# ---- pipeline_hazard_controller ----
File: config.mk
export PLATFORM = sky130hd
export DESIGN_NAME = pipeline_hazard_controller
export DESIGN_NICKNAME = d
export VERILOG_FILES = /design/src/rtl/pipeline_hazard_controller.sv
export SDC_FILE = /design/constraint.sdc
export NUM_CORES = 1
export LEC_CHECK = 0
export CORE_MARGIN = 10
export CORE_UTILIZATION = 35
export CTS_CLUSTER_DIAMETER = 80
export DETAILED_ROUTE_END_ITERATION = 8
export PLACE_DENSITY_LB_ADDON = 0.12
export SYNTH_ARGS = -nofsm -noshare
export SYNTH_HDL_FRONTEND = slang
export SYNTH_SLANG_ARGS = --single-unit
File: constraint.sdc
create_clock -name clk -period 3.1 [get_ports clk]
set_input_delay 0.775 -clock clk [delete_from_list [all_inputs] [get_ports clk]]
set_output_delay 0.775 -clock clk [all_outputs]
set_load 0.05 [all_outputs]
File: src/rtl/pipeline_hazard_controller.sv
// Stall/flush sequencer for the IF_ID, ID_EX, EX_MEM and MEM_WB pipeline registers.
// Optional perf counters are enabled by defining HAZARD_PERF_COUNTERS_EN.
module pipeline_hazard_controller #(
    parameter int unsigned XLEN         = 32,
    parameter int unsigned DRAIN_CYCLES = 2
) (
    input  logic            clk,
    input  logic            reset,
    input  logic [4:0]      ID_rs1,
    input  logic [4:0]      ID_rs2,
    input  logic            ID_rs1_used,
    input  logic            ID_rs2_used,
    input  logic            ID_csr_access,
    input  logic [4:0]      EX_rd,
    input  logic            EX_memory_read,
    input  logic            EX_csr_write_enable,
    input  logic            MEM_csr_write_enable,
    input  logic            EX_redirect,
    input  logic            dmem_busy,
    input  logic            trap_request,
    output logic            pc_stall,
    output logic            IF_ID_stall,
    output logic            IF_ID_flush,
    output logic            ID_EX_stall,
    output logic            ID_EX_flush,
    output logic            EX_MEM_stall,
    output logic            EX_MEM_flush,
`ifdef HAZARD_PERF_COUNTERS_EN
    output logic [XLEN-1:0] stall_cycles,
    output logic [XLEN-1:0] flush_events,
`endif
    output logic            MEM_WB_flush
);

    localparam int unsigned CNT_W = 4;

    if (XLEN < 1 || DRAIN_CYCLES < 1 || DRAIN_CYCLES > 15) begin : g_bad_param
        $error("pipeline_hazard_controller: parameter out of range");
    end

    typedef enum logic [1:0] {
        ST_RUN       = 2'd0,
        ST_CSR_DRAIN = 2'd1,
        ST_MEM_WAIT  = 2'd2
    } state_t;

    state_t             state_q, state_d, eff_state;
    logic [CNT_W-1:0]   drain_cnt_q, drain_cnt_d;
    logic               load_use, csr_hazard;

    assign load_use = EX_memory_read && (EX_rd != 5'd0) &&
                      ((ID_rs1_used && (ID_rs1 == EX_rd)) ||
                       (ID_rs2_used && (ID_rs2 == EX_rd)));
    assign csr_hazard = ID_csr_access && (EX_csr_write_enable || MEM_csr_write_enable);

    always_ff @(posedge clk) begin
        if (reset) begin
            state_q     <= ST_RUN;
            drain_cnt_q <= '0;
        end else begin
            state_q     <= state_d;
            drain_cnt_q <= drain_cnt_d;
        end
    end

    // Release from MEM_WAIT re-evaluates hazards as the state it will return to.
    always_comb begin
        pc_stall     = 1'b0;
        IF_ID_stall  = 1'b0;
        IF_ID_flush  = 1'b0;
        ID_EX_stall  = 1'b0;
        ID_EX_flush  = 1'b0;
        EX_MEM_stall = 1'b0;
        EX_MEM_flush = 1'b0;
        MEM_WB_flush = 1'b0;
        state_d      = state_q;
        drain_cnt_d  = drain_cnt_q;
        eff_state    = state_q;
        if (state_q == ST_MEM_WAIT) begin
            eff_state = (drain_cnt_q != '0) ? ST_CSR_DRAIN : ST_RUN;
        end

        if (reset) begin
            IF_ID_flush  = 1'b1;
            ID_EX_flush  = 1'b1;
            EX_MEM_flush = 1'b1;
            MEM_WB_flush = 1'b1;
        end else if (trap_request) begin
            IF_ID_flush  = 1'b1;
            ID_EX_flush  = 1'b1;
            EX_MEM_flush = 1'b1;
            state_d      = ST_RUN;
            drain_cnt_d  = '0;
        end else if (dmem_busy) begin
            pc_stall     = 1'b1;
            IF_ID_stall  = 1'b1;
            ID_EX_stall  = 1'b1;
            EX_MEM_stall = 1'b1;
            MEM_WB_flush = 1'b1;
            state_d      = ST_MEM_WAIT;
        end else if (EX_redirect) begin
            IF_ID_flush  = 1'b1;
            ID_EX_flush  = 1'b1;
            state_d      = ST_RUN;
            drain_cnt_d  = '0;
        end else if (eff_state == ST_CSR_DRAIN) begin
            pc_stall     = 1'b1;
            IF_ID_stall  = 1'b1;
            ID_EX_flush  = 1'b1;
            drain_cnt_d  = drain_cnt_q - CNT_W'(1);
            state_d      = (drain_cnt_q == CNT_W'(1)) ? ST_RUN : ST_CSR_DRAIN;
        end else if (load_use) begin
            pc_stall     = 1'b1;
            IF_ID_stall  = 1'b1;
            ID_EX_flush  = 1'b1;
            state_d      = ST_RUN;
        end else if (csr_hazard) begin
            pc_stall     = 1'b1;
            IF_ID_stall  = 1'b1;
            ID_EX_flush  = 1'b1;
            drain_cnt_d  = CNT_W'(DRAIN_CYCLES - 1);
            state_d      = (DRAIN_CYCLES > 1) ? ST_CSR_DRAIN : ST_RUN;
        end else begin
            state_d      = ST_RUN;
        end
    end

`ifdef HAZARD_PERF_COUNTERS_EN
    logic [XLEN-1:0] stall_cycles_q, flush_events_q;

    always_ff @(posedge clk) begin
        if (reset) begin
            stall_cycles_q <= '0;
            flush_events_q <= '0;
        end else begin
            if (pc_stall) begin
                stall_cycles_q <= stall_cycles_q + XLEN'(1);
            end
            if (IF_ID_flush || EX_MEM_flush) begin
                flush_events_q <= flush_events_q + XLEN'(1);
            end
        end
    end

    assign stall_cycles = stall_cycles_q;
    assign flush_events = flush_events_q;
`endif

endmodule

# ---- mcu_p1_result_capture ----
`config.mk`:
```
export PLATFORM = sky130hd
export DESIGN_NAME = mcu_p1_result_capture
export DESIGN_NICKNAME = d
export VERILOG_FILES = /design/src/rtl/mcu_p1_result_capture.sv
export SDC_FILE = /design/constraint.sdc
export NUM_CORES = 1
export LEC_CHECK = 0
export CAP_MARGIN = 15
export CORE_AREA = 2 2 142 283
export DETAILED_ROUTE_END_ITERATION = 8
export DIE_AREA = 0 0 144 285
export RECOVER_POWER = 25
export SLEW_MARGIN = 20
export SYNTH_ARGS = -nofsm -noshare
export SYNTH_HDL_FRONTEND = slang
export SYNTH_SLANG_ARGS = --single-unit
```
`constraint.sdc`:
```
create_clock -name HCLK -period 17.9 [get_ports HCLK]
set_input_delay 3.58 -clock HCLK [delete_from_list [all_inputs] [get_ports HCLK]]
set_output_delay 3.58 -clock HCLK [all_outputs]
set_load 0.01 [all_outputs]
```
`src/rtl/mcu_p1_result_capture.sv`:
```
// P1 GPIO result capture: synchronises a toggle-handshake byte stream, packs
// bytes little-endian into 32-bit words, buffers them and flags descending words.
module mcu_p1_result_capture #(
  parameter int DEPTH       = 8,
  parameter int SYNC_STAGES = 2
) (
  input  logic                     HCLK,
  input  logic                     HRESET,
  input  logic [7:0]               p1_data,
  input  logic                     p1_strobe,
  output logic                     p1_ack,
  input  logic                     clear,
  input  logic                     rd_en,
  output logic [31:0]              rd_data,
  output logic                     empty,
  output logic                     full,
  output logic [$clog2(DEPTH):0]   count,
  output logic [15:0]              word_count,
  output logic                     sort_error
);

  localparam int PW = $clog2(DEPTH);

  typedef enum logic [0:0] {
    IDLE  = 1'b0,
    STALL = 1'b1
  } state_t;

  state_t                          state;
  state_t                          state_next;
  logic [SYNC_STAGES-1:0]          strobe_sync;
  logic [SYNC_STAGES-1:0][7:0]     data_sync;
  logic                            s_q;
  logic                            s_prev;
  logic [7:0]                      s_data;
  logic                            new_byte;
  logic [1:0]                      idx;
  logic [31:0]                     asm_word;
  logic                            latch_byte;
  logic                            hold_byte;
  logic                            push_live;
  logic                            push_held;
  logic                            push;
  logic                            pop;
  logic                            ack_toggle;
  logic [31:0]                     push_word;
  logic [31:0]                     mem [DEPTH];
  logic [PW:0]                     wr_ptr;
  logic [PW:0]                     rd_ptr;
  logic [31:0]                     last_word;
  logic                            have_prev;

  assign s_q      = strobe_sync[SYNC_STAGES-1];
  assign s_data   = data_sync[SYNC_STAGES-1];
  assign new_byte = (s_q != s_prev);

  // Pin synchronisers; deliberately untouched by clear
  always_ff @(posedge HCLK or posedge HRESET) begin
    if (HRESET) begin
      strobe_sync <= '0;
      data_sync   <= '0;
      s_prev      <= 1'b0;
    end else begin
      strobe_sync <= {strobe_sync[SYNC_STAGES-2:0], p1_strobe};
      data_sync   <= {data_sync[SYNC_STAGES-2:0], p1_data};
      s_prev      <= s_q;
    end
  end

  // FSM state register
  always_ff @(posedge HCLK or posedge HRESET) begin
    if (HRESET) begin
      state <= IDLE;
    end else if (clear) begin
      state <= IDLE;
    end else begin
      state <= state_next;
    end
  end

  // FSM next state: the 4th byte stalls only when the FIFO has no room
  always_comb begin
    state_next = state;
    case (state)
      IDLE: begin
        if (new_byte && (idx == 2'd3) && full) begin
          state_next = STALL;
        end else begin
          state_next = IDLE;
        end
      end
      STALL: begin
        if (!full) begin
          state_next = IDLE;
        end else begin
          state_next = STALL;
        end
      end
      default: state_next = IDLE;
    endcase
  end

  // FSM outputs; strobe toggles while stalled are protocol violations and dropped
  always_comb begin
    latch_byte = 1'b0;
    hold_byte  = 1'b0;
    push_live  = 1'b0;
    push_held  = 1'b0;
    case (state)
      IDLE: begin
        if (new_byte) begin
          if (idx != 2'd3) begin
            latch_byte = 1'b1;
          end else if (!full) begin
            push_live = 1'b1;
          end else begin
            hold_byte = 1'b1;
          end
        end else begin
          latch_byte = 1'b0;
        end
      end
      STALL: begin
        if (!full) begin
          push_held = 1'b1;
        end else begin
          push_held = 1'b0;
        end
      end
      default: begin
        latch_byte = 1'b0;
      end
    endcase
  end

  assign push       = push_live | push_held;
  assign ack_toggle = latch_byte | push;
  assign push_word  = push_held ? asm_word : {s_data, asm_word[23:0]};
  assign pop        = rd_en & ~empty;

  // Byte assembly; a held 4th byte parks in the top lane until room appears
  always_ff @(posedge HCLK or posedge HRESET) begin
    if (HRESET) begin
      idx      <= 2'd0;
      asm_word <= 32'h0000_0000;
    end else if (clear) begin
      idx      <= 2'd0;
      asm_word <= 32'h0000_0000;
    end else if (latch_byte) begin
      asm_word[{idx, 3'b000} +: 8] <= s_data;
      idx                          <= idx + 2'd1;
    end else if (hold_byte) begin
      asm_word[31:24] <= s_data;
    end else if (push) begin
      idx <= 2'd0;
    end else begin
      idx <= idx;
    end
  end

  // Acknowledge toggle back to firmware
  always_ff @(posedge HCLK or posedge HRESET) begin
    if (HRESET) begin
      p1_ack <= 1'b0;
    end else if (ack_toggle && !clear) begin
      p1_ack <= ~p1_ack;
    end else begin
      p1_ack <= p1_ack;
    end
  end

  // FIFO storage
  always_ff @(posedge HCLK) begin
    if (push && !clear) begin
      mem[wr_ptr[PW-1:0]] <= push_word;
    end
  end

  // FIFO pointers with an extra wrap bit so full and empty differ
  always_ff @(posedge HCLK or posedge HRESET) begin
    if (HRESET) begin
      wr_ptr <= '0;
      rd_ptr <= '0;
    end else if (clear) begin
      wr_ptr <= '0;
      rd_ptr <= '0;
    end else begin
      if (push) begin
        wr_ptr <= wr_ptr + (PW+1)'(1);
      end
      if (pop) begin
        rd_ptr <= rd_ptr + (PW+1)'(1);
      end
    end
  end

  assign count   = wr_ptr - rd_ptr;
  assign empty   = (count == '0);
  assign full    = (count == (PW+1)'(DEPTH));
  assign rd_data = empty ? 32'h0000_0000 : mem[rd_ptr[PW-1:0]];

  // Word statistics; ordering is judged against the last pushed word, not the head
  always_ff @(posedge HCLK or posedge HRESET) begin
    if (HRESET) begin
      word_count <= 16'h0000;
      sort_error <= 1'b0;
      last_word  <= 32'h0000_0000;
      have_prev  <= 1'b0;
    end else if (clear) begin
      word_count <= 16'h0000;
      sort_error <= 1'b0;
      last_word  <= 32'h0000_0000;
      have_prev  <= 1'b0;
    end else if (push) begin
      if (word_count != 16'hFFFF) begin
        word_count <= word_count + 16'h0001;
      end
      if (have_prev && (push_word < last_word)) begin
        sort_error <= 1'b1;
      end
      last_word <= push_word;
      have_prev <= 1'b1;
    end else begin
      word_count <= word_count;
    end
  end

endmodule

```
# ---- seq_frame_tx_flat ----
[src/rtl/seq_frame_tx_pkg.sv]
// rtl/seq_frame_tx_pkg.sv - shared state encodings, defaults and sizing helpers for seq_frame_tx
//
// Contents:
//   state_t       3-bit FSM state encoding (ST_IDLE/ST_SYNC/ST_DATA/ST_PARITY/ST_GAP)
//   DEFAULT_SYNC  default SYNC pattern (4'b1011 in the low bits)
//   clog2, max3   constant-elaboration helpers for counter sizing
package seq_frame_tx_pkg;

    typedef enum logic [2:0] {
        ST_IDLE   = 3'd0,
        ST_SYNC   = 3'd1,
        ST_DATA   = 3'd2,
        ST_PARITY = 3'd3,
        ST_GAP    = 3'd4
    } state_t;

    localparam logic [15:0] DEFAULT_SYNC = 16'h000B;

    function automatic int clog2(input int value);
        int r;
        r = 0;
        for (int i = 0; i < 31; i++) begin
            if ((1 << i) < value) r = i + 1;
        end
        return r;
    endfunction

    function automatic int max3(input int a, input int b, input int c);
        int m;
        m = a;
        if (b > m) m = b;
        if (c > m) m = c;
        return m;
    endfunction

endpackage

[src/rtl/seq_frame_tx_if.sv]
// rtl/seq_frame_tx_if.sv - parallel payload valid/ready handshake for seq_frame_tx
//
// Signals:
//   in_data   WIDTH  payload word (master -> slave)
//   in_valid  1      payload offered (master -> slave)
//   in_ready  1      slave can accept (slave -> master)
interface seq_frame_tx_if #(
    parameter int WIDTH = 8
);
    logic [WIDTH-1:0] in_data;
    logic             in_valid;
    logic             in_ready;

    modport master (output in_data, output in_valid, input in_ready);
    modport slave  (input in_data, input in_valid, output in_ready);
endinterface

[src/rtl/seq_frame_tx_piso.sv]
// rtl/seq_frame_tx_piso.sv - WIDTH-bit parallel-in/serial-out shift register, MSB out
//
// Ports:
//   clk    in   clock, rising edge
//   rst    in   synchronous active-low reset (clears the register)
//   load   in   capture din (has priority over shift)
//   shift  in   shift left by one, zero fill
//   din    in   parallel word
//   msb    out  current MSB of the register
module seq_frame_tx_piso #(
    parameter int WIDTH = 8
) (
    input  logic             clk,
    input  logic             rst,
    input  logic             load,
    input  logic             shift,
    input  logic [WIDTH-1:0] din,
    output logic             msb
);
    logic [WIDTH-1:0] sr;

    always_ff @(posedge clk) begin
        if (!rst)       sr <= '0;
        else if (load)  sr <= din;
        else if (shift) sr <= sr << 1;
    end

    assign msb = sr[WIDTH-1];
endmodule

[src/rtl/seq_frame_tx.sv]
// rtl/seq_frame_tx.sv - serial frame transmitter: SYNC pattern, MSB-first payload, optional parity, idle gap
//
// Ports:
//   clk    in     clock, rising edge
//   rst    in     synchronous active-low reset
//   in_if  slave  payload handshake (in_data/in_valid in, in_ready out)
//   out    out    serial line, registered, low when idle or in gap
//   busy   out    high from the cycle after acceptance through the last gap cycle
//   done   out    high while the final frame bit is on out
// Build option: SEQ_TX_PARITY_EN appends an even-parity bit after the payload.
module seq_frame_tx
    import seq_frame_tx_pkg::*;
#(
    parameter int                  WIDTH      = 8,
    parameter int                  SYNC_LEN   = 4,
    parameter logic [SYNC_LEN-1:0] SYNC       = DEFAULT_SYNC[SYNC_LEN-1:0],
    parameter int                  GAP_CYCLES = 2
) (
    input  logic          clk,
    input  logic          rst,
    seq_frame_tx_if.slave in_if,
    output logic          out,
    output logic          busy,
    output logic          done
);
    // Gap length is folded into the sizing so the counter can also time the gap.
    localparam int CNT_MAX = max3(SYNC_LEN, WIDTH, GAP_CYCLES);
    localparam int CW      = clog2(CNT_MAX + 1);

    state_t              state, state_next;
    logic [CW-1:0]       cnt, cnt_next;
    logic                out_next;
    logic                load, shift, piso_msb;
    logic [SYNC_LEN-1:0] sync_rest;

    seq_frame_tx_piso #(.WIDTH(WIDTH)) u_piso (
        .clk   (clk),
        .rst   (rst),
        .load  (load),
        .shift (shift),
        .din   (in_if.in_data),
        .msb   (piso_msb)
    );

`ifdef SEQ_TX_PARITY_EN
    logic parity_q;

    always_ff @(posedge clk) begin
        if (!rst)      parity_q <= 1'b0;
        else if (load) parity_q <= ^in_if.in_data;
    end
`endif

    // out is registered, so next-state logic decides the bit the line carries next cycle.
    always_ff @(posedge clk) begin
        if (!rst) begin
            state <= ST_IDLE;
            cnt   <= '0;
            out   <= 1'b0;
        end else begin
            state <= state_next;
            cnt   <= cnt_next;
            out   <= out_next;
        end
    end

    always_comb begin
        state_next = state;
        cnt_next   = cnt;
        out_next   = 1'b0;
        load       = 1'b0;
        shift      = 1'b0;
        done       = 1'b0;
        // Pattern aligned so its MSB is the SYNC bit following the one now on the line.
        sync_rest  = SYNC << (cnt + CW'(1));
        case (state)
            ST_IDLE: begin
                if (in_if.in_valid) begin
                    state_next = ST_SYNC;
                    cnt_next   = '0;
                    out_next   = SYNC[SYNC_LEN-1];
                    load       = 1'b1;
                end
            end
            ST_SYNC: begin
                if (cnt == CW'(SYNC_LEN - 1)) begin
                    state_next = ST_DATA;
                    cnt_next   = '0;
                    out_next   = piso_msb;
                    shift      = 1'b1;
                end else begin
                    cnt_next = cnt + CW'(1);
                    out_next = sync_rest[SYNC_LEN-1];
                end
            end
            ST_DATA: begin
                if (cnt == CW'(WIDTH - 1)) begin
`ifdef SEQ_TX_PARITY_EN
                    state_next = ST_PARITY;
                    out_next   = parity_q;
`else
                    done       = 1'b1;
                    state_next = (GAP_CYCLES == 0) ? ST_IDLE : ST_GAP;
                    cnt_next   = '0;
`endif
                end else begin
                    cnt_next = cnt + CW'(1);
                    out_next = piso_msb;
                    shift    = 1'b1;
                end
            end
`ifdef SEQ_TX_PARITY_EN
            ST_PARITY: begin
                done       = 1'b1;
                state_next = (GAP_CYCLES == 0) ? ST_IDLE : ST_GAP;
                cnt_next   = '0;
            end
`endif
            ST_GAP: begin
                if (cnt == CW'(GAP_CYCLES - 1)) state_next = ST_IDLE;
                else                            cnt_next   = cnt + CW'(1);
            end
            default: state_next = ST_IDLE;
        endcase
    end

    assign in_if.in_ready = (state == ST_IDLE);
    assign busy           = (state != ST_IDLE);
endmodule

[src/flat_wrapper.sv]
// flat-port wrapper written by rule: the top's interface ports become plain ports
module seq_frame_tx_flat import seq_frame_tx_pkg::*;
#(
    parameter int                  WIDTH      = 8,
    parameter int                  SYNC_LEN   = 4,
    parameter logic [SYNC_LEN-1:0] SYNC       = DEFAULT_SYNC[SYNC_LEN-1:0],
    parameter int                  GAP_CYCLES = 2
)
  (clk, rst, out, busy, done, in_if_in_data, in_if_in_valid, in_if_in_ready);
  seq_frame_tx_if #(.WIDTH(WIDTH)) in_if_i ();
  input  logic clk;
  input  logic rst;
  output logic out;
  output logic busy;
  output logic done;
  input wire logic [$bits(in_if_i.in_data)-1:0] in_if_in_data;
  input wire logic [$bits(in_if_i.in_valid)-1:0] in_if_in_valid;
  output wire logic [$bits(in_if_i.in_ready)-1:0] in_if_in_ready;
  assign in_if_i.in_data = in_if_in_data;
  assign in_if_i.in_valid = in_if_in_valid;
  assign in_if_in_ready = in_if_i.in_ready;
  seq_frame_tx #(.WIDTH(WIDTH), .SYNC_LEN(SYNC_LEN), .SYNC(SYNC), .GAP_CYCLES(GAP_CYCLES)) u_core (.clk(clk), .rst(rst), .in_if(in_if_i), .out(out), .busy(busy), .done(done));
endmodule
[config.mk]
export PLATFORM = sky130hd
export DESIGN_NAME = seq_frame_tx_flat
export DESIGN_NICKNAME = d
export VERILOG_FILES = /design/src/rtl/seq_frame_tx_pkg.sv /design/src/rtl/seq_frame_tx_if.sv /design/src/rtl/seq_frame_tx_piso.sv /design/src/rtl/seq_frame_tx.sv /design/src/flat_wrapper.sv
export SDC_FILE = /design/constraint.sdc
export NUM_CORES = 1
export LEC_CHECK = 0
export CAP_MARGIN = 0
export CORE_MARGIN = 4
export CORE_UTILIZATION = 30
export CTS_CLUSTER_DIAMETER = 200
export DETAILED_ROUTE_END_ITERATION = 7
export PLACE_DENSITY = 0.61
export SLEW_MARGIN = 0
export SYNTH_ARGS = -nofsm -noshare
export SYNTH_HDL_FRONTEND = slang
export SYNTH_SLANG_ARGS = --single-unit
[constraint.sdc]
create_clock -name clk -period 4.1 [get_ports clk]
set_clock_uncertainty 0.2 [all_clocks]
set_input_delay 0.41 -clock clk [delete_from_list [all_inputs] [get_ports clk]]
set_output_delay 0.41 -clock clk [all_outputs]
set_load 0.02 [all_outputs]
# ---- nap_session_ctrl ----
`config.mk`:
```
export PLATFORM = sky130hd
export DESIGN_NAME = nap_session_ctrl
export DESIGN_NICKNAME = d
export VERILOG_FILES = /design/src/rtl/nap_session_ctrl.sv
export SDC_FILE = /design/constraint.sdc
export NUM_CORES = 1
export LEC_CHECK = 0
export CAP_MARGIN = 0
export CORE_UTILIZATION = 40
export CTS_BUF_LIST = sky130_fd_sc_hd__clkbuf_8 sky130_fd_sc_hd__clkbuf_16
export DETAILED_ROUTE_END_ITERATION = 12
export PLACE_DENSITY = 0.69
export RECOVER_POWER = 25
export SLEW_MARGIN = 30
export SYNTH_ARGS = -nofsm -noshare
export SYNTH_HDL_FRONTEND = slang
export SYNTH_SLANG_ARGS = --single-unit
```
`constraint.sdc`:
```
create_clock -name clock -period 2.8 [get_ports clock]
set_clock_uncertainty 0.05 [all_clocks]
set_input_delay 0.56 -clock clock [delete_from_list [all_inputs] [get_ports clock]]
set_output_delay 0.56 -clock clock [all_outputs]
set_load 0.1 [all_outputs]
```
`src/rtl/nap_session_ctrl.sv`:
```
`default_nettype none
// +------------------------------------------------------------------------+
// | nap_session_ctrl: BCD nap countdown, alarm, snooze (NAP_SNOOZE_EN)      |
// | Revision: 1.0                                                          |
// +------------------------------------------------------------------------+
module nap_session_ctrl #(
   parameter int TICK_DIV        = 1000000,
   parameter int ALARM_TIMEOUT_S = 60,
   parameter int SNOOZE_MIN      = 5,
   parameter int MAX_SNOOZE      = 3
) (
   input  logic        clock,
   input  logic        reset,
   input  logic        load_valid,
   input  logic [23:0] load_time,
   input  logic        start,
   input  logic        cancel,
   input  logic        snooze,
   output logic [23:0] remain,
   output logic [2:0]  state,
   output logic        sleeping,
   output logic        alarm_on,
   output logic        load_err,
   output logic [3:0]  snooze_left,
   output logic        tick
);

   typedef enum logic [2:0] {
      ST_IDLE  = 3'd0,
      ST_ARMED = 3'd1,
      ST_SLEEP = 3'd2,
      ST_ALARM = 3'd3,
      ST_DONE  = 3'd4
   } state_t;

   localparam int          c_CNT_W       = (TICK_DIV > 2) ? $clog2(TICK_DIV) : 1;
   localparam logic [c_CNT_W-1:0] c_TICK_LAST = c_CNT_W'(TICK_DIV - 1);
   localparam logic [7:0]  c_ALARM_LAST  = 8'(ALARM_TIMEOUT_S - 1);
   localparam logic [23:0] c_SNOOZE_TIME = {8'h00, 4'(SNOOZE_MIN / 10), 4'(SNOOZE_MIN % 10), 8'h00};

   state_t               r_state, w_state_nxt;
   logic [23:0]          r_remain, w_remain_nxt;
   logic [c_CNT_W-1:0]   r_tick_cnt, w_tick_cnt_nxt;
   logic [7:0]           r_alarm_sec, w_alarm_sec_nxt;
   logic                 r_sleeping, r_alarm_on, r_load_err;
   logic                 w_load_err_nxt, w_active, w_tick, w_restart;
   logic                 w_load_take, w_snz_take, w_snooze_go;

   // One-second BCD decrement; digits S10 and M10 wrap to 5, the others to 9.
   function automatic logic [23:0] bcd_dec(input logic [23:0] t);
      logic [23:0] r;
      logic        borrow;
      logic [3:0]  lim;
      r      = t;
      borrow = 1'b1;
      for (int i = 0; i < 6; i++) begin
         lim = (i == 1 || i == 3) ? 4'd5 : 4'd9;
         if (borrow) begin
            if (r[i*4 +: 4] == 4'd0) begin
               r[i*4 +: 4] = lim;
            end else begin
               r[i*4 +: 4] = r[i*4 +: 4] - 4'd1;
               borrow      = 1'b0;
            end
         end
      end
      return r;
   endfunction

   function automatic logic load_ok(input logic [23:0] t);
      logic ok;
      ok = (t != 24'h0);
      for (int i = 0; i < 6; i++) begin
         if (t[i*4 +: 4] > 4'd9) ok = 1'b0;
      end
      if (t[15:12] > 4'd5 || t[7:4] > 4'd5) ok = 1'b0;
      if (t[23:20] > 4'd2 || (t[23:20] == 4'd2 && t[19:16] > 4'd3)) ok = 1'b0;
      return ok;
   endfunction

   assign w_active = (r_state == ST_SLEEP) || (r_state == ST_ALARM);
   assign w_tick   = w_active && (r_tick_cnt == c_TICK_LAST);

`ifdef NAP_SNOOZE_EN
   logic [3:0] r_snooze_left;

   assign w_snooze_go = snooze && (r_state == ST_ALARM) && (r_snooze_left != 4'd0);

   always_ff @(posedge clock) begin
      if (reset) begin
         r_snooze_left <= 4'd0;
      end else if (w_load_take) begin
         r_snooze_left <= 4'(MAX_SNOOZE);
      end else if (w_snz_take) begin
         r_snooze_left <= r_snooze_left - 4'd1;
      end
   end

   assign snooze_left = r_snooze_left;
`else
   logic w_unused_snooze;

   assign w_snooze_go     = 1'b0;
   assign w_unused_snooze = ^{snooze, w_load_take, w_snz_take, (MAX_SNOOZE == 0)};
   assign snooze_left     = 4'd0;
`endif

   // Priority chain: cancel > load > snooze > start > tick expiry.
   // A request that is illegal in the current state falls through.
   always_comb begin
      w_state_nxt     = r_state;
      w_remain_nxt    = r_remain;
      w_alarm_sec_nxt = r_alarm_sec;
      w_load_err_nxt  = 1'b0;
      w_restart       = 1'b0;
      w_load_take     = 1'b0;
      w_snz_take      = 1'b0;
      if (cancel && (r_state == ST_ARMED || w_active)) begin
         if (r_state == ST_ARMED) begin
            w_state_nxt  = ST_IDLE;
            w_remain_nxt = 24'h0;
         end else begin
            w_state_nxt  = ST_DONE;
         end
      end else if (load_valid && !w_active) begin
         if (load_ok(load_time)) begin
            w_remain_nxt = load_time;
            w_state_nxt  = ST_ARMED;
            w_load_take  = 1'b1;
         end else begin
            w_load_err_nxt = 1'b1;
         end
      end else if (w_snooze_go) begin
         w_remain_nxt = c_SNOOZE_TIME;
         w_state_nxt  = ST_SLEEP;
         w_restart    = 1'b1;
         w_snz_take   = 1'b1;
      end else if (start && r_state == ST_ARMED) begin
         w_state_nxt = ST_SLEEP;
         w_restart   = 1'b1;
      end else if (start && r_state == ST_DONE) begin
         w_state_nxt = ST_IDLE;
      end else if (w_tick && r_state == ST_SLEEP) begin
         if (r_remain == 24'h000001) begin
            w_remain_nxt    = 24'h0;
            w_state_nxt     = ST_ALARM;
            w_alarm_sec_nxt = 8'd0;
         end else begin
            w_remain_nxt = bcd_dec(r_remain);
         end
      end else if (w_tick && r_state == ST_ALARM) begin
         if (r_alarm_sec == c_ALARM_LAST) w_state_nxt = ST_DONE;
         else                              w_alarm_sec_nxt = r_alarm_sec + 8'd1;
      end

      if (w_restart || w_tick || !(w_state_nxt == ST_SLEEP || w_state_nxt == ST_ALARM))
         w_tick_cnt_nxt = '0;
      else
         w_tick_cnt_nxt = r_tick_cnt + 1'b1;
   end

   always_ff @(posedge clock) begin
      if (reset) begin
         r_state     <= ST_IDLE;
         r_remain    <= 24'h0;
         r_tick_cnt  <= '0;
         r_alarm_sec <= 8'd0;
         r_sleeping  <= 1'b0;
         r_alarm_on  <= 1'b0;
         r_load_err  <= 1'b0;
      end else begin
         r_state     <= w_state_nxt;
         r_remain    <= w_remain_nxt;
         r_tick_cnt  <= w_tick_cnt_nxt;
         r_alarm_sec <= w_alarm_sec_nxt;
         r_sleeping  <= (w_state_nxt == ST_SLEEP);
         r_alarm_on  <= (w_state_nxt == ST_ALARM);
         r_load_err  <= w_load_err_nxt;
      end
   end

   assign remain   = r_remain;
   assign state    = r_state;
   assign sleeping = r_sleeping;
   assign alarm_on = r_alarm_on;
   assign load_err = r_load_err;
   assign tick     = w_tick;

endmodule
`default_nettype wire
```
**nap_session_ctrl: met4 routing**

Drawn at 4 px/µm. Supply wires on this layer in gray.
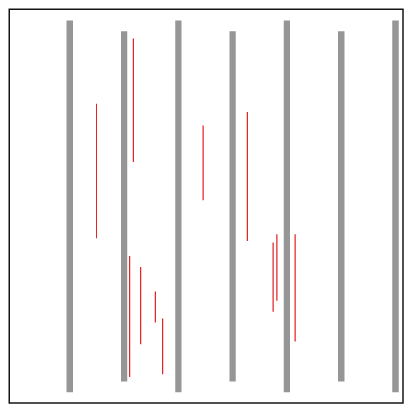
longest straight run: 33.3 µm
main direction: vertical

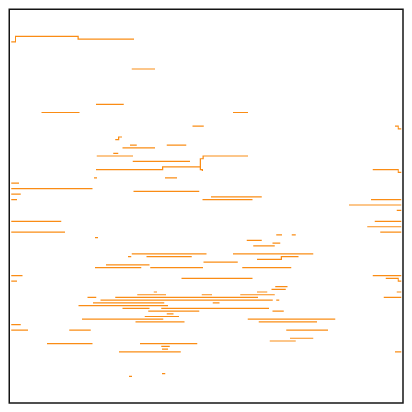
**Above:** nap_session_ctrl (met3 routing).
Drawn at 4 px/µm.
wire length on this layer: 800 µm
share of all routed wire: 7.0%
main direction: horizontal
nets with wire on the layer: 71

==> flow_summary.ini, nap_session_ctrl <==
; yosys + openroad results
[run_status]
status = finished, violations left
violations = design-rule violations

[synth]
edf_count = 0
synth_area_mm2 = 0.003690
async_reset_ff_frac = 0
yosysUniqueCellTypes = 68
ys_sh_simple = 0.3045
synth_flops = 58
ff_type = dfxtp_1
synth.most_common_cell = dfxtp_1

[clocking]
cts_root_buf = clkbuf_8
htreeDepth = 3

[final_layout]
buffer_area_frac = 0.1600
seq_cell_count = 58
seq_area_frac = 0.2480
largest_class = multi-input combinational cells
n_all_buffers = 96
finalNonFillerCells = 662

[detailed_routing]
drt_iter0_drc = 274
wl_met1_mm = 5.170
drc = 3
highest_layer = met4

[place]
place_inst = 646
routabilityCongestion = 0.8940
place_hpwl_mm = 8.317

[setup_path]
cp_top_family = simple AND/OR/NAND/NOR gates
reg2reg_slack_ns = 0.23
crit_path_end_kind = register
crit_path_cell_trace = or4_4 -> nor4_4 -> a2bb2oi_2 -> a21o_1 -> o311ai_1 -> nand3_1

[hold_path]
whs_path_depth = 1
hp-start = r_tick_cnt[0]

[run]
cap_viol_max_count = 0

[pwr]
top_power_group = clock
pg_clk_uw = 987
p_int_mw = 1.714

[floorplan]
rows = 34

[grt]
grt_pass1_vias = 3800
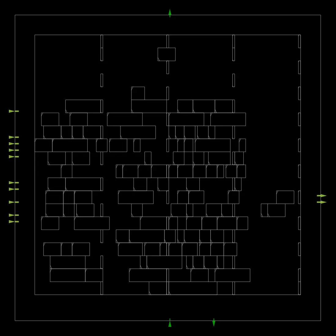
**Above:** seq_frame_tx_flat (placed standard cells).
Placeable Area: 0.003028 mm²
FP Rows: 20
Tapcells: 44
Finished Core Util: 0.3769

==> flow_summary.ini, seq_frame_tx_flat <==
; yosys + openroad results
[clocking]
clkSlewWorstSetupHoldPaths_ns = 0.09

[run_status]
status = finished, final reports clean

[grt]
grt_use_met1 = 0.1194
use_met2 = 0.1716
grt_pass1_wl_mm = 3.298

[floorplan]
dieArea_mm2 = 0.004097

[synth]
yosysTopAreaCellShare = 0.3404
yosys.stat.chipArea_um2 = 940.9
ys_sh_simple = 0.2872

[hold_path]
holdPathEnd = u_core.u_piso.sr[0]

[place]
preCtsSetupSlack_ns = 1.523

[run]
warnings = 27

[pwr]
vdd_ir_drop_max_uv = 141.5
power_frac_seq = 0.532

[final_layout]
buffer_area_frac = 0.1228
final_cell_area_mm2 = 0.001141
n_all_inverters = 6
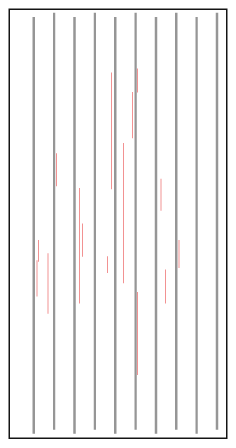
**Above:** mcu_p1_result_capture (met4 routing).
Drawn at 1.5 px/µm. Supply wires on this layer in gray.
nets with wire on the layer: 7
wire length on this layer: 543 µm
share of all routed wire: 1.7%
main direction: vertical
longest straight run: 93.2 µm
Vias: 8558
routed wire length: 32.37 mm

==> flow_summary.ini, mcu_p1_result_capture <==
; yosys + openroad results
[final_layout]
logic_area_mm2 = 0.004578
n_all_inverters = 43
logic_gates = 552
largest_reg_flops = 256
n_all_buffers = 84

[clocking]
cts_max_path_buffers = 3
post_cts_buffers = 0

[run_status]
status = finished, final reports clean

[synth]
async_reset_ff_frac = 0.3062
fp_nets = 1067
mux_share = 0.1146

[final_timing]
maxSlewViolCount = 0
worst_pin_slew_ns = 1.026
whs_ns = 0.3465

[grt]
grt_use_met1 = 0.2094
track_usage = 0.1619

[setup_path]
reg2reg_slack_ns = 13.02
critPathCapture = empty
crit_path_end_kind = output pin
crit_cells = 7

[pwr]
p_int_mw = 1.507
top_power_group = registers
power_combinational_uw = 483
p_leak_nw = 6.182
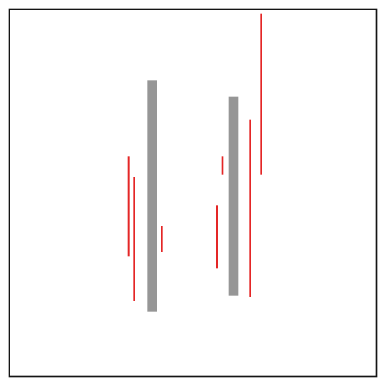
**Above:** pipeline_hazard_controller (met4 routing).
Drawn at 6 px/µm. Supply wires on this layer in gray.
longest straight run: 29.2 µm
wire length on this layer: 110 µm
main direction: vertical
routed wire length: 2.937 mm
Vias: 878

==> flow_summary.ini, pipeline_hazard_controller <==
; yosys + openroad results
[clocking]
cts_sinks = 6
cts_tree = done

[final_layout]
finalNonFillerCells = 159
logic_gates = 63
n_all_inverters = 6
clk_share = 0.01761
seq_area_um2 = 120.1
largest_reg_flops = 4
lay_top_count = buf_4
largest_class = buffers

[final_timing]
setup_viol = 0
min_period_ns = 3.090

[grt]
grt_overflow_total = 0
antenna_found_initial = 0
busiest_layer = met2

[pwr]
power_frac_seq = 0.250
p_per_area_mw_per_mm2 = 248.4

[detailed_routing]
wl_per_cell_um = 18.47
drt-vias-per-instance = 5.522
highest_layer = met4

[synth]
mux_share = 0.01706
yosysTopAreaCell = dfxtp_1
ff_type = dfxtp_1
postSynthAreaPerCell_um2 = 7.523
synth-xor-area-share = 0.1493

[setup_path]
r2r-start = drain_cnt_q[0]

[hold_path]
min_path_type = register to register

[floorplan]
rows = 14
initCoreUtil = 0.3807

[run_status]
status = finished, final reports clean

==> layout pictures side by side <==
Met2 routing.
shot_01.png
Drawn at 4 px/µm. Cells faint in the background.
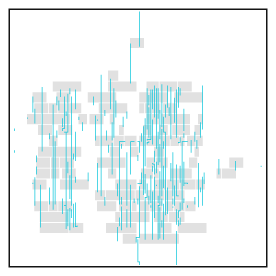
shot_02.png
Drawn at 1 px/µm. Cells faint in the background.
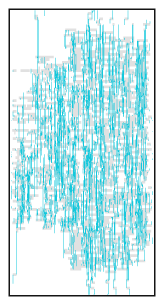
shot_03.png
Drawn at 4 px/µm. Cells faint in the background.
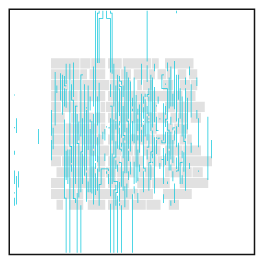
shot_04.png
Drawn at 3 px/µm. Cells faint in the background.
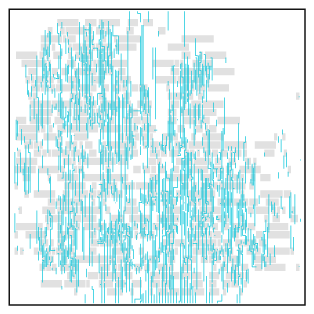
- largest die: shot_02.png
shot_04.png comes from nap_session_ctrl.
shot_03.png comes from pipeline_hazard_controller.
shot_01.png comes from seq_frame_tx_flat.
shot_02.png comes from mcu_p1_result_capture.

Key to shot_03.png:
nets with wire on the layer: 157
wire length on this layer: 1520 µm


# ---- wb_regfile ----
**wb_regfile: met4 routing**

Drawn at 1 px/µm. Supply wires on this layer in gray.
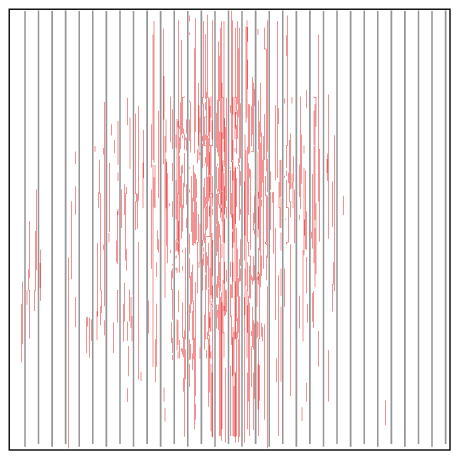

$ cat src/rtl/wb_regfile_pkg.sv
// Shared constants for the write-back stage: MEM/WB control layout,
// write-back source encodings and load funct3 codes.
package wb_regfile_pkg;

  localparam int CTRL_W        = 12;
  localparam int CTRL_REGWRITE = 0;
  localparam int CTRL_WBSEL    = 1;  // two bits, [2:1]
  localparam int CTRL_FUNCT3   = 3;  // three bits, [5:3]
  localparam int CTRL_VALID    = 6;

  typedef enum logic [1:0] {
    WB_ALU = 2'b00,
    WB_MEM = 2'b01,
    WB_IMM = 2'b10,
    WB_PC4 = 2'b11
  } wbsel_e;

  localparam logic [2:0] F3_LB  = 3'b000;
  localparam logic [2:0] F3_LH  = 3'b001;
  localparam logic [2:0] F3_LW  = 3'b010;
  localparam logic [2:0] F3_LBU = 3'b100;
  localparam logic [2:0] F3_LHU = 3'b101;

  typedef struct packed {
    logic       valid;
    logic [2:0] funct3;
    wbsel_e     wbsel;
    logic       regwrite;
  } ctrl_t;

  function automatic ctrl_t decode_ctrl(input logic [CTRL_W-1:0] raw);
    ctrl_t c;
    c.valid    = raw[CTRL_VALID];
    c.funct3   = raw[CTRL_FUNCT3 +: 3];
    c.wbsel    = wbsel_e'(raw[CTRL_WBSEL +: 2]);
    c.regwrite = raw[CTRL_REGWRITE];
    return c;
  endfunction

endpackage

$ cat src/rtl/wb_regfile_load_extend.sv
// Picks the addressed byte/halfword out of an aligned memory word and
// sign- or zero-extends it; unknown funct3 codes pass the full word.
module wb_regfile_load_extend
  import wb_regfile_pkg::*;
#(
  parameter int XLEN = 32
) (
  input  logic [XLEN-1:0] raw,
  input  logic [1:0]      off,
  input  logic [2:0]      funct3,
  output logic [XLEN-1:0] ext
);

  logic [7:0]  byte_sel;
  logic [15:0] half_sel;

  always_comb begin
    case (off)
      2'd0:    byte_sel = raw[7:0];
      2'd1:    byte_sel = raw[15:8];
      2'd2:    byte_sel = raw[23:16];
      default: byte_sel = raw[31:24];
    endcase
  end

  // Halfword loads ignore off[0]: misaligned halves are the memory side's problem.
  assign half_sel = off[1] ? raw[31:16] : raw[15:0];

  always_comb begin
    case (funct3)
      F3_LB:   ext = {{(XLEN-8){byte_sel[7]}}, byte_sel};
      F3_LBU:  ext = {{(XLEN-8){1'b0}}, byte_sel};
      F3_LH:   ext = {{(XLEN-16){half_sel[15]}}, half_sel};
      F3_LHU:  ext = {{(XLEN-16){1'b0}}, half_sel};
      default: ext = raw;
    endcase
  end

endmodule

$ cat src/rtl/wb_regfile.sv
// Write-back stage: selects the result, commits it to the register file,
// serves two bypassed read ports and counts retired instructions.
module wb_regfile
  import wb_regfile_pkg::*;
#(
  parameter int NREG = 32,
  parameter int XLEN = 32,
  parameter int CNTW = 64
) (
  input  logic                    clkIn,
  input  logic                    resetIn,
  input  logic [$clog2(NREG)-1:0] rdIn,
  input  logic [XLEN-1:0]         retAddrIn,
  input  logic [XLEN-1:0]         ImmIn,
  input  logic [XLEN-1:0]         ResultIn,
  input  logic [XLEN-1:0]         memRdataIn,
  input  logic [CTRL_W-1:0]       ctrlIn,
  input  logic [$clog2(NREG)-1:0] rs1Addr,
  input  logic [$clog2(NREG)-1:0] rs2Addr,
  output logic [XLEN-1:0]         rs1Data,
  output logic [XLEN-1:0]         rs2Data,
  output logic                    wbEn,
  output logic [$clog2(NREG)-1:0] wbRd,
  output logic [XLEN-1:0]         wbData,
  output logic [CNTW-1:0]         instretOut
);

  localparam int AW    = $clog2(NREG);
  localparam int NPORT = 2;

  ctrl_t           ctrl;
  logic [XLEN-1:0] load_val;
  logic [XLEN-1:0] wb_data;
  logic            wb_en;
  logic            ctrl_unused;
  logic [XLEN-1:0] regs [NREG];
  logic [CNTW-1:0] instret;

  assign ctrl        = decode_ctrl(ctrlIn);
  assign ctrl_unused = ^ctrlIn[CTRL_W-1:CTRL_VALID+1];

  wb_regfile_load_extend #(.XLEN(XLEN)) u_load_extend (
    .raw    (memRdataIn),
    .off    (ResultIn[1:0]),
    .funct3 (ctrl.funct3),
    .ext    (load_val)
  );

  always_comb begin
    case (ctrl.wbsel)
      WB_ALU:  wb_data = ResultIn;
      WB_MEM:  wb_data = load_val;
      WB_IMM:  wb_data = ImmIn;
      default: wb_data = retAddrIn;
    endcase
  end

  assign wb_en  = ctrl.valid & ctrl.regwrite & (rdIn != '0);
  assign wbEn   = wb_en;
  assign wbRd   = rdIn;
  assign wbData = wb_data;

  // x0 is never written, so its array slot stays at its reset value.
  always_ff @(posedge clkIn or posedge resetIn) begin
    if (resetIn) begin
      for (int i = 0; i < NREG; i++) regs[i] <= '0;
    end else if (wb_en) begin
      regs[rdIn] <= wb_data;
    end
  end

  // Read ports: x0 forced to zero, then same-cycle write-through, then array.
  logic [NPORT-1:0][AW-1:0]   rs_addr;
  logic [NPORT-1:0][XLEN-1:0] rs_data;

  assign rs_addr = {rs2Addr, rs1Addr};

  for (genvar p = 0; p < NPORT; p++) begin : g_rd
    assign rs_data[p] = (rs_addr[p] == '0)                ? '0      :
                        (wb_en && (rdIn == rs_addr[p]))   ? wb_data :
                                                            regs[rs_addr[p]];
  end

  assign rs1Data = rs_data[0];
  assign rs2Data = rs_data[1];

  always_ff @(posedge clkIn or posedge resetIn) begin
    if (resetIn)         instret <= '0;
    else if (ctrl.valid) instret <= instret + CNTW'(1);
  end

  assign instretOut = instret;

endmodule

$ cat config.mk
export PLATFORM = sky130hd
export DESIGN_NAME = wb_regfile
export DESIGN_NICKNAME = d
export VERILOG_FILES = /design/src/rtl/wb_regfile_pkg.sv /design/src/rtl/wb_regfile_load_extend.sv /design/src/rtl/wb_regfile.sv
export SDC_FILE = /design/constraint.sdc
export NUM_CORES = 2
export LEC_CHECK = 0
export CORE_UTILIZATION = 30
export DETAILED_ROUTE_END_ITERATION = 8
export GPL_ROUTABILITY_DRIVEN = 0
export GPL_TIMING_DRIVEN = 0
export SYNTH_ARGS = -nofsm -noshare
export SYNTH_HDL_FRONTEND = slang
export SYNTH_SLANG_ARGS = --single-unit
export TNS_END_PERCENT = 10
$ cat constraint.sdc
create_clock -name clkIn -period 54.5 [get_ports clkIn]
set_input_delay 16.35 -clock clkIn [delete_from_list [all_inputs] [get_ports clkIn]]
set_output_delay 16.35 -clock clkIn [all_outputs]
set_load 0.005 [all_outputs]
# ---- p18_pixel_arbiter ----
## src/rtl/p18_pixel_arbiter.sv

```systemverilog
`default_nettype none
// ============================================================================
//  Module      : p18_pixel_arbiter
//  Description : Per-pixel priority compositor (ball > paddle > border >
//                bricks > background) with a frame-synchronous border-flash
//                sequencer. Colour and winning layer ID are registered.
//  Revision    : 1.0 - initial release
// ============================================================================
module p18_pixel_arbiter #(
  parameter logic [5:0] BG_COLOR      = 6'b000000,
  parameter logic [5:0] FLASH_COLOR   = 6'b000011,
  parameter int         FLASH_PERIOD  = 4,
  parameter int         FLASH_TOGGLES = 6
) (
  input  logic       clk,
  input  logic       rst_n,
  input  logic       video_active,
  input  logic       frame_tick,
  input  logic       flash_req,
  input  logic       border_in,
  input  logic [5:0] border_color,
  input  logic       bricks_in,
  input  logic [5:0] bricks_color,
  input  logic       paddle_in,
  input  logic [5:0] paddle_color,
  input  logic       ball_in,
  input  logic [5:0] ball_color,
  output logic [5:0] rgb,
  output logic [2:0] layer,
  output logic       flash_busy
);

  localparam int FC_W = (FLASH_PERIOD > 1) ? $clog2(FLASH_PERIOD) : 1;
  localparam int TG_W = $clog2(FLASH_TOGGLES + 1);

  localparam logic [FC_W-1:0] C_FC_LAST = FC_W'(FLASH_PERIOD - 1);
  localparam logic [TG_W-1:0] C_TG_INIT = TG_W'(FLASH_TOGGLES);
  localparam logic [TG_W-1:0] C_TG_ONE  = TG_W'(1);

  localparam logic [2:0] C_LAYER_BG     = 3'd0;
  localparam logic [2:0] C_LAYER_BRICKS = 3'd1;
  localparam logic [2:0] C_LAYER_BORDER = 3'd2;
  localparam logic [2:0] C_LAYER_PADDLE = 3'd3;
  localparam logic [2:0] C_LAYER_BALL   = 3'd4;

  typedef enum logic [1:0] {
    S_IDLE      = 2'd0,
    S_FLASH_ON  = 2'd1,
    S_FLASH_OFF = 2'd2
  } state_e;

  state_e          state_q, state_d;
  logic            pending_q, pending_d;
  logic [FC_W-1:0] frame_cnt_q, frame_cnt_d;
  logic [TG_W-1:0] toggles_left_q, toggles_left_d;
  logic [5:0]      rgb_q, rgb_d;
  logic [2:0]      layer_q, layer_d;
  logic [5:0]      border_eff;

  // Flash sequencer: a pending request restarts the sequence on the next
  // frame tick; otherwise ticks count frames and alternate the phase.
  always_comb begin
    state_d        = state_q;
    frame_cnt_d    = frame_cnt_q;
    toggles_left_d = toggles_left_q;
    pending_d      = pending_q | flash_req;
    if (frame_tick) begin
      if (pending_q) begin
        state_d        = S_FLASH_ON;
        frame_cnt_d    = '0;
        toggles_left_d = C_TG_INIT;
        // A request arriving in the consuming tick cycle stays pending.
        pending_d      = flash_req;
      end else if (state_q != S_IDLE) begin
        if (frame_cnt_q == C_FC_LAST) begin
          frame_cnt_d = '0;
          if (toggles_left_q == C_TG_ONE) begin
            state_d = S_IDLE;
          end else begin
            state_d        = (state_q == S_FLASH_ON) ? S_FLASH_OFF : S_FLASH_ON;
            toggles_left_d = toggles_left_q - C_TG_ONE;
          end
        end else begin
          frame_cnt_d = frame_cnt_q + FC_W'(1);
        end
      end
    end
  end

  // Priority compositor; the border colour is overridden during FLASH_ON
  // using the state as it stands before this cycle's tick takes effect.
  always_comb begin
    border_eff = (state_q == S_FLASH_ON) ? FLASH_COLOR : border_color;
    rgb_d      = BG_COLOR;
    layer_d    = C_LAYER_BG;
    if (!video_active) begin
      rgb_d   = 6'd0;
      layer_d = C_LAYER_BG;
    end else if (ball_in) begin
      rgb_d   = ball_color;
      layer_d = C_LAYER_BALL;
    end else if (paddle_in) begin
      rgb_d   = paddle_color;
      layer_d = C_LAYER_PADDLE;
    end else if (border_in) begin
      rgb_d   = border_eff;
      layer_d = C_LAYER_BORDER;
    end else if (bricks_in) begin
      rgb_d   = bricks_color;
      layer_d = C_LAYER_BRICKS;
    end
  end

  // State, counters and pixel output registers with synchronous reset.
  always_ff @(posedge clk) begin
    if (!rst_n) begin
      state_q        <= S_IDLE;
      pending_q      <= 1'b0;
      frame_cnt_q    <= '0;
      toggles_left_q <= '0;
      rgb_q          <= 6'd0;
      layer_q        <= C_LAYER_BG;
    end else begin
      state_q        <= state_d;
      pending_q      <= pending_d;
      frame_cnt_q    <= frame_cnt_d;
      toggles_left_q <= toggles_left_d;
      rgb_q          <= rgb_d;
      layer_q        <= layer_d;
    end
  end

  assign rgb        = rgb_q;
  assign layer      = layer_q;
  assign flash_busy = pending_q | (state_q != S_IDLE);

endmodule
`default_nettype wire

```

## config.mk

```make
export PLATFORM = sky130hd
export DESIGN_NAME = p18_pixel_arbiter
export DESIGN_NICKNAME = d
export VERILOG_FILES = /design/src/rtl/p18_pixel_arbiter.sv
export SDC_FILE = /design/constraint.sdc
export NUM_CORES = 1
export LEC_CHECK = 0
export ABC_AREA = 1
export CAP_MARGIN = 20
export CORE_MARGIN = 8
export CORE_UTILIZATION = 44
export CTS_BUF_LIST = sky130_fd_sc_hd__clkbuf_4
export DETAILED_ROUTE_END_ITERATION = 6
export GPL_TIMING_DRIVEN = 0
export HOLD_SLACK_MARGIN = 0.06
export PLACE_DENSITY = 0.88
export SYNTH_ARGS = -nofsm -noshare
export SYNTH_HDL_FRONTEND = slang
export SYNTH_SLANG_ARGS = --single-unit
```

## constraint.sdc

```tcl
create_clock -name clk -period 2.99 [get_ports clk]
set_input_delay 0.598 -clock clk [delete_from_list [all_inputs] [get_ports clk]]
set_output_delay 0.598 -clock clk [all_outputs]
set_load 0.05 [all_outputs]
```


==> gallery <==
Met2 routing.
(a)
Drawn at 4 px/µm. Cells faint in the background.
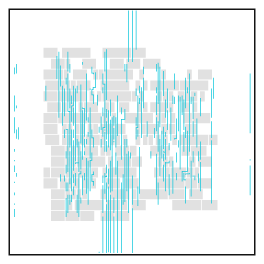
(b)
Drawn at 1 px/µm. Cells faint in the background.
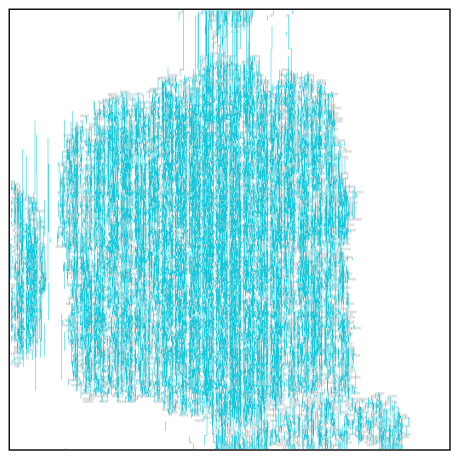
Of these, largest die: (b)
(b) comes from wb_regfile.
(a) comes from p18_pixel_arbiter.

**p18_pixel_arbiter: met3 routing**

Drawn at 6 px/µm.
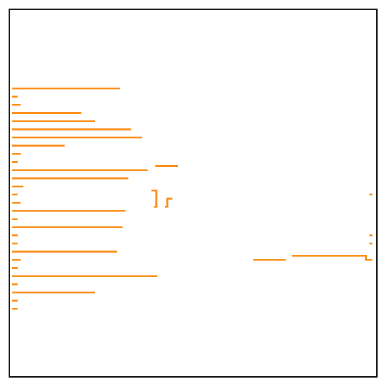
share of all routed wire: 11%
longest straight run: 23.9 µm
nets with wire on the layer: 35
wire length on this layer: 267 µm
main direction: horizontal

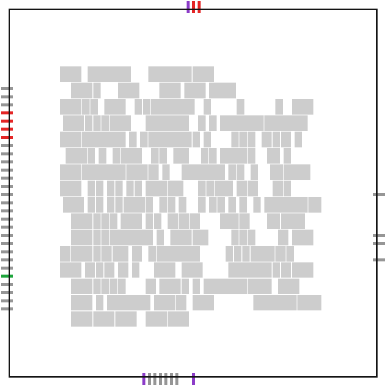
**Above:** p18_pixel_arbiter (pin map).
Drawn at 6 px/µm. Pins as bars across the die edge, other pins in gray.
legend:
  red:
    port: `rgb`
    pins: 6
    direction: output
    edge: 4 west, 2 north
  green:
    port: `clk`
    pins: 1
    direction: input
    edge: west
  purple:
    port: `layer`
    pins: 3
    direction: output
    edge: 2 south, 1 north
all pins by edge: 28 west, 8 south, 4 east, 3 north

==> flow_summary.ini, p18_pixel_arbiter <==
; yosys + openroad results
[pwr]
top_power_group = registers
pg_seq_uw = 243

[grt]
grt_use_met1 = 0.1277
use_met2 = 0.2418
grt_pass1_wl_mm = 3.870

[final_layout]
seq_area_um2 = 340.3
seq_area_frac = 0.2495
logic_gates = 102

[place]
preCtsSetupSlack_ns = 1.029

[run_status]
status = finished, final reports clean

[synth]
async_reset_ff_frac = 0
synth.most_common_cell = nand2_1
synth_area_um2 = 892.1
yosysUniqueCellTypes = 18

[detailed_routing]
drt_iter0_drc = 15
highest_layer = met4
drt-vias-per-instance = 4.644

[final_timing]
fin_crit_sh = 0.7587
worst_pin_slew_ns = 0.5175
setup_viol = 0

[setup_path]
worstSetupPathType = register to output pin
crit_path_end_kind = output pin

[hold_path]
hp-start = frame_cnt_q[1]

[clocking]
post_cts_buffers = 0
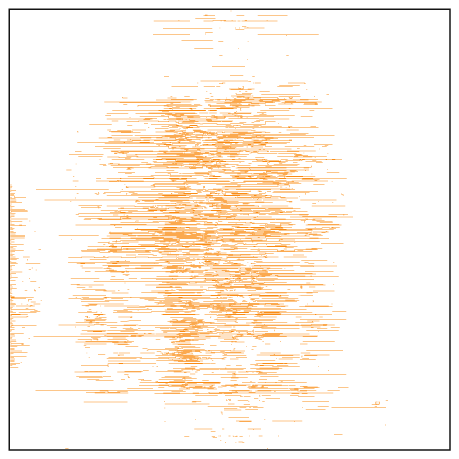
**Above:** wb_regfile (met3 routing).
Drawn at 1 px/µm.
wire length on this layer: 35.7 mm
main direction: horizontal
longest straight run: 147 µm

## Picture notes: 'met4 routing' of wb_regfile
main direction: vertical
share of all routed wire: 8.9%
nets with wire on the layer: 302
Vias: 51010
routed wire length: 260.4 mm

==> flow_summary.ini, wb_regfile <==
; yosys + openroad results
[run_status]
status = finished, violations left
violations = max-capacitance violations, max-slew violations

[floorplan]
initCoreUtil = 0.3018
die_y_um = 439.2

[grt]
grt_max_degree = 131
gr-usage-met3 = 0.1107

[final_layout]
comb_share = 0.4046
areaGrowthSynthToFinish_pct = 18.80
nFillCells = 18760

[synth]
yosys.area_share.aoi = 0.1460
ff_type = dfrtp_1
synth_area_mm2 = 0.05733

[final_timing]
maxSlewViolCount = 55
setup_viol = 0
fin_tns_setup_ns = 0

[pwr]
p_per_area_mw_per_mm2 = 34.08
power.total_mw = 2.321
clockPowerShare = 0.377

[detailed_routing]
wl_met3_mm = 35.75
drt_iter0_drc = 7228

[setup_path]
r2r_cells = 6
path_max_fanout = 10

[run]
cap_viol_max_count = 5

# ---- tone_arbiter_flat ----
**tone_arbiter_flat: met1 routing**

Drawn at 3 px/µm. Supply wires on this layer in gray.
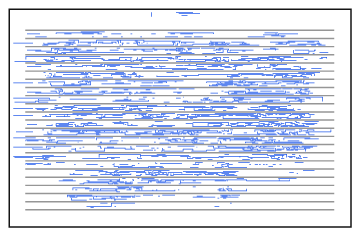

==> src/rtl/tone_arbiter_if.sv <==
// Tone-path bus shared between the note requesters and the tone arbiter.
// The requesters hold the master side; the arbiter holds the slave side.
interface tone_arbiter_if #(
  parameter int N_REQ     = 4,
  parameter int NOTE_BITS = 3,
  parameter int OCT_BITS  = 3,
  parameter int LEN_BITS  = 3
);
  logic [N_REQ-1:0]           req;
  logic [N_REQ*NOTE_BITS-1:0] req_note;
  logic [N_REQ*OCT_BITS-1:0]  req_oct;
  logic [N_REQ*LEN_BITS-1:0]  req_len;
  logic [N_REQ-1:0]           flush;
  logic [N_REQ-1:0]           ack;
  logic [N_REQ-1:0]           done;
  logic [N_REQ-1:0]           grant;
  logic                       busy;
  logic                       snd_en;
  logic [NOTE_BITS-1:0]       snd_note;
  logic [OCT_BITS-1:0]        snd_oct;

  modport master (
    output req, req_note, req_oct, req_len, flush,
    input  ack, done, grant, busy, snd_en, snd_note, snd_oct
  );

  modport slave (
    input  req, req_note, req_oct, req_len, flush,
    output ack, done, grant, busy, snd_en, snd_note, snd_oct
  );
endinterface

==> src/rtl/tone_arbiter.sv <==
// Fixed-priority, non-preemptive owner of the single Sound tone path.
// Each granted note is timed in ms ticks, then followed by a silent gap.
module tone_arbiter #(
  parameter int N_REQ     = 4,
  parameter int NOTE_BITS = 3,
  parameter int OCT_BITS  = 3,
  parameter int LEN_BITS  = 3,
  parameter int TICK_DIV  = 100000,
  parameter int UNIT_MS   = 125,
  parameter int GAP_MS    = 20
) (
  input  logic           clk,
  input  logic           rst,
  tone_arbiter_if.slave  bus
);

  localparam int TICK_W     = (TICK_DIV > 1) ? $clog2(TICK_DIV) : 1;
  localparam int PLAY_MAX   = (1 << LEN_BITS) * UNIT_MS;
  localparam int MS_MAX     = (PLAY_MAX > GAP_MS) ? PLAY_MAX : GAP_MS;
  localparam int MS_W       = $clog2(MS_MAX + 1);
  localparam int GAP_LAST_I = (GAP_MS > 0) ? GAP_MS - 1 : 0;

  localparam logic [TICK_W-1:0] TICK_LAST = TICK_W'(TICK_DIV - 1);
  localparam logic [MS_W-1:0]   GAP_LAST  = MS_W'(GAP_LAST_I);

  typedef enum logic [1:0] {
    IDLE,
    PLAY,
    GAP
  } state_t;

  state_t               state_q, state_d;
  logic [TICK_W-1:0]    tick_q, tick_d;
  logic [MS_W-1:0]      ms_q, ms_d;
  logic [LEN_BITS-1:0]  len_q, len_d;
  logic [N_REQ-1:0]     ack_q, ack_d;
  logic [N_REQ-1:0]     done_q, done_d;
  logic [N_REQ-1:0]     grant_q, grant_d;
  logic                 busy_q, busy_d;
  logic                 en_q, en_d;
  logic [NOTE_BITS-1:0] note_q, note_d;
  logic [OCT_BITS-1:0]  oct_q, oct_d;

  logic [N_REQ-1:0]     eligible;
  logic [N_REQ-1:0]     sel_oh;
  logic [NOTE_BITS-1:0] sel_note;
  logic [OCT_BITS-1:0]  sel_oct;
  logic [LEN_BITS-1:0]  sel_len;
  logic                 tick;
  logic                 owner_flush;
  logic [MS_W-1:0]      play_last;

  // A requester flushing in the same cycle it requests is not a candidate;
  // the lowest set bit of the remaining candidates wins.
  always_comb begin
    eligible = bus.req & ~bus.flush;
    sel_oh   = eligible & (~eligible + N_REQ'(1));
    sel_note = '0;
    sel_oct  = '0;
    sel_len  = '0;
    for (int i = 0; i < N_REQ; i++) begin
      if (sel_oh[i]) begin
        sel_note = bus.req_note[i*NOTE_BITS +: NOTE_BITS];
        sel_oct  = bus.req_oct[i*OCT_BITS +: OCT_BITS];
        sel_len  = bus.req_len[i*LEN_BITS +: LEN_BITS];
      end
    end
  end

  always_comb begin
    tick        = (tick_q == TICK_LAST);
    owner_flush = |(bus.flush & grant_q);
    play_last   = (MS_W'(len_q) + MS_W'(1)) * MS_W'(UNIT_MS) - MS_W'(1);
  end

  // Next-state and next-output logic; every register gets a hold default,
  // ack and done default low so they can only ever pulse for one cycle.
  always_comb begin
    state_d = state_q;
    tick_d  = tick_q;
    ms_d    = ms_q;
    len_d   = len_q;
    ack_d   = '0;
    done_d  = '0;
    grant_d = grant_q;
    busy_d  = busy_q;
    en_d    = en_q;
    note_d  = note_q;
    oct_d   = oct_q;

    case (state_q)
      IDLE: begin
        tick_d = '0;
        ms_d   = '0;
        if (|eligible) begin
          state_d = PLAY;
          ack_d   = sel_oh;
          grant_d = sel_oh;
          busy_d  = 1'b1;
          en_d    = (sel_note != '0);
          note_d  = sel_note;
          oct_d   = sel_oct;
          len_d   = sel_len;
        end
      end

      PLAY: begin
        if (owner_flush) begin
          state_d = IDLE;
          tick_d  = '0;
          ms_d    = '0;
          grant_d = '0;
          busy_d  = 1'b0;
          en_d    = 1'b0;
        end else begin
          tick_d = tick ? '0 : tick_q + TICK_W'(1);
          if (tick) begin
            if (ms_q == play_last) begin
              done_d = grant_q;
              en_d   = 1'b0;
              tick_d = '0;
              ms_d   = '0;
              if (GAP_MS > 0) begin
                state_d = GAP;
              end else begin
                state_d = IDLE;
                grant_d = '0;
                busy_d  = 1'b0;
              end
            end else begin
              ms_d = ms_q + MS_W'(1);
            end
          end
        end
      end

      GAP: begin
        // The gap keeps the owner granted so a flush from it still aborts cleanly.
        if (owner_flush || (tick && ms_q == GAP_LAST)) begin
          state_d = IDLE;
          tick_d  = '0;
          ms_d    = '0;
          grant_d = '0;
          busy_d  = 1'b0;
          en_d    = 1'b0;
        end else begin
          tick_d = tick ? '0 : tick_q + TICK_W'(1);
          if (tick) begin
            ms_d = ms_q + MS_W'(1);
          end
        end
      end

      default: begin
        state_d = IDLE;
        tick_d  = '0;
        ms_d    = '0;
        grant_d = '0;
        busy_d  = 1'b0;
        en_d    = 1'b0;
      end
    endcase
  end

  always_ff @(posedge clk) begin
    if (rst) begin
      state_q <= IDLE;
      tick_q  <= '0;
      ms_q    <= '0;
      len_q   <= '0;
      ack_q   <= '0;
      done_q  <= '0;
      grant_q <= '0;
      busy_q  <= 1'b0;
      en_q    <= 1'b0;
      note_q  <= '0;
      oct_q   <= '0;
    end else begin
      state_q <= state_d;
      tick_q  <= tick_d;
      ms_q    <= ms_d;
      len_q   <= len_d;
      ack_q   <= ack_d;
      done_q  <= done_d;
      grant_q <= grant_d;
      busy_q  <= busy_d;
      en_q    <= en_d;
      note_q  <= note_d;
      oct_q   <= oct_d;
    end
  end

  assign bus.ack      = ack_q;
  assign bus.done     = done_q;
  assign bus.grant    = grant_q;
  assign bus.busy     = busy_q;
  assign bus.snd_en   = en_q;
  assign bus.snd_note = note_q;
  assign bus.snd_oct  = oct_q;

endmodule

==> src/flat_wrapper.sv <==
// flat-port wrapper written by rule: the top's interface ports become plain ports
module tone_arbiter_flat 
#(
  parameter int N_REQ     = 4,
  parameter int NOTE_BITS = 3,
  parameter int OCT_BITS  = 3,
  parameter int LEN_BITS  = 3,
  parameter int TICK_DIV  = 100000,
  parameter int UNIT_MS   = 125,
  parameter int GAP_MS    = 20
)
  (clk, rst, bus_req, bus_req_note, bus_req_oct, bus_req_len, bus_flush, bus_ack, bus_done, bus_grant, bus_busy, bus_snd_en, bus_snd_note, bus_snd_oct);
  tone_arbiter_if #(.N_REQ(N_REQ), .NOTE_BITS(NOTE_BITS), .OCT_BITS(OCT_BITS), .LEN_BITS(LEN_BITS)) bus_i ();
  input  logic clk;
  input  logic rst;
  input wire logic [$bits(bus_i.req)-1:0] bus_req;
  input wire logic [$bits(bus_i.req_note)-1:0] bus_req_note;
  input wire logic [$bits(bus_i.req_oct)-1:0] bus_req_oct;
  input wire logic [$bits(bus_i.req_len)-1:0] bus_req_len;
  input wire logic [$bits(bus_i.flush)-1:0] bus_flush;
  output wire logic [$bits(bus_i.ack)-1:0] bus_ack;
  output wire logic [$bits(bus_i.done)-1:0] bus_done;
  output wire logic [$bits(bus_i.grant)-1:0] bus_grant;
  output wire logic [$bits(bus_i.busy)-1:0] bus_busy;
  output wire logic [$bits(bus_i.snd_en)-1:0] bus_snd_en;
  output wire logic [$bits(bus_i.snd_note)-1:0] bus_snd_note;
  output wire logic [$bits(bus_i.snd_oct)-1:0] bus_snd_oct;
  assign bus_i.req = bus_req;
  assign bus_i.req_note = bus_req_note;
  assign bus_i.req_oct = bus_req_oct;
  assign bus_i.req_len = bus_req_len;
  assign bus_i.flush = bus_flush;
  assign bus_ack = bus_i.ack;
  assign bus_done = bus_i.done;
  assign bus_grant = bus_i.grant;
  assign bus_busy = bus_i.busy;
  assign bus_snd_en = bus_i.snd_en;
  assign bus_snd_note = bus_i.snd_note;
  assign bus_snd_oct = bus_i.snd_oct;
  tone_arbiter #(.N_REQ(N_REQ), .NOTE_BITS(NOTE_BITS), .OCT_BITS(OCT_BITS), .LEN_BITS(LEN_BITS), .TICK_DIV(TICK_DIV), .UNIT_MS(UNIT_MS), .GAP_MS(GAP_MS)) u_core (.clk(clk), .rst(rst), .bus(bus_i));
endmodule
==> config.mk <==
export PLATFORM = sky130hd
export DESIGN_NAME = tone_arbiter_flat
export DESIGN_NICKNAME = d
export VERILOG_FILES = /design/src/rtl/tone_arbiter_if.sv /design/src/rtl/tone_arbiter.sv /design/src/flat_wrapper.sv
export SDC_FILE = /design/constraint.sdc
export NUM_CORES = 1
export LEC_CHECK = 0
export CORE_ASPECT_RATIO = 0.6
export CORE_MARGIN = 5
export CORE_UTILIZATION = 48
export CTS_BUF_LIST = sky130_fd_sc_hd__clkbuf_4 sky130_fd_sc_hd__clkbuf_8
export DETAILED_ROUTE_END_ITERATION = 8
export GPL_ROUTABILITY_DRIVEN = 0
export MAX_ROUTING_LAYER = met4
export PLACE_DENSITY = 0.79
export SYNTH_ARGS = -nofsm -noshare
export SYNTH_HDL_FRONTEND = slang
export SYNTH_SLANG_ARGS = --single-unit
export TNS_END_PERCENT = 50
==> constraint.sdc <==
create_clock -name clk -period 3.8 [get_ports clk]
set_input_delay 0.38 -clock clk [delete_from_list [all_inputs] [get_ports clk]]
set_output_delay 0.38 -clock clk [all_outputs]
set_load 0.05 [all_outputs]
# ---- bilateral_filter_nx1 ----
[src/rtl/bilateral_pkg.sv]
// Shared types and width helpers for the horizontal bilateral disparity filter.
//   state_e     : input-side FSM states (accept pixels / inject end-of-line bubbles)
//   tap_t       : one window entry; disp/conf fields are sized for the widest supported
//                 configuration and the filter uses only the low DISP_BITS/CONF_BITS bits
//   prod_width  : width of a conf*disp product
//   sum_width   : width of a sum of `taps` values of `base_bits` each
package bilateral_pkg;

  localparam int unsigned DispMaxBits = 16;
  localparam int unsigned ConfMaxBits = 16;

  typedef enum logic [0:0] {StRun, StFlush} state_e;

  typedef struct packed {
    logic                   valid;
    logic [DispMaxBits-1:0] disp;
    logic [ConfMaxBits-1:0] conf;
    logic [7:0]             gray;
    logic                   last_line;
    logic                   last_frame;
  } tap_t;

  function automatic int unsigned prod_width(input int unsigned disp_bits,
                                             input int unsigned conf_bits);
    return disp_bits + conf_bits;
  endfunction

  function automatic int unsigned sum_width(input int unsigned base_bits,
                                            input int unsigned taps);
    return base_bits + $clog2(taps);
  endfunction

endpackage

[src/rtl/bilateral_div.sv]
// Unsigned divider with a registered quotient. A zero divisor yields a zero quotient.
//   clk, reset : clock, synchronous active-high reset (quotient cleared)
//   en         : quotient register load enable
//   num, den   : dividend and divisor
//   quo        : registered floor(num / den), or 0 when den == 0
module bilateral_div #(
  parameter int unsigned NumBits = 8,
  parameter int unsigned DenBits = 8,
  parameter int unsigned QuoBits = 8
) (
  input  logic               clk,
  input  logic               reset,
  input  logic               en,
  input  logic [NumBits-1:0] num,
  input  logic [DenBits-1:0] den,
  output logic [QuoBits-1:0] quo
);

  logic [QuoBits-1:0] quo_d, quo_q;

  // Callers guarantee the true quotient fits QuoBits, so the narrowing cast is lossless.
  always_comb begin
    quo_d = '0;
    if (den != '0) begin
      quo_d = QuoBits'(num / NumBits'(den));
    end
  end

  always_ff @(posedge clk) begin
    if (reset) begin
      quo_q <= '0;
    end else if (en) begin
      quo_q <= quo_d;
    end
  end

  assign quo = quo_q;

endmodule

[src/rtl/bilateral_filter_nx1.sv]
// Horizontal (2*RADIUS+1)x1 confidence-weighted, gray-gated disparity filter.
//   clk, reset                 : clock, synchronous active-high reset
//   disparity_in/confidence_in : raw disparity and its confidence
//   gray_in                    : pixel grayscale
//   gray_threshold_in          : neighbour match threshold, taken with the first pixel of a line
//   first/last_pixel_in_line, last_pixel_in_frame : line/frame markers
//   in_valid/in_ready          : input handshake
//   disparity_out              : floor(sum(conf*disp) / sum(conf)) over kept taps
//   confidence_out             : floor(sum(conf) / kept taps)
//   gray_out, last_pixel_in_line_out, last_pixel_in_frame_out : centre pass-through
//   out_valid/out_ready        : output handshake
module bilateral_filter_nx1
  import bilateral_pkg::*;
#(
  parameter int unsigned DISP_BITS = 5,
  parameter int unsigned CONF_BITS = 8,
  parameter int unsigned RADIUS    = 1
) (
  input  logic                 clk,
  input  logic                 reset,
  input  logic [DISP_BITS-1:0] disparity_in,
  input  logic [CONF_BITS-1:0] confidence_in,
  input  logic [7:0]           gray_in,
  input  logic [7:0]           gray_threshold_in,
  input  logic                 first_pixel_in_line,
  input  logic                 last_pixel_in_line,
  input  logic                 last_pixel_in_frame,
  input  logic                 in_valid,
  output logic                 in_ready,
  output logic [DISP_BITS-1:0] disparity_out,
  output logic [CONF_BITS-1:0] confidence_out,
  output logic [7:0]           gray_out,
  output logic                 last_pixel_in_line_out,
  output logic                 last_pixel_in_frame_out,
  output logic                 out_valid,
  input  logic                 out_ready
);

  localparam int unsigned Taps        = 2 * RADIUS + 1;
  localparam int unsigned ProdBits    = prod_width(DISP_BITS, CONF_BITS);
  localparam int unsigned ConfSumBits = sum_width(CONF_BITS, Taps);
  localparam int unsigned CdSumBits   = sum_width(ProdBits, Taps);
  localparam int unsigned KeepBits    = $clog2(Taps + 1);
  localparam int unsigned FlushBits   = $clog2(RADIUS + 1);

  logic                 en, in_fire, advance;
  state_e               state_q;
  logic [FlushBits-1:0] flush_cnt_q;
  logic [7:0]           thr_q;
  tap_t                 win_q [Taps];
  tap_t                 new_tap;
  logic                 fresh_q;

  assign en       = !(out_valid && !out_ready);
  assign in_ready = !reset && en && (state_q == StRun);
  assign in_fire  = in_valid && in_ready;
  // The window moves only on real pixels or end-of-line bubbles, never on idle input.
  assign advance  = in_fire || (en && (state_q == StFlush));

  always_ff @(posedge clk) begin
    if (reset) begin
      state_q     <= StRun;
      flush_cnt_q <= '0;
    end else if (en) begin
      unique case (state_q)
        StRun: begin
          if (in_fire && last_pixel_in_line) begin
            state_q     <= StFlush;
            flush_cnt_q <= FlushBits'(RADIUS);
          end
        end
        StFlush: begin
          flush_cnt_q <= flush_cnt_q - FlushBits'(1);
          if (flush_cnt_q == FlushBits'(1)) begin
            state_q <= StRun;
          end
        end
        default: state_q <= StRun;
      endcase
    end
  end

  always_ff @(posedge clk) begin
    if (reset) begin
      thr_q <= '0;
    end else if (in_fire && first_pixel_in_line) begin
      thr_q <= gray_threshold_in;
    end
  end

  always_comb begin
    new_tap = '0;
    if (in_fire) begin
      new_tap.valid      = 1'b1;
      new_tap.disp       = DispMaxBits'(disparity_in);
      new_tap.conf       = ConfMaxBits'(confidence_in);
      new_tap.gray       = gray_in;
      new_tap.last_line  = last_pixel_in_line;
      new_tap.last_frame = last_pixel_in_frame;
    end
  end

  always_ff @(posedge clk) begin
    if (reset) begin
      for (int i = 0; i < Taps; i++) begin
        win_q[i] <= '0;
      end
    end else if (advance) begin
      win_q[0] <= new_tap;
      for (int i = 1; i < Taps; i++) begin
        win_q[i] <= win_q[i-1];
      end
    end
  end

  // Marks that the centre entry arrived with the last shift and has not been consumed yet.
  always_ff @(posedge clk) begin
    if (reset) begin
      fresh_q <= 1'b0;
    end else if (en) begin
      fresh_q <= advance;
    end
  end

  // Stage A: gray gating and per-tap weighting.
  logic [7:0]           lo, hi;
  logic [8:0]           hi_sum;
  logic [ProdBits-1:0]  prod_d [Taps];
  logic [CONF_BITS-1:0] conf_d [Taps];
  logic [KeepBits-1:0]  keep_cnt_d;

  always_comb begin
    lo     = (win_q[RADIUS].gray > thr_q) ? win_q[RADIUS].gray - thr_q : 8'd0;
    hi_sum = {1'b0, win_q[RADIUS].gray} + {1'b0, thr_q};
    hi     = hi_sum[8] ? 8'hff : hi_sum[7:0];
    keep_cnt_d = '0;
    for (int i = 0; i < Taps; i++) begin
      prod_d[i] = '0;
      conf_d[i] = '0;
      if (i == RADIUS ||
          (win_q[i].valid && win_q[i].gray >= lo && win_q[i].gray <= hi)) begin
        prod_d[i]  = ProdBits'(win_q[i].conf[CONF_BITS-1:0]) *
                     ProdBits'(win_q[i].disp[DISP_BITS-1:0]);
        conf_d[i]  = win_q[i].conf[CONF_BITS-1:0];
        keep_cnt_d = keep_cnt_d + KeepBits'(1);
      end
    end
  end

  logic                 a_valid_q, a_ll_q, a_lf_q;
  logic [ProdBits-1:0]  a_prod_q [Taps];
  logic [CONF_BITS-1:0] a_conf_q [Taps];
  logic [KeepBits-1:0]  a_keep_q;
  logic [7:0]           a_gray_q;

  always_ff @(posedge clk) begin
    if (reset) begin
      a_valid_q <= 1'b0;
      a_keep_q  <= '0;
      a_gray_q  <= '0;
      a_ll_q    <= 1'b0;
      a_lf_q    <= 1'b0;
      for (int i = 0; i < Taps; i++) begin
        a_prod_q[i] <= '0;
        a_conf_q[i] <= '0;
      end
    end else if (en) begin
      a_valid_q <= fresh_q && win_q[RADIUS].valid;
      a_keep_q  <= keep_cnt_d;
      a_gray_q  <= win_q[RADIUS].gray;
      a_ll_q    <= win_q[RADIUS].last_line;
      a_lf_q    <= win_q[RADIUS].last_frame;
      for (int i = 0; i < Taps; i++) begin
        a_prod_q[i] <= prod_d[i];
        a_conf_q[i] <= conf_d[i];
      end
    end
  end

  // Stage B: sums across the window.
  logic [ConfSumBits-1:0] conf_sum_d, b_conf_sum_q;
  logic [CdSumBits-1:0]   cd_sum_d, b_cd_sum_q;
  logic [KeepBits-1:0]    b_keep_q;
  logic [7:0]             b_gray_q;
  logic                   b_valid_q, b_ll_q, b_lf_q;

  always_comb begin
    conf_sum_d = '0;
    cd_sum_d   = '0;
    for (int i = 0; i < Taps; i++) begin
      conf_sum_d = conf_sum_d + ConfSumBits'(a_conf_q[i]);
      cd_sum_d   = cd_sum_d + CdSumBits'(a_prod_q[i]);
    end
  end

  always_ff @(posedge clk) begin
    if (reset) begin
      b_valid_q    <= 1'b0;
      b_conf_sum_q <= '0;
      b_cd_sum_q   <= '0;
      b_keep_q     <= '0;
      b_gray_q     <= '0;
      b_ll_q       <= 1'b0;
      b_lf_q       <= 1'b0;
    end else if (en) begin
      b_valid_q    <= a_valid_q;
      b_conf_sum_q <= conf_sum_d;
      b_cd_sum_q   <= cd_sum_d;
      b_keep_q     <= a_keep_q;
      b_gray_q     <= a_gray_q;
      b_ll_q       <= a_ll_q;
      b_lf_q       <= a_lf_q;
    end
  end

  // Stage C: division and registered outputs.
  bilateral_div #(
    .NumBits(CdSumBits),
    .DenBits(ConfSumBits),
    .QuoBits(DISP_BITS)
  ) u_div_disp (
    .clk  (clk),
    .reset(reset),
    .en   (en),
    .num  (b_cd_sum_q),
    .den  (b_conf_sum_q),
    .quo  (disparity_out)
  );

  bilateral_div #(
    .NumBits(ConfSumBits),
    .DenBits(KeepBits),
    .QuoBits(CONF_BITS)
  ) u_div_conf (
    .clk  (clk),
    .reset(reset),
    .en   (en),
    .num  (b_conf_sum_q),
    .den  (b_keep_q),
    .quo  (confidence_out)
  );

  always_ff @(posedge clk) begin
    if (reset) begin
      out_valid               <= 1'b0;
      gray_out                <= '0;
      last_pixel_in_line_out  <= 1'b0;
      last_pixel_in_frame_out <= 1'b0;
    end else if (en) begin
      out_valid               <= b_valid_q;
      gray_out                <= b_gray_q;
      last_pixel_in_line_out  <= b_ll_q;
      last_pixel_in_frame_out <= b_lf_q;
    end
  end

endmodule

[config.mk]
export PLATFORM = sky130hd
export DESIGN_NAME = bilateral_filter_nx1
export DESIGN_NICKNAME = d
export VERILOG_FILES = /design/src/rtl/bilateral_pkg.sv /design/src/rtl/bilateral_div.sv /design/src/rtl/bilateral_filter_nx1.sv
export SDC_FILE = /design/constraint.sdc
export NUM_CORES = 1
export LEC_CHECK = 0
export CORE_MARGIN = 2
export CORE_UTILIZATION = 35
export CTS_CLUSTER_SIZE = 40
export DETAILED_ROUTE_END_ITERATION = 10
export GPL_TIMING_DRIVEN = 0
export PLACE_DENSITY_LB_ADDON = 0.05
export SKIP_CTS_REPAIR_TIMING = 1
export SYNTH_ARGS = -nofsm -noshare
export SYNTH_HDL_FRONTEND = slang
export SYNTH_HIERARCHICAL = 1
export SYNTH_SLANG_ARGS = --single-unit
export TNS_END_PERCENT = 100
[constraint.sdc]
create_clock -name clk -period 50.4 [get_ports clk]
set_clock_uncertainty 0.15 [all_clocks]
set_input_delay 10.08 -clock clk [delete_from_list [all_inputs] [get_ports clk]]
set_output_delay 10.08 -clock clk [all_outputs]
set_load 0.01 [all_outputs]
# ---- table3x4_scan_flat ----
===== config.mk =====
export PLATFORM = sky130hd
export DESIGN_NAME = table3x4_scan_flat
export DESIGN_NICKNAME = d
export VERILOG_FILES = /design/src/rtl/table3x4_scan_pkg.sv /design/src/rtl/table3x4_scan_if.sv /design/src/rtl/table3x4_scan_idx.sv /design/src/rtl/table3x4_scan.sv /design/src/flat_wrapper.sv
export SDC_FILE = /design/constraint.sdc
export NUM_CORES = 1
export LEC_CHECK = 0
export CORE_ASPECT_RATIO = 0.5
export CORE_MARGIN = 2
export CORE_UTILIZATION = 42
export DETAILED_ROUTE_END_ITERATION = 12
export HOLD_SLACK_MARGIN = 0.08
export PLACE_DENSITY = 0.95
export SLEW_MARGIN = 15
export SYNTH_ARGS = -nofsm -noshare
export SYNTH_HDL_FRONTEND = slang
export SYNTH_SLANG_ARGS = --single-unit

===== constraint.sdc =====
create_clock -name clk -period 3.85 [get_ports clk]
set_clock_uncertainty 0.1 [all_clocks]
set_input_delay 0.385 -clock clk [delete_from_list [all_inputs] [get_ports clk]]
set_output_delay 0.385 -clock clk [all_outputs]
set_load 0.01 [all_outputs]

===== src/rtl/table3x4_scan_pkg.sv =====
// Shared definitions for the 3x4 table scanner: FSM encoding, table
// geometry, index widths and the word the selector returns when no row
// is selected.
package table3x4_scan_pkg;

    typedef enum logic [1:0] {
        ST_IDLE  = 2'd0,
        ST_FETCH = 2'd1,
        ST_SEND  = 2'd2
    } state_t;

    localparam int NUM_ROWS    = 3;
    localparam int NUM_COLS    = 4;
    localparam int NUM_ENTRIES = 12;
    localparam int IDX_W       = 4;
    localparam int ROW_W       = 3;   // one-hot row select
    localparam int ROW_IDX_W   = 2;   // binary row number
    localparam int COL_W       = 2;
    localparam int DATA_W      = 32;

    localparam logic [DATA_W-1:0] IDLE_WORD = 32'hDEADBEEF;

    // Row number to the one-hot select the table selector expects.
    function automatic logic [ROW_W-1:0] row_onehot(input logic [ROW_IDX_W-1:0] r);
        row_onehot = 3'b001 << r;
    endfunction

    // row*4 + col; with four columns this is a plain concatenation.
    function automatic logic [IDX_W-1:0] entry_index(input logic [ROW_IDX_W-1:0] r,
                                                      input logic [COL_W-1:0] c);
        entry_index = {r, c};
    endfunction

endpackage


===== src/rtl/table3x4_scan_if.sv =====
// Valid/ready stream carrying one table word plus its entry index and
// end-of-scan marker from the scanner to its consumer.
interface table3x4_scan_if;
    import table3x4_scan_pkg::*;

    logic [DATA_W-1:0] out_data;
    logic [IDX_W-1:0]  out_idx;
    logic              out_valid;
    logic              out_ready;
    logic              out_last;

    modport master (
        output out_data,
        output out_idx,
        output out_valid,
        output out_last,
        input  out_ready
    );

    modport slave (
        input  out_data,
        input  out_idx,
        input  out_valid,
        input  out_last,
        output out_ready
    );

endinterface


===== src/rtl/table3x4_scan_idx.sv =====
// Entry walker for the 3x4 table. Holds the current row/column, steps
// through the table in row-major or column-major order and flags the
// twelfth entry. Once stepped past the twelfth entry the selects go to
// zero so the selector is left idle.
module table3x4_scan_idx
    import table3x4_scan_pkg::*;
#(
    parameter bit ROW_MAJOR = 1'b1
) (
    input  logic                 clk,
    input  logic                 rst_n,
    input  logic                 clr,
    input  logic                 adv,
    output logic [COL_W-1:0]     sel_col,
    output logic [ROW_W-1:0]     sel_row,
    output logic [IDX_W-1:0]     idx,
    output logic                 last
);

    logic [ROW_IDX_W-1:0] row_q;
    logic [COL_W-1:0]     col_q;
    logic                 past_end_q;
    logic                 at_end;
    logic                 row_wrap;
    logic                 col_wrap;

    // Both orders finish on row 2, column 3.
    assign row_wrap = (row_q == ROW_IDX_W'(NUM_ROWS - 1));
    assign col_wrap = (col_q == COL_W'(NUM_COLS - 1));
    assign at_end   = row_wrap && col_wrap;

    // Advance the row/column pair in the configured order.
    always_ff @(posedge clk) begin
        if (!rst_n || clr) begin
            row_q      <= '0;
            col_q      <= '0;
            past_end_q <= 1'b0;
        end else if (adv && !past_end_q) begin
            if (at_end) begin
                past_end_q <= 1'b1;
            end else if (ROW_MAJOR) begin
                if (col_wrap) begin
                    col_q <= '0;
                    row_q <= row_q + ROW_IDX_W'(1);
                end else begin
                    col_q <= col_q + COL_W'(1);
                end
            end else begin
                if (row_wrap) begin
                    row_q <= '0;
                    col_q <= col_q + COL_W'(1);
                end else begin
                    row_q <= row_q + ROW_IDX_W'(1);
                end
            end
        end
    end

    assign sel_col = past_end_q ? '0 : col_q;
    assign sel_row = past_end_q ? '0 : row_onehot(row_q);
    assign idx     = entry_index(row_q, col_q);
    assign last    = at_end && !past_end_q;

endmodule


===== src/rtl/table3x4_scan.sv =====
// table3x4_scan: walks all twelve entries of the 3x4 table through the
// downstream combinational selector and streams each word out over a
// valid/ready handshake. Build option TABLE3X4_SCAN_CHECKSUM_EN adds a
// running 32-bit sum of the transferred words; without it checksum is 0.
module table3x4_scan
    import table3x4_scan_pkg::*;
#(
    parameter bit ROW_MAJOR = 1'b1
) (
    input  logic               clk,
    input  logic               rst_n,
    input  logic               start,
    input  logic               abort,
    output logic [COL_W-1:0]   sel_col,
    output logic [ROW_W-1:0]   sel_row,
    input  logic [DATA_W-1:0]  sel_data,
    table3x4_scan_if.master    out_if,
    output logic               busy,
    output logic               done,
    output logic [DATA_W-1:0]  checksum
);

    state_t             state_q;
    state_t             state_d;
    logic               capture;
    logic               done_d;
    logic               done_q;
    logic               hs;
    logic               valid;
    logic               accept;
    logic [DATA_W-1:0]  data_q;
    logic [IDX_W-1:0]   idx_q;
    logic               last_q;
    logic [COL_W-1:0]   cur_col;
    logic [ROW_W-1:0]   cur_row;
    logic [IDX_W-1:0]   cur_idx;
    logic               cur_last;

    table3x4_scan_idx #(
        .ROW_MAJOR (ROW_MAJOR)
    ) u_idx (
        .clk     (clk),
        .rst_n   (rst_n),
        .clr     (state_q == ST_IDLE),
        .adv     (capture),
        .sel_col (cur_col),
        .sel_row (cur_row),
        .idx     (cur_idx),
        .last    (cur_last)
    );

    assign valid  = (state_q == ST_SEND);
    assign hs     = valid && out_if.out_ready;
    assign accept = (state_q == ST_IDLE) && start && !abort;

    // The selector must see no row while idle, even straight after an abort.
    assign sel_col = (state_q == ST_IDLE) ? '0 : cur_col;
    assign sel_row = (state_q == ST_IDLE) ? '0 : cur_row;

    // Next state, word capture and completion pulse; abort always wins.
    always_comb begin
        state_d = state_q;
        capture = 1'b0;
        done_d  = 1'b0;
        case (state_q)
            ST_IDLE: begin
                if (accept) state_d = ST_FETCH;
            end
            ST_FETCH: begin
                if (abort) begin
                    state_d = ST_IDLE;
                end else begin
                    capture = 1'b1;
                    state_d = ST_SEND;
                end
            end
            ST_SEND: begin
                if (abort) begin
                    state_d = ST_IDLE;
                end else if (hs) begin
                    if (last_q) begin
                        state_d = ST_IDLE;
                        done_d  = 1'b1;
                    end else begin
                        capture = 1'b1;
                    end
                end
            end
            default: state_d = ST_IDLE;
        endcase
    end

    // State register and the one-cycle done pulse.
    always_ff @(posedge clk) begin
        if (!rst_n) begin
            state_q <= ST_IDLE;
            done_q  <= 1'b0;
        end else begin
            state_q <= state_d;
            done_q  <= done_d;
        end
    end

    // Output word register; only changes on fetch or an accepted transfer.
    always_ff @(posedge clk) begin
        if (!rst_n) begin
            data_q <= '0;
            idx_q  <= '0;
            last_q <= 1'b0;
        end else if (capture) begin
            data_q <= sel_data;
            idx_q  <= cur_idx;
            last_q <= cur_last;
        end
    end

`ifdef TABLE3X4_SCAN_CHECKSUM_EN
    logic [DATA_W-1:0] sum_q;

    // Running sum of transferred words, including one accepted alongside abort.
    always_ff @(posedge clk) begin
        if (!rst_n) begin
            sum_q <= '0;
        end else if (accept) begin
            sum_q <= '0;
        end else if (hs) begin
            sum_q <= sum_q + data_q;
        end
    end

    assign checksum = sum_q;
`else
    assign checksum = '0;
`endif

    assign out_if.out_data  = data_q;
    assign out_if.out_idx   = idx_q;
    assign out_if.out_valid = valid;
    assign out_if.out_last  = last_q && valid;
    assign busy             = (state_q != ST_IDLE);
    assign done             = done_q;

endmodule


===== src/flat_wrapper.sv =====
// flat-port wrapper written by rule: the top's interface ports become plain ports
module table3x4_scan_flat import table3x4_scan_pkg::*;
#(
    parameter bit ROW_MAJOR = 1'b1
)
  (clk, rst_n, start, abort, sel_col, sel_row, sel_data, busy, done, checksum, out_if_out_data, out_if_out_idx, out_if_out_valid, out_if_out_last, out_if_out_ready);
  table3x4_scan_if out_if_i ();
  input  logic clk;
  input  logic rst_n;
  input  logic start;
  input  logic abort;
  output logic [COL_W-1:0] sel_col;
  output logic [ROW_W-1:0] sel_row;
  input  logic [DATA_W-1:0] sel_data;
  output logic busy;
  output logic done;
  output logic [DATA_W-1:0] checksum;
  output wire logic [$bits(out_if_i.out_data)-1:0] out_if_out_data;
  output wire logic [$bits(out_if_i.out_idx)-1:0] out_if_out_idx;
  output wire logic [$bits(out_if_i.out_valid)-1:0] out_if_out_valid;
  output wire logic [$bits(out_if_i.out_last)-1:0] out_if_out_last;
  input wire logic [$bits(out_if_i.out_ready)-1:0] out_if_out_ready;
  assign out_if_out_data = out_if_i.out_data;
  assign out_if_out_idx = out_if_i.out_idx;
  assign out_if_out_valid = out_if_i.out_valid;
  assign out_if_out_last = out_if_i.out_last;
  assign out_if_i.out_ready = out_if_out_ready;
  table3x4_scan #(.ROW_MAJOR(ROW_MAJOR)) u_core (.clk(clk), .rst_n(rst_n), .start(start), .abort(abort), .sel_col(sel_col), .sel_row(sel_row), .sel_data(sel_data), .out_if(out_if_i), .busy(busy), .done(done), .checksum(checksum));
endmodule

**tone_arbiter_flat: met3 routing**

Drawn at 3 px/µm.
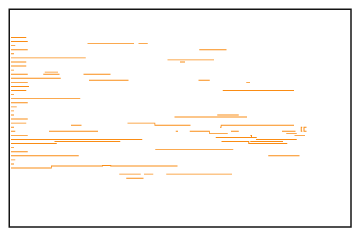
longest straight run: 43.5 µm
share of all routed wire: 8.3%
main direction: horizontal
nets with wire on the layer: 64
wire length on this layer: 668 µm

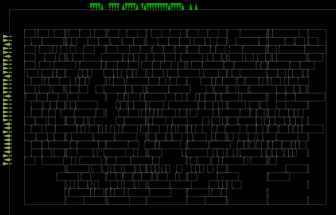
**Above:** tone_arbiter_flat (placed standard cells).
non-filler cells, final: 512
Placeable Area: 0.006166 mm²

About 'met1 routing' of tone_arbiter_flat:
longest straight run: 35.9 µm
nets with wire on the layer: 460

==> flow_summary.ini, tone_arbiter_flat <==
; yosys + openroad results
[setup_path]
worstSetupStartpoint = u_core.len_q[0]
reg2reg_slack_ns = 0.1
r2r-start = u_core.len_q[0]

[final_timing]
maxSlewViolCount = 0

[floorplan]
die_w_um = 113.4

[final_layout]
clock_buffers = 5
drive_gt1_frac = 0.1098
num-nets-final = 492
seq_area_frac = 0.2549
final_cell_area_mm2 = 0.004094
largestRegisters = u_core.tick_q (17), u_core.ms_q (10)

[clocking]
cts_buffers = 5
cts_root_buf = clkbuf_8
cts_sinks = 52
cts_resized = 2

[synth]
fp_nets = 424
synth_flops = 52
ff_type = dfxtp_1

[place]
place_hpwl_mm = 6.016
place_inst = 502

[detailed_routing]
via_count = 2850
wl_met3_um = 667
wl_per_cell_um = 15.73

[run_status]
status = finished, final reports clean
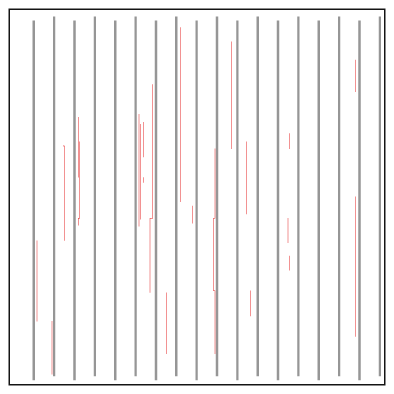
**Above:** bilateral_filter_nx1 (met4 routing).
Drawn at 1.5 px/µm. Supply wires on this layer in gray.
nets with wire on the layer: 15
wire length on this layer: 1150 µm
routed wire length: 57.45 mm
Vias: 17100

==> flow_summary.ini, bilateral_filter_nx1 <==
; yosys + openroad results
[synth]
edf_count = 133
synthCells = 2367
yosysTopAreaCell = edfxtp_1

[setup_path]
cp_top_family = AND-OR/OR-AND gates
start_kind = register

[floorplan]
die_y_um = 249.3

[clocking]
cts_sinks = 219

[final_layout]
final_cell_mix = ha_1, nand2_1, and2_1, nor2_1, inv_1
final_cell_area_mm2 = 0.02370
seq_area_mm2 = 0.005715
seq_cell_count = 219

[hold_path]
hp-start = b_gray_q[2]

[final_timing]
finalHoldViolations = 0

[detailed_routing]
highest_layer = met5
antenna_left = 0

[grt]
grt_max_degree = 46

[run_status]
status = finished, final reports clean
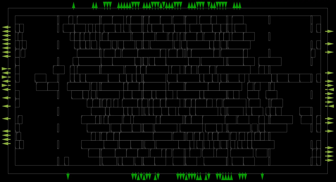
**Above:** table3x4_scan_flat (placed standard cells).
FP Rows: 18
Tapcells: 70

==> flow_summary.ini, table3x4_scan_flat <==
; yosys + openroad results
[detailed_routing]
highest_layer = met4
wl_met3_um = 343

[setup_path]
crit_path_end_kind = register
start_kind = register
worstSetupStartpoint = u_core.state_q[0]

[synth]
postSynthAreaPerCell_um2 = 8.292
synth_area_mm2 = 0.002115
ys_top_logic_family = simple AND/OR/NAND/NOR gates
async_reset_ff_frac = 0
yosys.area_share.aoi = 0.1260

[final_layout]
lay_top_count = clkdlybuf4s50_1
seq_area_frac = 0.3065
utilization = 0.6014
largest_reg_flops = 32
n_all_buffers = 83

[run_status]
status = finished, final reports clean

[grt]
busiest_layer = met2
antenna_found_initial = 0

[clocking]
cts_max_path_buffers = 2
cts_tree = done

# ---- ram16x4_ctrl ----
**ram16x4_ctrl: met3 routing**

Drawn at 6 px/µm.
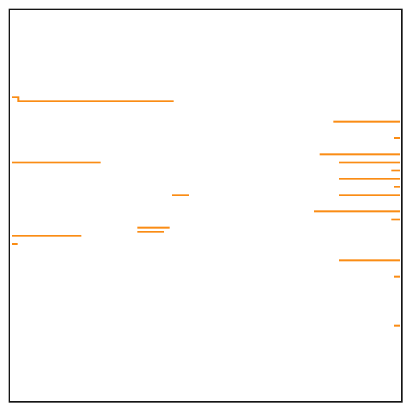

File: config.mk
export PLATFORM = sky130hd
export DESIGN_NAME = ram16x4_ctrl
export DESIGN_NICKNAME = d
export VERILOG_FILES = /design/src/rtl/ram_pkg.sv /design/src/rtl/ram16x4_ctrl.sv
export SDC_FILE = /design/constraint.sdc
export NUM_CORES = 1
export LEC_CHECK = 0
export ABC_AREA = 1
export CAP_MARGIN = 20
export CORE_MARGIN = 8
export CORE_UTILIZATION = 45
export DETAILED_ROUTE_END_ITERATION = 8
export GPL_TIMING_DRIVEN = 0
export PLACE_DENSITY = 0.74
export SLEW_MARGIN = 10
export SYNTH_ARGS = -nofsm -noshare
export SYNTH_HDL_FRONTEND = slang
export SYNTH_SLANG_ARGS = --single-unit
File: constraint.sdc
create_clock -name clk -period 1.6 [get_ports clk]
set_clock_uncertainty 0.05 [all_clocks]
set_input_delay 0.24 -clock clk [delete_from_list [all_inputs] [get_ports clk]]
set_output_delay 0.24 -clock clk [all_outputs]
set_load 0.01 [all_outputs]
File: src/rtl/ram_pkg.sv
`default_nettype none
// ============================================================================
// Module      : ram_pkg
// Description : Shared defaults and FSM state encoding for the ram16x4
//               controller.
// Revision    : 1.0 - initial release
// ============================================================================
package ram_pkg;

  // Default geometry of the attached ram16x4 macro
  localparam int DATA_WIDTH = 4;
  localparam int DEPTH      = 16;
  localparam int ADDR_WIDTH = $clog2(DEPTH);

  // Controller states: clear sweep, idle/accept, two-cycle read pipe, response
  typedef enum logic [2:0] {
    INIT     = 3'd0,
    IDLE     = 3'd1,
    RD_ISSUE = 3'd2,
    RD_CAPT  = 3'd3,
    RSP      = 3'd4
  } state_t;

endpackage : ram_pkg
`default_nettype wire

File: src/rtl/ram16x4_ctrl.sv
`default_nettype none
// ============================================================================
// Module      : ram16x4_ctrl
// Description : Request/response front end for a synchronous 16x4 RAM.
//               Clears the RAM after reset, then serves single-cycle writes
//               and three-cycle-latency reads with a held response.
// Revision    : 1.0 - initial release
// ============================================================================
module ram16x4_ctrl #(
  parameter  int DATA_WIDTH = ram_pkg::DATA_WIDTH,
  parameter  int DEPTH      = ram_pkg::DEPTH,
  localparam int ADDR_WIDTH = $clog2(DEPTH)
) (
  input  logic                  clk,
  input  logic                  rst_n,
  // request channel
  input  logic                  req_valid,
  output logic                  req_ready,
  input  logic                  req_we,
  input  logic [ADDR_WIDTH-1:0] req_addr,
  input  logic [DATA_WIDTH-1:0] req_wdata,
  // response channel
  output logic                  rsp_valid,
  input  logic                  rsp_ready,
  output logic [DATA_WIDTH-1:0] rsp_rdata,
  // status
  output logic                  init_done,
  // RAM macro side
  output logic                  ram_we,
  output logic [ADDR_WIDTH-1:0] ram_addr,
  output logic [DATA_WIDTH-1:0] ram_wdata,
  input  logic [DATA_WIDTH-1:0] ram_rdata
);

  import ram_pkg::*;

  // Last address of the clear sweep; the counter parks here instead of wrapping
  localparam logic [ADDR_WIDTH-1:0] c_last_addr = ADDR_WIDTH'(DEPTH - 1);

  state_t                r_state;
  state_t                w_state_nxt;
  logic [ADDR_WIDTH-1:0] r_init_cnt;
  logic [ADDR_WIDTH-1:0] w_init_cnt_nxt;

  logic                  w_ram_we_nxt;
  logic [ADDR_WIDTH-1:0] w_ram_addr_nxt;
  logic [DATA_WIDTH-1:0] w_ram_wdata_nxt;
  logic                  w_rsp_valid_nxt;
  logic [DATA_WIDTH-1:0] w_rsp_rdata_nxt;
  logic                  w_init_done_nxt;
  logic                  w_req_fire;

  // Requests are only taken while idle; everything else ignores req_*
  assign req_ready  = (r_state == IDLE);
  assign w_req_fire = req_valid && req_ready;

  // State and clear-sweep counter registers
  always_ff @(posedge clk or negedge rst_n) begin
    if (!rst_n) begin
      r_state    <= INIT;
      r_init_cnt <= '0;
    end else begin
      r_state    <= w_state_nxt;
      r_init_cnt <= w_init_cnt_nxt;
    end
  end

  // Registered outputs toward the RAM and the response channel
  always_ff @(posedge clk or negedge rst_n) begin
    if (!rst_n) begin
      ram_we    <= 1'b0;
      ram_addr  <= '0;
      ram_wdata <= '0;
      rsp_valid <= 1'b0;
      rsp_rdata <= '0;
      init_done <= 1'b0;
    end else begin
      ram_we    <= w_ram_we_nxt;
      ram_addr  <= w_ram_addr_nxt;
      ram_wdata <= w_ram_wdata_nxt;
      rsp_valid <= w_rsp_valid_nxt;
      rsp_rdata <= w_rsp_rdata_nxt;
      init_done <= w_init_done_nxt;
    end
  end

  // Next-state and next-output decode
  always_comb begin
    w_state_nxt     = r_state;
    w_init_cnt_nxt  = r_init_cnt;
    w_ram_we_nxt    = 1'b0;
    w_ram_addr_nxt  = ram_addr;
    w_ram_wdata_nxt = ram_wdata;
    w_rsp_valid_nxt = rsp_valid;
    w_rsp_rdata_nxt = rsp_rdata;
    w_init_done_nxt = init_done;

    case (r_state)
      INIT: begin
        // One zero-write per cycle, addresses 0..DEPTH-1, exactly once
        w_ram_we_nxt    = 1'b1;
        w_ram_addr_nxt  = r_init_cnt;
        w_ram_wdata_nxt = '0;
        if (r_init_cnt == c_last_addr) begin
          w_state_nxt     = IDLE;
          w_init_done_nxt = 1'b1;
        end else begin
          w_init_cnt_nxt = r_init_cnt + 1'b1;
        end
      end

      IDLE: begin
        if (w_req_fire) begin
          w_ram_addr_nxt = req_addr;
          if (req_we) begin
            // Writes complete in the RAM next cycle; stay idle for back-to-back
            w_ram_we_nxt    = 1'b1;
            w_ram_wdata_nxt = req_wdata;
          end else begin
            w_state_nxt = RD_ISSUE;
          end
        end
      end

      RD_ISSUE: begin
        // Address is on the RAM this cycle; data appears the next one
        w_state_nxt = RD_CAPT;
      end

      RD_CAPT: begin
        w_rsp_rdata_nxt = ram_rdata;
        w_rsp_valid_nxt = 1'b1;
        w_state_nxt     = RSP;
      end

      RSP: begin
        // Response holds until the consumer takes it
        if (rsp_ready) begin
          w_rsp_valid_nxt = 1'b0;
          w_state_nxt     = IDLE;
        end
      end

      default: begin
        w_state_nxt = INIT;
      end
    endcase
  end

endmodule : ram16x4_ctrl
`default_nettype wire

# ---- signal_history_flat ----
<file path="config.mk">
export PLATFORM = sky130hd
export DESIGN_NAME = signal_history_flat
export DESIGN_NICKNAME = d
export VERILOG_FILES = /design/src/rtl/signal_history_if.sv /design/src/rtl/signal_history.sv /design/src/flat_wrapper.sv
export SDC_FILE = /design/constraint.sdc
export NUM_CORES = 1
export LEC_CHECK = 0
export ABC_CLOCK_PERIOD_IN_PS = 2000
export CAP_MARGIN = 20
export CORE_AREA = 2 2 90 92
export CTS_CLUSTER_SIZE = 12
export DETAILED_ROUTE_END_ITERATION = 8
export DIE_AREA = 0 0 92 94
export PLACE_DENSITY = 0.88
export SKIP_CTS_REPAIR_TIMING = 1
export SLEW_MARGIN = 20
export SYNTH_ARGS = -nofsm -noshare
export SYNTH_HDL_FRONTEND = slang
export SYNTH_SLANG_ARGS = --single-unit
</file>
<file path="constraint.sdc">
create_clock -name clk -period 2 [get_ports clk]
set_clock_uncertainty 0.15 [all_clocks]
set_input_delay 0.4 -clock clk [delete_from_list [all_inputs] [get_ports clk]]
set_output_delay 0.4 -clock clk [all_outputs]
set_load 0.01 [all_outputs]
</file>
<file path="src/rtl/signal_history_if.sv">
// Bus bundle for signal_history: sample inputs, tap select and all history/edge outputs.
// The slave modport is the history buffer; the master modport is the logic that drives and reads it.
interface signal_history_if #(
    parameter int WIDTH = 16,
    parameter int DEPTH = 4
);
    localparam int TSW = $clog2(DEPTH);
    localparam int CW  = $clog2(DEPTH + 1);

    logic [WIDTH-1:0] din;
    logic             en;
    logic             flush;
    logic [TSW-1:0]   tap_sel;
    logic [WIDTH-1:0] tap_out;
    logic             tap_valid;
    logic [WIDTH-1:0] p1_out;
    logic [WIDTH-1:0] rise;
    logic [WIDTH-1:0] fall;
    logic             changed;
    logic [CW-1:0]    fill_count;
    logic             full;

    modport master (
        output din, en, flush, tap_sel,
        input  tap_out, tap_valid, p1_out, rise, fall, changed, fill_count, full
    );

    modport slave (
        input  din, en, flush, tap_sel,
        output tap_out, tap_valid, p1_out, rise, fall, changed, fill_count, full
    );
endinterface

</file>
<file path="src/rtl/signal_history.sv">
// DEPTH-deep delay line of WIDTH-bit samples with enable, flush, fill tracking,
// a selectable read tap and per-bit rise/fall detection between the two newest samples.
module signal_history #(
    parameter int               WIDTH       = 16,
    parameter int               DEPTH       = 4,
    parameter logic [WIDTH-1:0] RESET_VALUE = '0
) (
    input  logic             clk,
    input  logic             reset,
    signal_history_if.slave  bus
);
    localparam int TSW = $clog2(DEPTH);
    localparam int CW  = $clog2(DEPTH + 1);
    localparam int MW  = (TSW > CW) ? TSW : CW;

    logic [WIDTH-1:0] stage_reg [DEPTH];
    logic [CW-1:0]    fill_reg;
    logic [CW-1:0]    fill_next;
    logic [WIDTH-1:0] tap_mux;
    logic             have_pair;

    // Newest stage: a sample taken on the flush edge survives the flush.
    always_ff @(posedge clk or negedge reset) begin
        if (!reset) begin
            stage_reg[0] <= RESET_VALUE;
        end else if (bus.en) begin
            stage_reg[0] <= bus.din;
        end else if (bus.flush) begin
            stage_reg[0] <= RESET_VALUE;
        end
    end

    generate
        for (genvar gi = 1; gi < DEPTH; gi++) begin : g_stage
            always_ff @(posedge clk or negedge reset) begin
                if (!reset) begin
                    stage_reg[gi] <= RESET_VALUE;
                end else if (bus.flush) begin
                    stage_reg[gi] <= RESET_VALUE;
                end else if (bus.en) begin
                    stage_reg[gi] <= stage_reg[gi-1];
                end
            end
        end
    endgenerate

    always_comb begin
        fill_next = fill_reg;
        if (bus.flush) begin
            fill_next = bus.en ? CW'(1) : '0;
        end else if (bus.en && (fill_reg != CW'(DEPTH))) begin
            fill_next = fill_reg + CW'(1);
        end
    end

    always_ff @(posedge clk or negedge reset) begin
        if (!reset) begin
            fill_reg <= '0;
        end else begin
            fill_reg <= fill_next;
        end
    end

    // Compare-based mux so an out-of-range tap_sel never indexes past the array.
    always_comb begin
        tap_mux = RESET_VALUE;
        for (int i = 0; i < DEPTH; i++) begin
            if (MW'(bus.tap_sel) == MW'(i)) begin
                tap_mux = stage_reg[i];
            end
        end
    end

    assign have_pair      = (fill_reg >= CW'(2));
    assign bus.tap_out    = tap_mux;
    assign bus.tap_valid  = (MW'(bus.tap_sel) < MW'(fill_reg));
    assign bus.p1_out     = stage_reg[0];
    assign bus.rise       = have_pair ? (stage_reg[0] & ~stage_reg[1]) : '0;
    assign bus.fall       = have_pair ? (~stage_reg[0] & stage_reg[1]) : '0;
    assign bus.changed    = |(bus.rise | bus.fall);
    assign bus.fill_count = fill_reg;
    assign bus.full       = (fill_reg == CW'(DEPTH));
endmodule

</file>
<file path="src/flat_wrapper.sv">
// flat-port wrapper written by rule: the top's interface ports become plain ports
module signal_history_flat 
#(
    parameter int               WIDTH       = 16,
    parameter int               DEPTH       = 4,
    parameter logic [WIDTH-1:0] RESET_VALUE = '0
)
  (clk, reset, bus_din, bus_en, bus_flush, bus_tap_sel, bus_tap_out, bus_tap_valid, bus_p1_out, bus_rise, bus_fall, bus_changed, bus_fill_count, bus_full);
  signal_history_if #(.WIDTH(WIDTH), .DEPTH(DEPTH)) bus_i ();
  input  logic clk;
  input  logic reset;
  input wire logic [$bits(bus_i.din)-1:0] bus_din;
  input wire logic [$bits(bus_i.en)-1:0] bus_en;
  input wire logic [$bits(bus_i.flush)-1:0] bus_flush;
  input wire logic [$bits(bus_i.tap_sel)-1:0] bus_tap_sel;
  output wire logic [$bits(bus_i.tap_out)-1:0] bus_tap_out;
  output wire logic [$bits(bus_i.tap_valid)-1:0] bus_tap_valid;
  output wire logic [$bits(bus_i.p1_out)-1:0] bus_p1_out;
  output wire logic [$bits(bus_i.rise)-1:0] bus_rise;
  output wire logic [$bits(bus_i.fall)-1:0] bus_fall;
  output wire logic [$bits(bus_i.changed)-1:0] bus_changed;
  output wire logic [$bits(bus_i.fill_count)-1:0] bus_fill_count;
  output wire logic [$bits(bus_i.full)-1:0] bus_full;
  assign bus_i.din = bus_din;
  assign bus_i.en = bus_en;
  assign bus_i.flush = bus_flush;
  assign bus_i.tap_sel = bus_tap_sel;
  assign bus_tap_out = bus_i.tap_out;
  assign bus_tap_valid = bus_i.tap_valid;
  assign bus_p1_out = bus_i.p1_out;
  assign bus_rise = bus_i.rise;
  assign bus_fall = bus_i.fall;
  assign bus_changed = bus_i.changed;
  assign bus_fill_count = bus_i.fill_count;
  assign bus_full = bus_i.full;
  signal_history #(.WIDTH(WIDTH), .DEPTH(DEPTH), .RESET_VALUE(RESET_VALUE)) u_core (.clk(clk), .reset(reset), .bus(bus_i));
endmodule
</file>
# ---- reg_file ----
## config.mk

```make
export PLATFORM = sky130hd
export DESIGN_NAME = reg_file
export DESIGN_NICKNAME = d
export VERILOG_FILES = /design/src/rtl/reg_file_pkg.sv /design/src/rtl/reg_file.sv
export SDC_FILE = /design/constraint.sdc
export NUM_CORES = 1
export LEC_CHECK = 0
export CELL_PAD_IN_SITES_DETAIL_PLACEMENT = 0
export CELL_PAD_IN_SITES_GLOBAL_PLACEMENT = 1
export CORE_ASPECT_RATIO = 0.7
export CORE_MARGIN = 8
export CORE_UTILIZATION = 44
export CTS_CLUSTER_SIZE = 14
export DETAILED_ROUTE_END_ITERATION = 8
export HOLD_SLACK_MARGIN = 0.15
export PLACE_DENSITY_LB_ADDON = 0.25
export RECOVER_POWER = 25
export SETUP_SLACK_MARGIN = 0.5
export SLEW_MARGIN = 10
export SYNTH_ARGS = -nofsm -noshare
export SYNTH_HDL_FRONTEND = slang
export SYNTH_SLANG_ARGS = --single-unit
export TNS_END_PERCENT = 100
```

## constraint.sdc

```tcl
create_clock -name CLK -period 1.72 [get_ports CLK]
set_input_delay 0.172 -clock CLK [delete_from_list [all_inputs] [get_ports CLK]]
set_output_delay 0.172 -clock CLK [all_outputs]
set_load 0.01 [all_outputs]
```

## src/rtl/reg_file_pkg.sv

```systemverilog
// reg_file_pkg
//   Shared default geometry for the register file. Other blocks import this
//   package so that the register file size has one definition.
package reg_file_pkg;

    localparam int unsigned REG_FILE_WIDTH = 16;
    localparam int unsigned REG_FILE_ADDR  = 3;
    localparam int unsigned REG_FILE_DEPTH = 2 ** REG_FILE_ADDR;

endpackage : reg_file_pkg

```

## src/rtl/reg_file.sv

```systemverilog
// reg_file
//   DEPTH x WIDTH register file with a single shared address, a synchronous
//   write port and a registered read port (one-cycle read latency).
//
// Ports
//   CLK      in   1      clock, all state changes on the rising edge
//   RST      in   1      synchronous active-high reset, clears storage and RdData
//   WrEn     in   1      write enable; wins over RdEn when both are high
//   RdEn     in   1      read enable; RdData holds its value when low
//   Address  in   ADDR   register select for the read or write
//   WrData   in   WIDTH  write data, stored as-is
//   RdData   out  WIDTH  registered read data
module reg_file
    import reg_file_pkg::*;
#(
    parameter int unsigned WIDTH = REG_FILE_WIDTH,
    parameter int unsigned DEPTH = REG_FILE_DEPTH,
    parameter int unsigned ADDR  = REG_FILE_ADDR
) (
    input  logic             CLK,
    input  logic             RST,
    input  logic             WrEn,
    input  logic             RdEn,
    input  logic [ADDR-1:0]  Address,
    input  logic [WIDTH-1:0] WrData,
    output logic [WIDTH-1:0] RdData
);

    logic [WIDTH-1:0] regs [DEPTH];

    // A simultaneous write and read performs only the write; RdData keeps
    // its previous value rather than returning old or new data.
    always_ff @(posedge CLK) begin
        if (RST) begin
            regs   <= '{default: '0};
            RdData <= '0;
        end else if (WrEn) begin
            regs[Address] <= WrData;
        end else if (RdEn) begin
            RdData <= regs[Address];
        end
    end

endmodule : reg_file

```

**reg_file: placed standard cells**

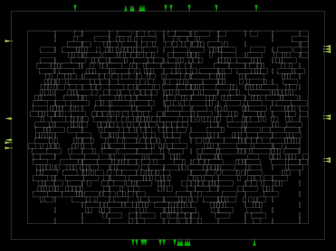
Tapcells: 190
FP Rows: 36
non-filler cells, final: 1033
Finished Core Util: 0.5607

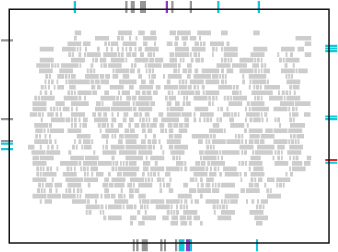
**Above:** reg_file (pin map).
Drawn at 2 px/µm. Pins as bars across the die edge, other pins in gray.
legend:
  purple:
    port: `Address`
    pins: 3
    direction: input
    edge: 2 south, 1 north
  red:
    port: `RST`
    pins: 1
    direction: input
    edge: east
  cyan:
    port: `WrData`
    pins: 16
    direction: input
    edge: 6 east, 5 south, 3 north, 2 west
all pins by edge: 15 south, 12 north, 7 east, 5 west

==> flow_summary.ini, reg_file <==
; yosys + openroad results
[run]
cap_viol_max_count = 0

[setup_path]
crit-reg2reg-capture = RdData[13]
crit_required_ns = 2.07
path_common_cell = nand2_1

[place]
place_inst = 1000
io_buffers = 38

[final_layout]
final_cell_area_mm2 = 0.007829
seq_cell_count = 144
lay_top_count = nand2_1
num-nets-final = 854

[pwr]
pg_seq_mw = 3.47
power_frac_seq = 0.425
p_per_area_mw_per_mm2 = 1045
p_int_mw = 6.287

[grt]
busiest_layer = met2

[synth]
synth_area_mm2 = 0.006305
topCellsByArea = dfxtp_1, nand2_1, a21oi_1

[detailed_routing]
drt_iter0_drc = 473
dr_wl_met2_mm = 8.796
drt-vias-per-instance = 5.492

[floorplan]
die_y_um = 116.2

[clocking]
cts_sinks = 144

[run_status]
status = finished, final reports clean
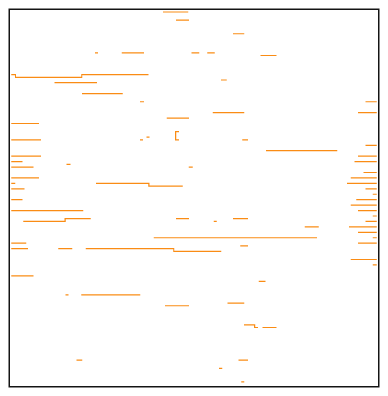
**Above:** signal_history_flat (met3 routing).
Drawn at 4 px/µm.
longest straight run: 40.5 µm
nets with wire on the layer: 58
wire length on this layer: 436 µm
routed wire length: 10.52 mm
Vias: 3235
GR Util met3: 0.05056

==> flow_summary.ini, signal_history_flat <==
; yosys + openroad results
[run_status]
status = finished, violations left
violations = negative setup slack

[clocking]
cts_root_buf = clkbuf_8
htreeDepth = 3
cts_tree = done
clk_latency_ns = 0.34

[pwr]
vdd_ir_drop_max_uv = 570.2
p_switching_mw = 1.032
top_power_group = registers
p_int_mw = 2.626

[floorplan]
die_y_um = 94
dieArea_mm2 = 0.008648
initCoreUtil = 0.4933

[setup_path]
worstSetupPathType = register to output pin
path_buffers = 4
critPathCapture = bus_rise[3]
slowest_stage = dfrtp_1
r2r-start = u_core.bus.fill_count[1]
reg2reg_slack_ns = 0.35
crit_path_end_kind = output pin
r2r_cells = 7

[detailed_routing]
wl_per_cell_um = 16.80
dr_wl_met2_mm = 5.332

[final_layout]
seq_cell_count = 67
final_cell_mix = nor2_1, dfrtp_1, buf_4, mux2i_1, nand2b_1
logic_gates = 251
lay_top_count = nor2_1
drive_gt1_frac = 0.3760

[synth]
yosys.stat.chipArea_mm2 = 0.003752
ys_cells = 360
ys_top_logic_family = multiplexers
synth_flops = 67
topCellsByArea = dfrtp_1, mux2i_1, nor2_1
yosys.area_share.aoi = 0.03168
synthCells = 360
ff_type = dfrtp_1
yosysUniqueCellTypes = 26

[hold_path]
min_path_type = input port to register

[final_timing]
maxSlewViolCount = 0
fin_ws_ns = -0.3107
setup_viol = 49
fin_crit_sh = 1.155

[grt]
grt_pass1_vias = 3109

[place]
placed_area_mm2 = 0.005182
place_hpwl_mm = 6.777
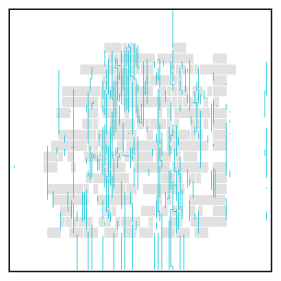
**Above:** ram16x4_ctrl (met2 routing).
Drawn at 4 px/µm. Cells faint in the background.
longest straight run: 30.6 µm
wire length on this layer: 1160 µm
main direction: vertical
share of all routed wire: 48%
met2 usage: 0.1956
Vias: 920
routed wire length: 2.390 mm

About 'met3 routing' of ram16x4_ctrl:
nets with wire on the layer: 19
main direction: horizontal
wire length on this layer: 148 µm
longest straight run: 25.8 µm
GR Util met3: 0.03741

==> flow_summary.ini, ram16x4_ctrl <==
; yosys + openroad results
[grt]
grt_max_degree = 23
busiest_layer = met2

[synth]
top_cells_by_count = nand2_1, dfrtp_1, inv_1, o21ai_0, nor2_1
ys_sh_simple = 0.3092
mux_share = 0

[pwr]
p_int_mw = 1.718
pg_clk_uw = 305
vdd_ir_drop_max_uv = 976.2

[run_status]
status = finished, final reports clean

[final_layout]
drive_gt1_frac = 0.1205
buffer_area_frac = 0.2323
seq_area_frac = 0.3680

[detailed_routing]
antenna_left = 0
dr_wl_met2_mm = 1.155
wl_met1_mm = 1.070

[final_timing]
fin_ws_ns = 0.09088
max_freq_mhz = 662.6
whs_ns = 0.4036

[setup_path]
critPathCapture = ram_wdata[3]
crit_path_end_kind = output pin
worstSetupPathType = register to output pin

[floorplan]
dieArea_mm2 = 0.004249

# ---- lcd_msg_formatter_flat ----
`src/rtl/lcd_msg_formatter_if.sv`:
```
// Byte stream from the message formatter to the LCD writer.
// The writer pulls one command/character byte per valid/ready transfer.
interface lcd_msg_formatter_if;
   logic       out_valid;
   logic       out_ready;
   logic [7:0] out_data;
   logic       out_rs;

   modport master (output out_valid, output out_data, output out_rs, input out_ready);
   modport slave  (input out_valid, input out_data, input out_rs, output out_ready);
endinterface

```
`src/rtl/lcd_msg_formatter.sv`:
```
// Formats two register operands and an ALU result into a 31-byte LCD
// command/character stream (clear, line 1 hex, line 2 "ALU=" hex).
//
// state | meaning
// ------+-----------------------------------------------------------
// IDLE  | waiting for start; outputs parked at 0x00 / rs=0
// SEND  | presenting byte idx of the message until the writer takes it
module lcd_msg_formatter (
   input  logic                        clk,
   input  logic                        rst_n,
   input  logic                        start,
   input  logic [31:0]                 read_register_1,
   input  logic [31:0]                 read_register_2,
   input  logic [31:0]                 ALU_result,
   lcd_msg_formatter_if.master         lcd,
   output logic                        busy,
   output logic                        done
);

   typedef enum logic {IDLE, SEND} state_t;

   localparam logic [4:0] LAST_IDX = 5'd30;

   state_t      state_q, state_n;
   logic [4:0]  idx_q, idx_n;
   logic [31:0] r1_q, r1_n;
   logic [31:0] r2_q, r2_n;
   logic [31:0] alu_q, alu_n;
   logic        valid_q, valid_n;
   logic [7:0]  data_q, data_n;
   logic        rs_q, rs_n;
   logic        busy_q, busy_n;
   logic        done_q, done_n;

   logic [4:0]  lk_idx;
   logic [2:0]  lk_nib;
   logic [7:0]  lk_data;
   logic        lk_rs;

   function automatic logic [7:0] hex_char(input logic [3:0] n);
      return (n < 4'd10) ? (8'h30 + {4'h0, n}) : (8'h37 + {4'h0, n});
   endfunction

   // Byte that follows the one currently presented, built from the captured operands.
   assign lk_idx = idx_q + 5'd1;

   always_comb begin
      lk_data = 8'h00;
      lk_rs   = 1'b0;
      lk_nib  = 3'd0;
      if (lk_idx == 5'd1) begin
         lk_data = 8'h80;
      end else if (lk_idx <= 5'd9) begin
         lk_nib  = 3'(5'd9 - lk_idx);
         lk_data = hex_char(r1_q[{lk_nib, 2'b00} +: 4]);
         lk_rs   = 1'b1;
      end else if (lk_idx <= 5'd17) begin
         lk_nib  = 3'(5'd17 - lk_idx);
         lk_data = hex_char(r2_q[{lk_nib, 2'b00} +: 4]);
         lk_rs   = 1'b1;
      end else if (lk_idx == 5'd18) begin
         lk_data = 8'hC0;
      end else if (lk_idx <= 5'd22) begin
         lk_rs = 1'b1;
         case (lk_idx)
            5'd19:   lk_data = 8'h41;
            5'd20:   lk_data = 8'h4C;
            5'd21:   lk_data = 8'h55;
            default: lk_data = 8'h3D;
         endcase
      end else begin
         lk_nib  = 3'(5'd30 - lk_idx);
         lk_data = hex_char(alu_q[{lk_nib, 2'b00} +: 4]);
         lk_rs   = 1'b1;
      end
   end

   always_comb begin
      state_n = state_q;
      idx_n   = idx_q;
      r1_n    = r1_q;
      r2_n    = r2_q;
      alu_n   = alu_q;
      valid_n = valid_q;
      data_n  = data_q;
      rs_n    = rs_q;
      busy_n  = busy_q;
      done_n  = 1'b0;
      case (state_q)
         IDLE: begin
            valid_n = 1'b0;
            data_n  = 8'h00;
            rs_n    = 1'b0;
            busy_n  = 1'b0;
            if (start) begin
               r1_n    = read_register_1;
               r2_n    = read_register_2;
               alu_n   = ALU_result;
               idx_n   = 5'd0;
               state_n = SEND;
               valid_n = 1'b1;
               data_n  = 8'h01;
               busy_n  = 1'b1;
            end
         end
         SEND: begin
            if (lcd.out_ready) begin
               if (idx_q == LAST_IDX) begin
                  state_n = IDLE;
                  idx_n   = 5'd0;
                  valid_n = 1'b0;
                  data_n  = 8'h00;
                  rs_n    = 1'b0;
                  busy_n  = 1'b0;
                  done_n  = 1'b1;
               end else begin
                  idx_n  = lk_idx;
                  data_n = lk_data;
                  rs_n   = lk_rs;
               end
            end
         end
         default: state_n = IDLE;
      endcase
   end

   always_ff @(posedge clk or negedge rst_n) begin
      if (!rst_n) begin
         state_q <= IDLE;
         idx_q   <= 5'd0;
         r1_q    <= 32'h0;
         r2_q    <= 32'h0;
         alu_q   <= 32'h0;
         valid_q <= 1'b0;
         data_q  <= 8'h00;
         rs_q    <= 1'b0;
         busy_q  <= 1'b0;
         done_q  <= 1'b0;
      end else begin
         state_q <= state_n;
         idx_q   <= idx_n;
         r1_q    <= r1_n;
         r2_q    <= r2_n;
         alu_q   <= alu_n;
         valid_q <= valid_n;
         data_q  <= data_n;
         rs_q    <= rs_n;
         busy_q  <= busy_n;
         done_q  <= done_n;
      end
   end

   assign lcd.out_valid = valid_q;
   assign lcd.out_data  = data_q;
   assign lcd.out_rs    = rs_q;
   assign busy          = busy_q;
   assign done          = done_q;

endmodule
```
`src/flat_wrapper.sv`:
```
// flat-port wrapper written by rule: the top's interface ports become plain ports
module lcd_msg_formatter_flat 
  (clk, rst_n, start, read_register_1, read_register_2, ALU_result, busy, done, lcd_out_valid, lcd_out_data, lcd_out_rs, lcd_out_ready);
  lcd_msg_formatter_if lcd_i ();
  input  logic clk;
  input  logic rst_n;
  input  logic start;
  input  logic [31:0] read_register_1;
  input  logic [31:0] read_register_2;
  input  logic [31:0] ALU_result;
  output logic busy;
  output logic done;
  output wire logic [$bits(lcd_i.out_valid)-1:0] lcd_out_valid;
  output wire logic [$bits(lcd_i.out_data)-1:0] lcd_out_data;
  output wire logic [$bits(lcd_i.out_rs)-1:0] lcd_out_rs;
  input wire logic [$bits(lcd_i.out_ready)-1:0] lcd_out_ready;
  assign lcd_out_valid = lcd_i.out_valid;
  assign lcd_out_data = lcd_i.out_data;
  assign lcd_out_rs = lcd_i.out_rs;
  assign lcd_i.out_ready = lcd_out_ready;
  lcd_msg_formatter u_core (.clk(clk), .rst_n(rst_n), .start(start), .read_register_1(read_register_1), .read_register_2(read_register_2), .ALU_result(ALU_result), .lcd(lcd_i), .busy(busy), .done(done));
endmodule
```
`config.mk`:
```
export PLATFORM = sky130hd
export DESIGN_NAME = lcd_msg_formatter_flat
export DESIGN_NICKNAME = d
export VERILOG_FILES = /design/src/rtl/lcd_msg_formatter_if.sv /design/src/rtl/lcd_msg_formatter.sv /design/src/flat_wrapper.sv
export SDC_FILE = /design/constraint.sdc
export NUM_CORES = 1
export LEC_CHECK = 0
export CORE_ASPECT_RATIO = 0.6
export CORE_MARGIN = 2
export CORE_UTILIZATION = 47
export DETAILED_ROUTE_END_ITERATION = 10
export PLACE_DENSITY_LB_ADDON = 0.3
export SLEW_MARGIN = 25
export SYNTH_ARGS = -nofsm -noshare
export SYNTH_HDL_FRONTEND = slang
export SYNTH_SLANG_ARGS = --single-unit
```
`constraint.sdc`:
```
create_clock -name clk -period 3.8 [get_ports clk]
set_input_delay 0.76 -clock clk [delete_from_list [all_inputs] [get_ports clk]]
set_output_delay 0.76 -clock clk [all_outputs]
set_load 0.01 [all_outputs]
```
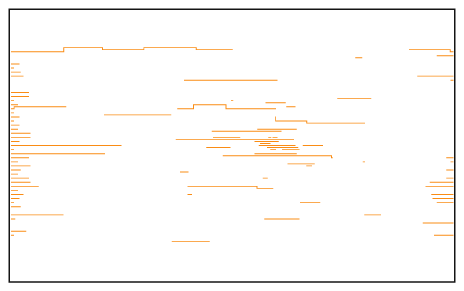
**Above:** lcd_msg_formatter_flat (met3 routing).
Drawn at 3 px/µm.
nets with wire on the layer: 76
share of all routed wire: 5.9%
wire length on this layer: 794 µm
routed wire length: 13.52 mm
GR Util met3: 0.06061

==> flow_summary.ini <==
; yosys + openroad results
[synth]
ys_cells = 439
synthCells = 439
yosysUniqueCellTypes = 64
synth-xor-area-share = 0.01584
adder_share = 0.02140

[clocking]
htreeDepth = 4
post_cts_buffers = 0
holdBufCountCts = 0

[final_timing]
rsz0062_at_grt = false
fin_tns_setup_ns = 0
min_period_ns = 3.541
max_freq_mhz = 282.4

[run_status]
status = finished, final reports clean

[pwr]
pg_clk_mw = 1.59
p_per_area_mw_per_mm2 = 690.8
power.total_mw = 5.324
vdd_ir_drop_max_uv = 393.8

[grt]
track_usage = 0.2154
use_met2 = 0.3164

[detailed_routing]
wl_met3_um = 793
drc = 0
wl_per_cell_um = 18.48

[final_layout]
final_cell_area_mm2 = 0.007706
largest_class = multi-input combinational cells
clock_buffers = 18
seq_cell_count = 113
logic_area_mm2 = 0.002848

[setup_path]
worstSetupStartpoint = u_core.idx_q[0]
crit_arrival_ns = 3.84
critPathCapture = u_core.lcd.out_data[6]

[floorplan]
die_y_um = 90.40

[place]
place_inst = 700
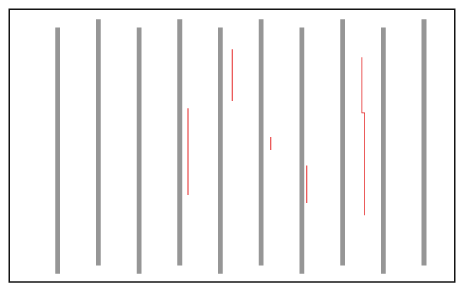
**Above:** lcd_msg_formatter_flat (met4 routing).
Drawn at 3 px/µm. Supply wires on this layer in gray.
longest straight run: 34.0 µm
nets with wire on the layer: 4
main direction: vertical



==> layout pictures side by side <==
Pin map.
Plate I
Drawn at 6 px/µm. Pins as bars across the die edge, other pins in gray.
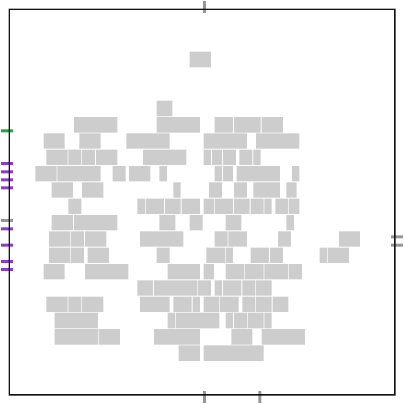
Plate II
Drawn at 4 px/µm. Pins as bars across the die edge, other pins in gray.
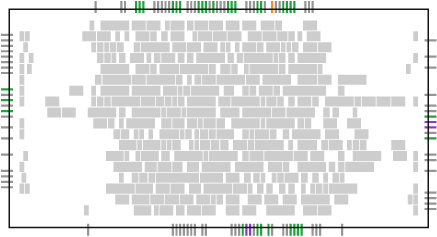
Plate III
Drawn at 6 px/µm. Pins as bars across the die edge, other pins in gray.
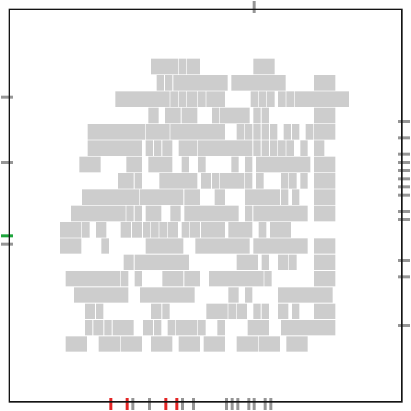
Plate IV
Drawn at 3 px/µm. Pins as bars across the die edge, other pins in gray.
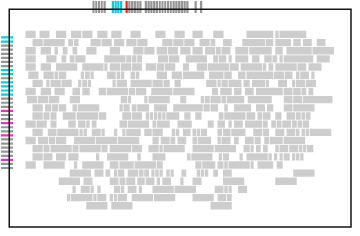
- seq_frame_tx_flat = Plate I
- table3x4_scan_flat = Plate II
- ram16x4_ctrl = Plate III
- tone_arbiter_flat = Plate IV

Key to Plate I:
legend:
  purple:
    port: `in_if_in_data`
    pins: 8
    direction: input
    edge: west
  green:
    port: `clk`
    pins: 1
    direction: input
    edge: west
all pins by edge: 10 west, 2 east, 2 south, 1 north


## Gallery

Met2 routing.
panel A
Drawn at 1 px/µm. Cells faint in the background.
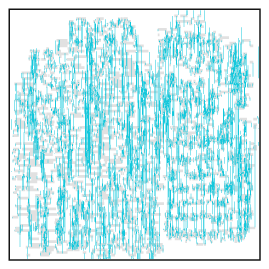
panel B
Drawn at 2 px/µm. Cells faint in the background.
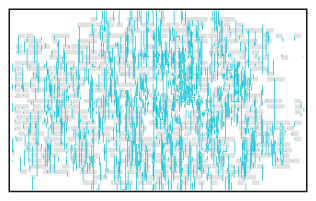
panel C
Drawn at 3 px/µm. Cells faint in the background.
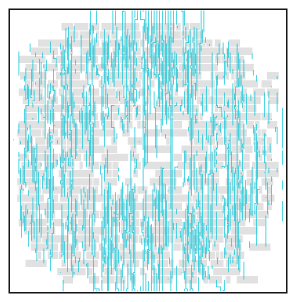
panel D
Drawn at 3 px/µm. Cells faint in the background.
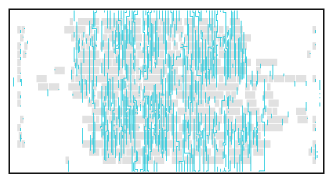
panel E
Drawn at 1.5 px/µm. Cells faint in the background.
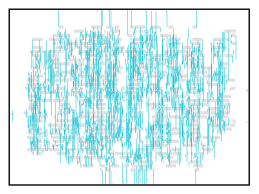
panel F
Drawn at 2 px/µm. Cells faint in the background.
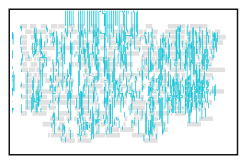
- panel F = tone_arbiter_flat
- panel A = bilateral_filter_nx1
- panel C = signal_history_flat
- panel D = table3x4_scan_flat
- panel B = lcd_msg_formatter_flat
- panel E = reg_file

Power and IR drop assume default switching activity.
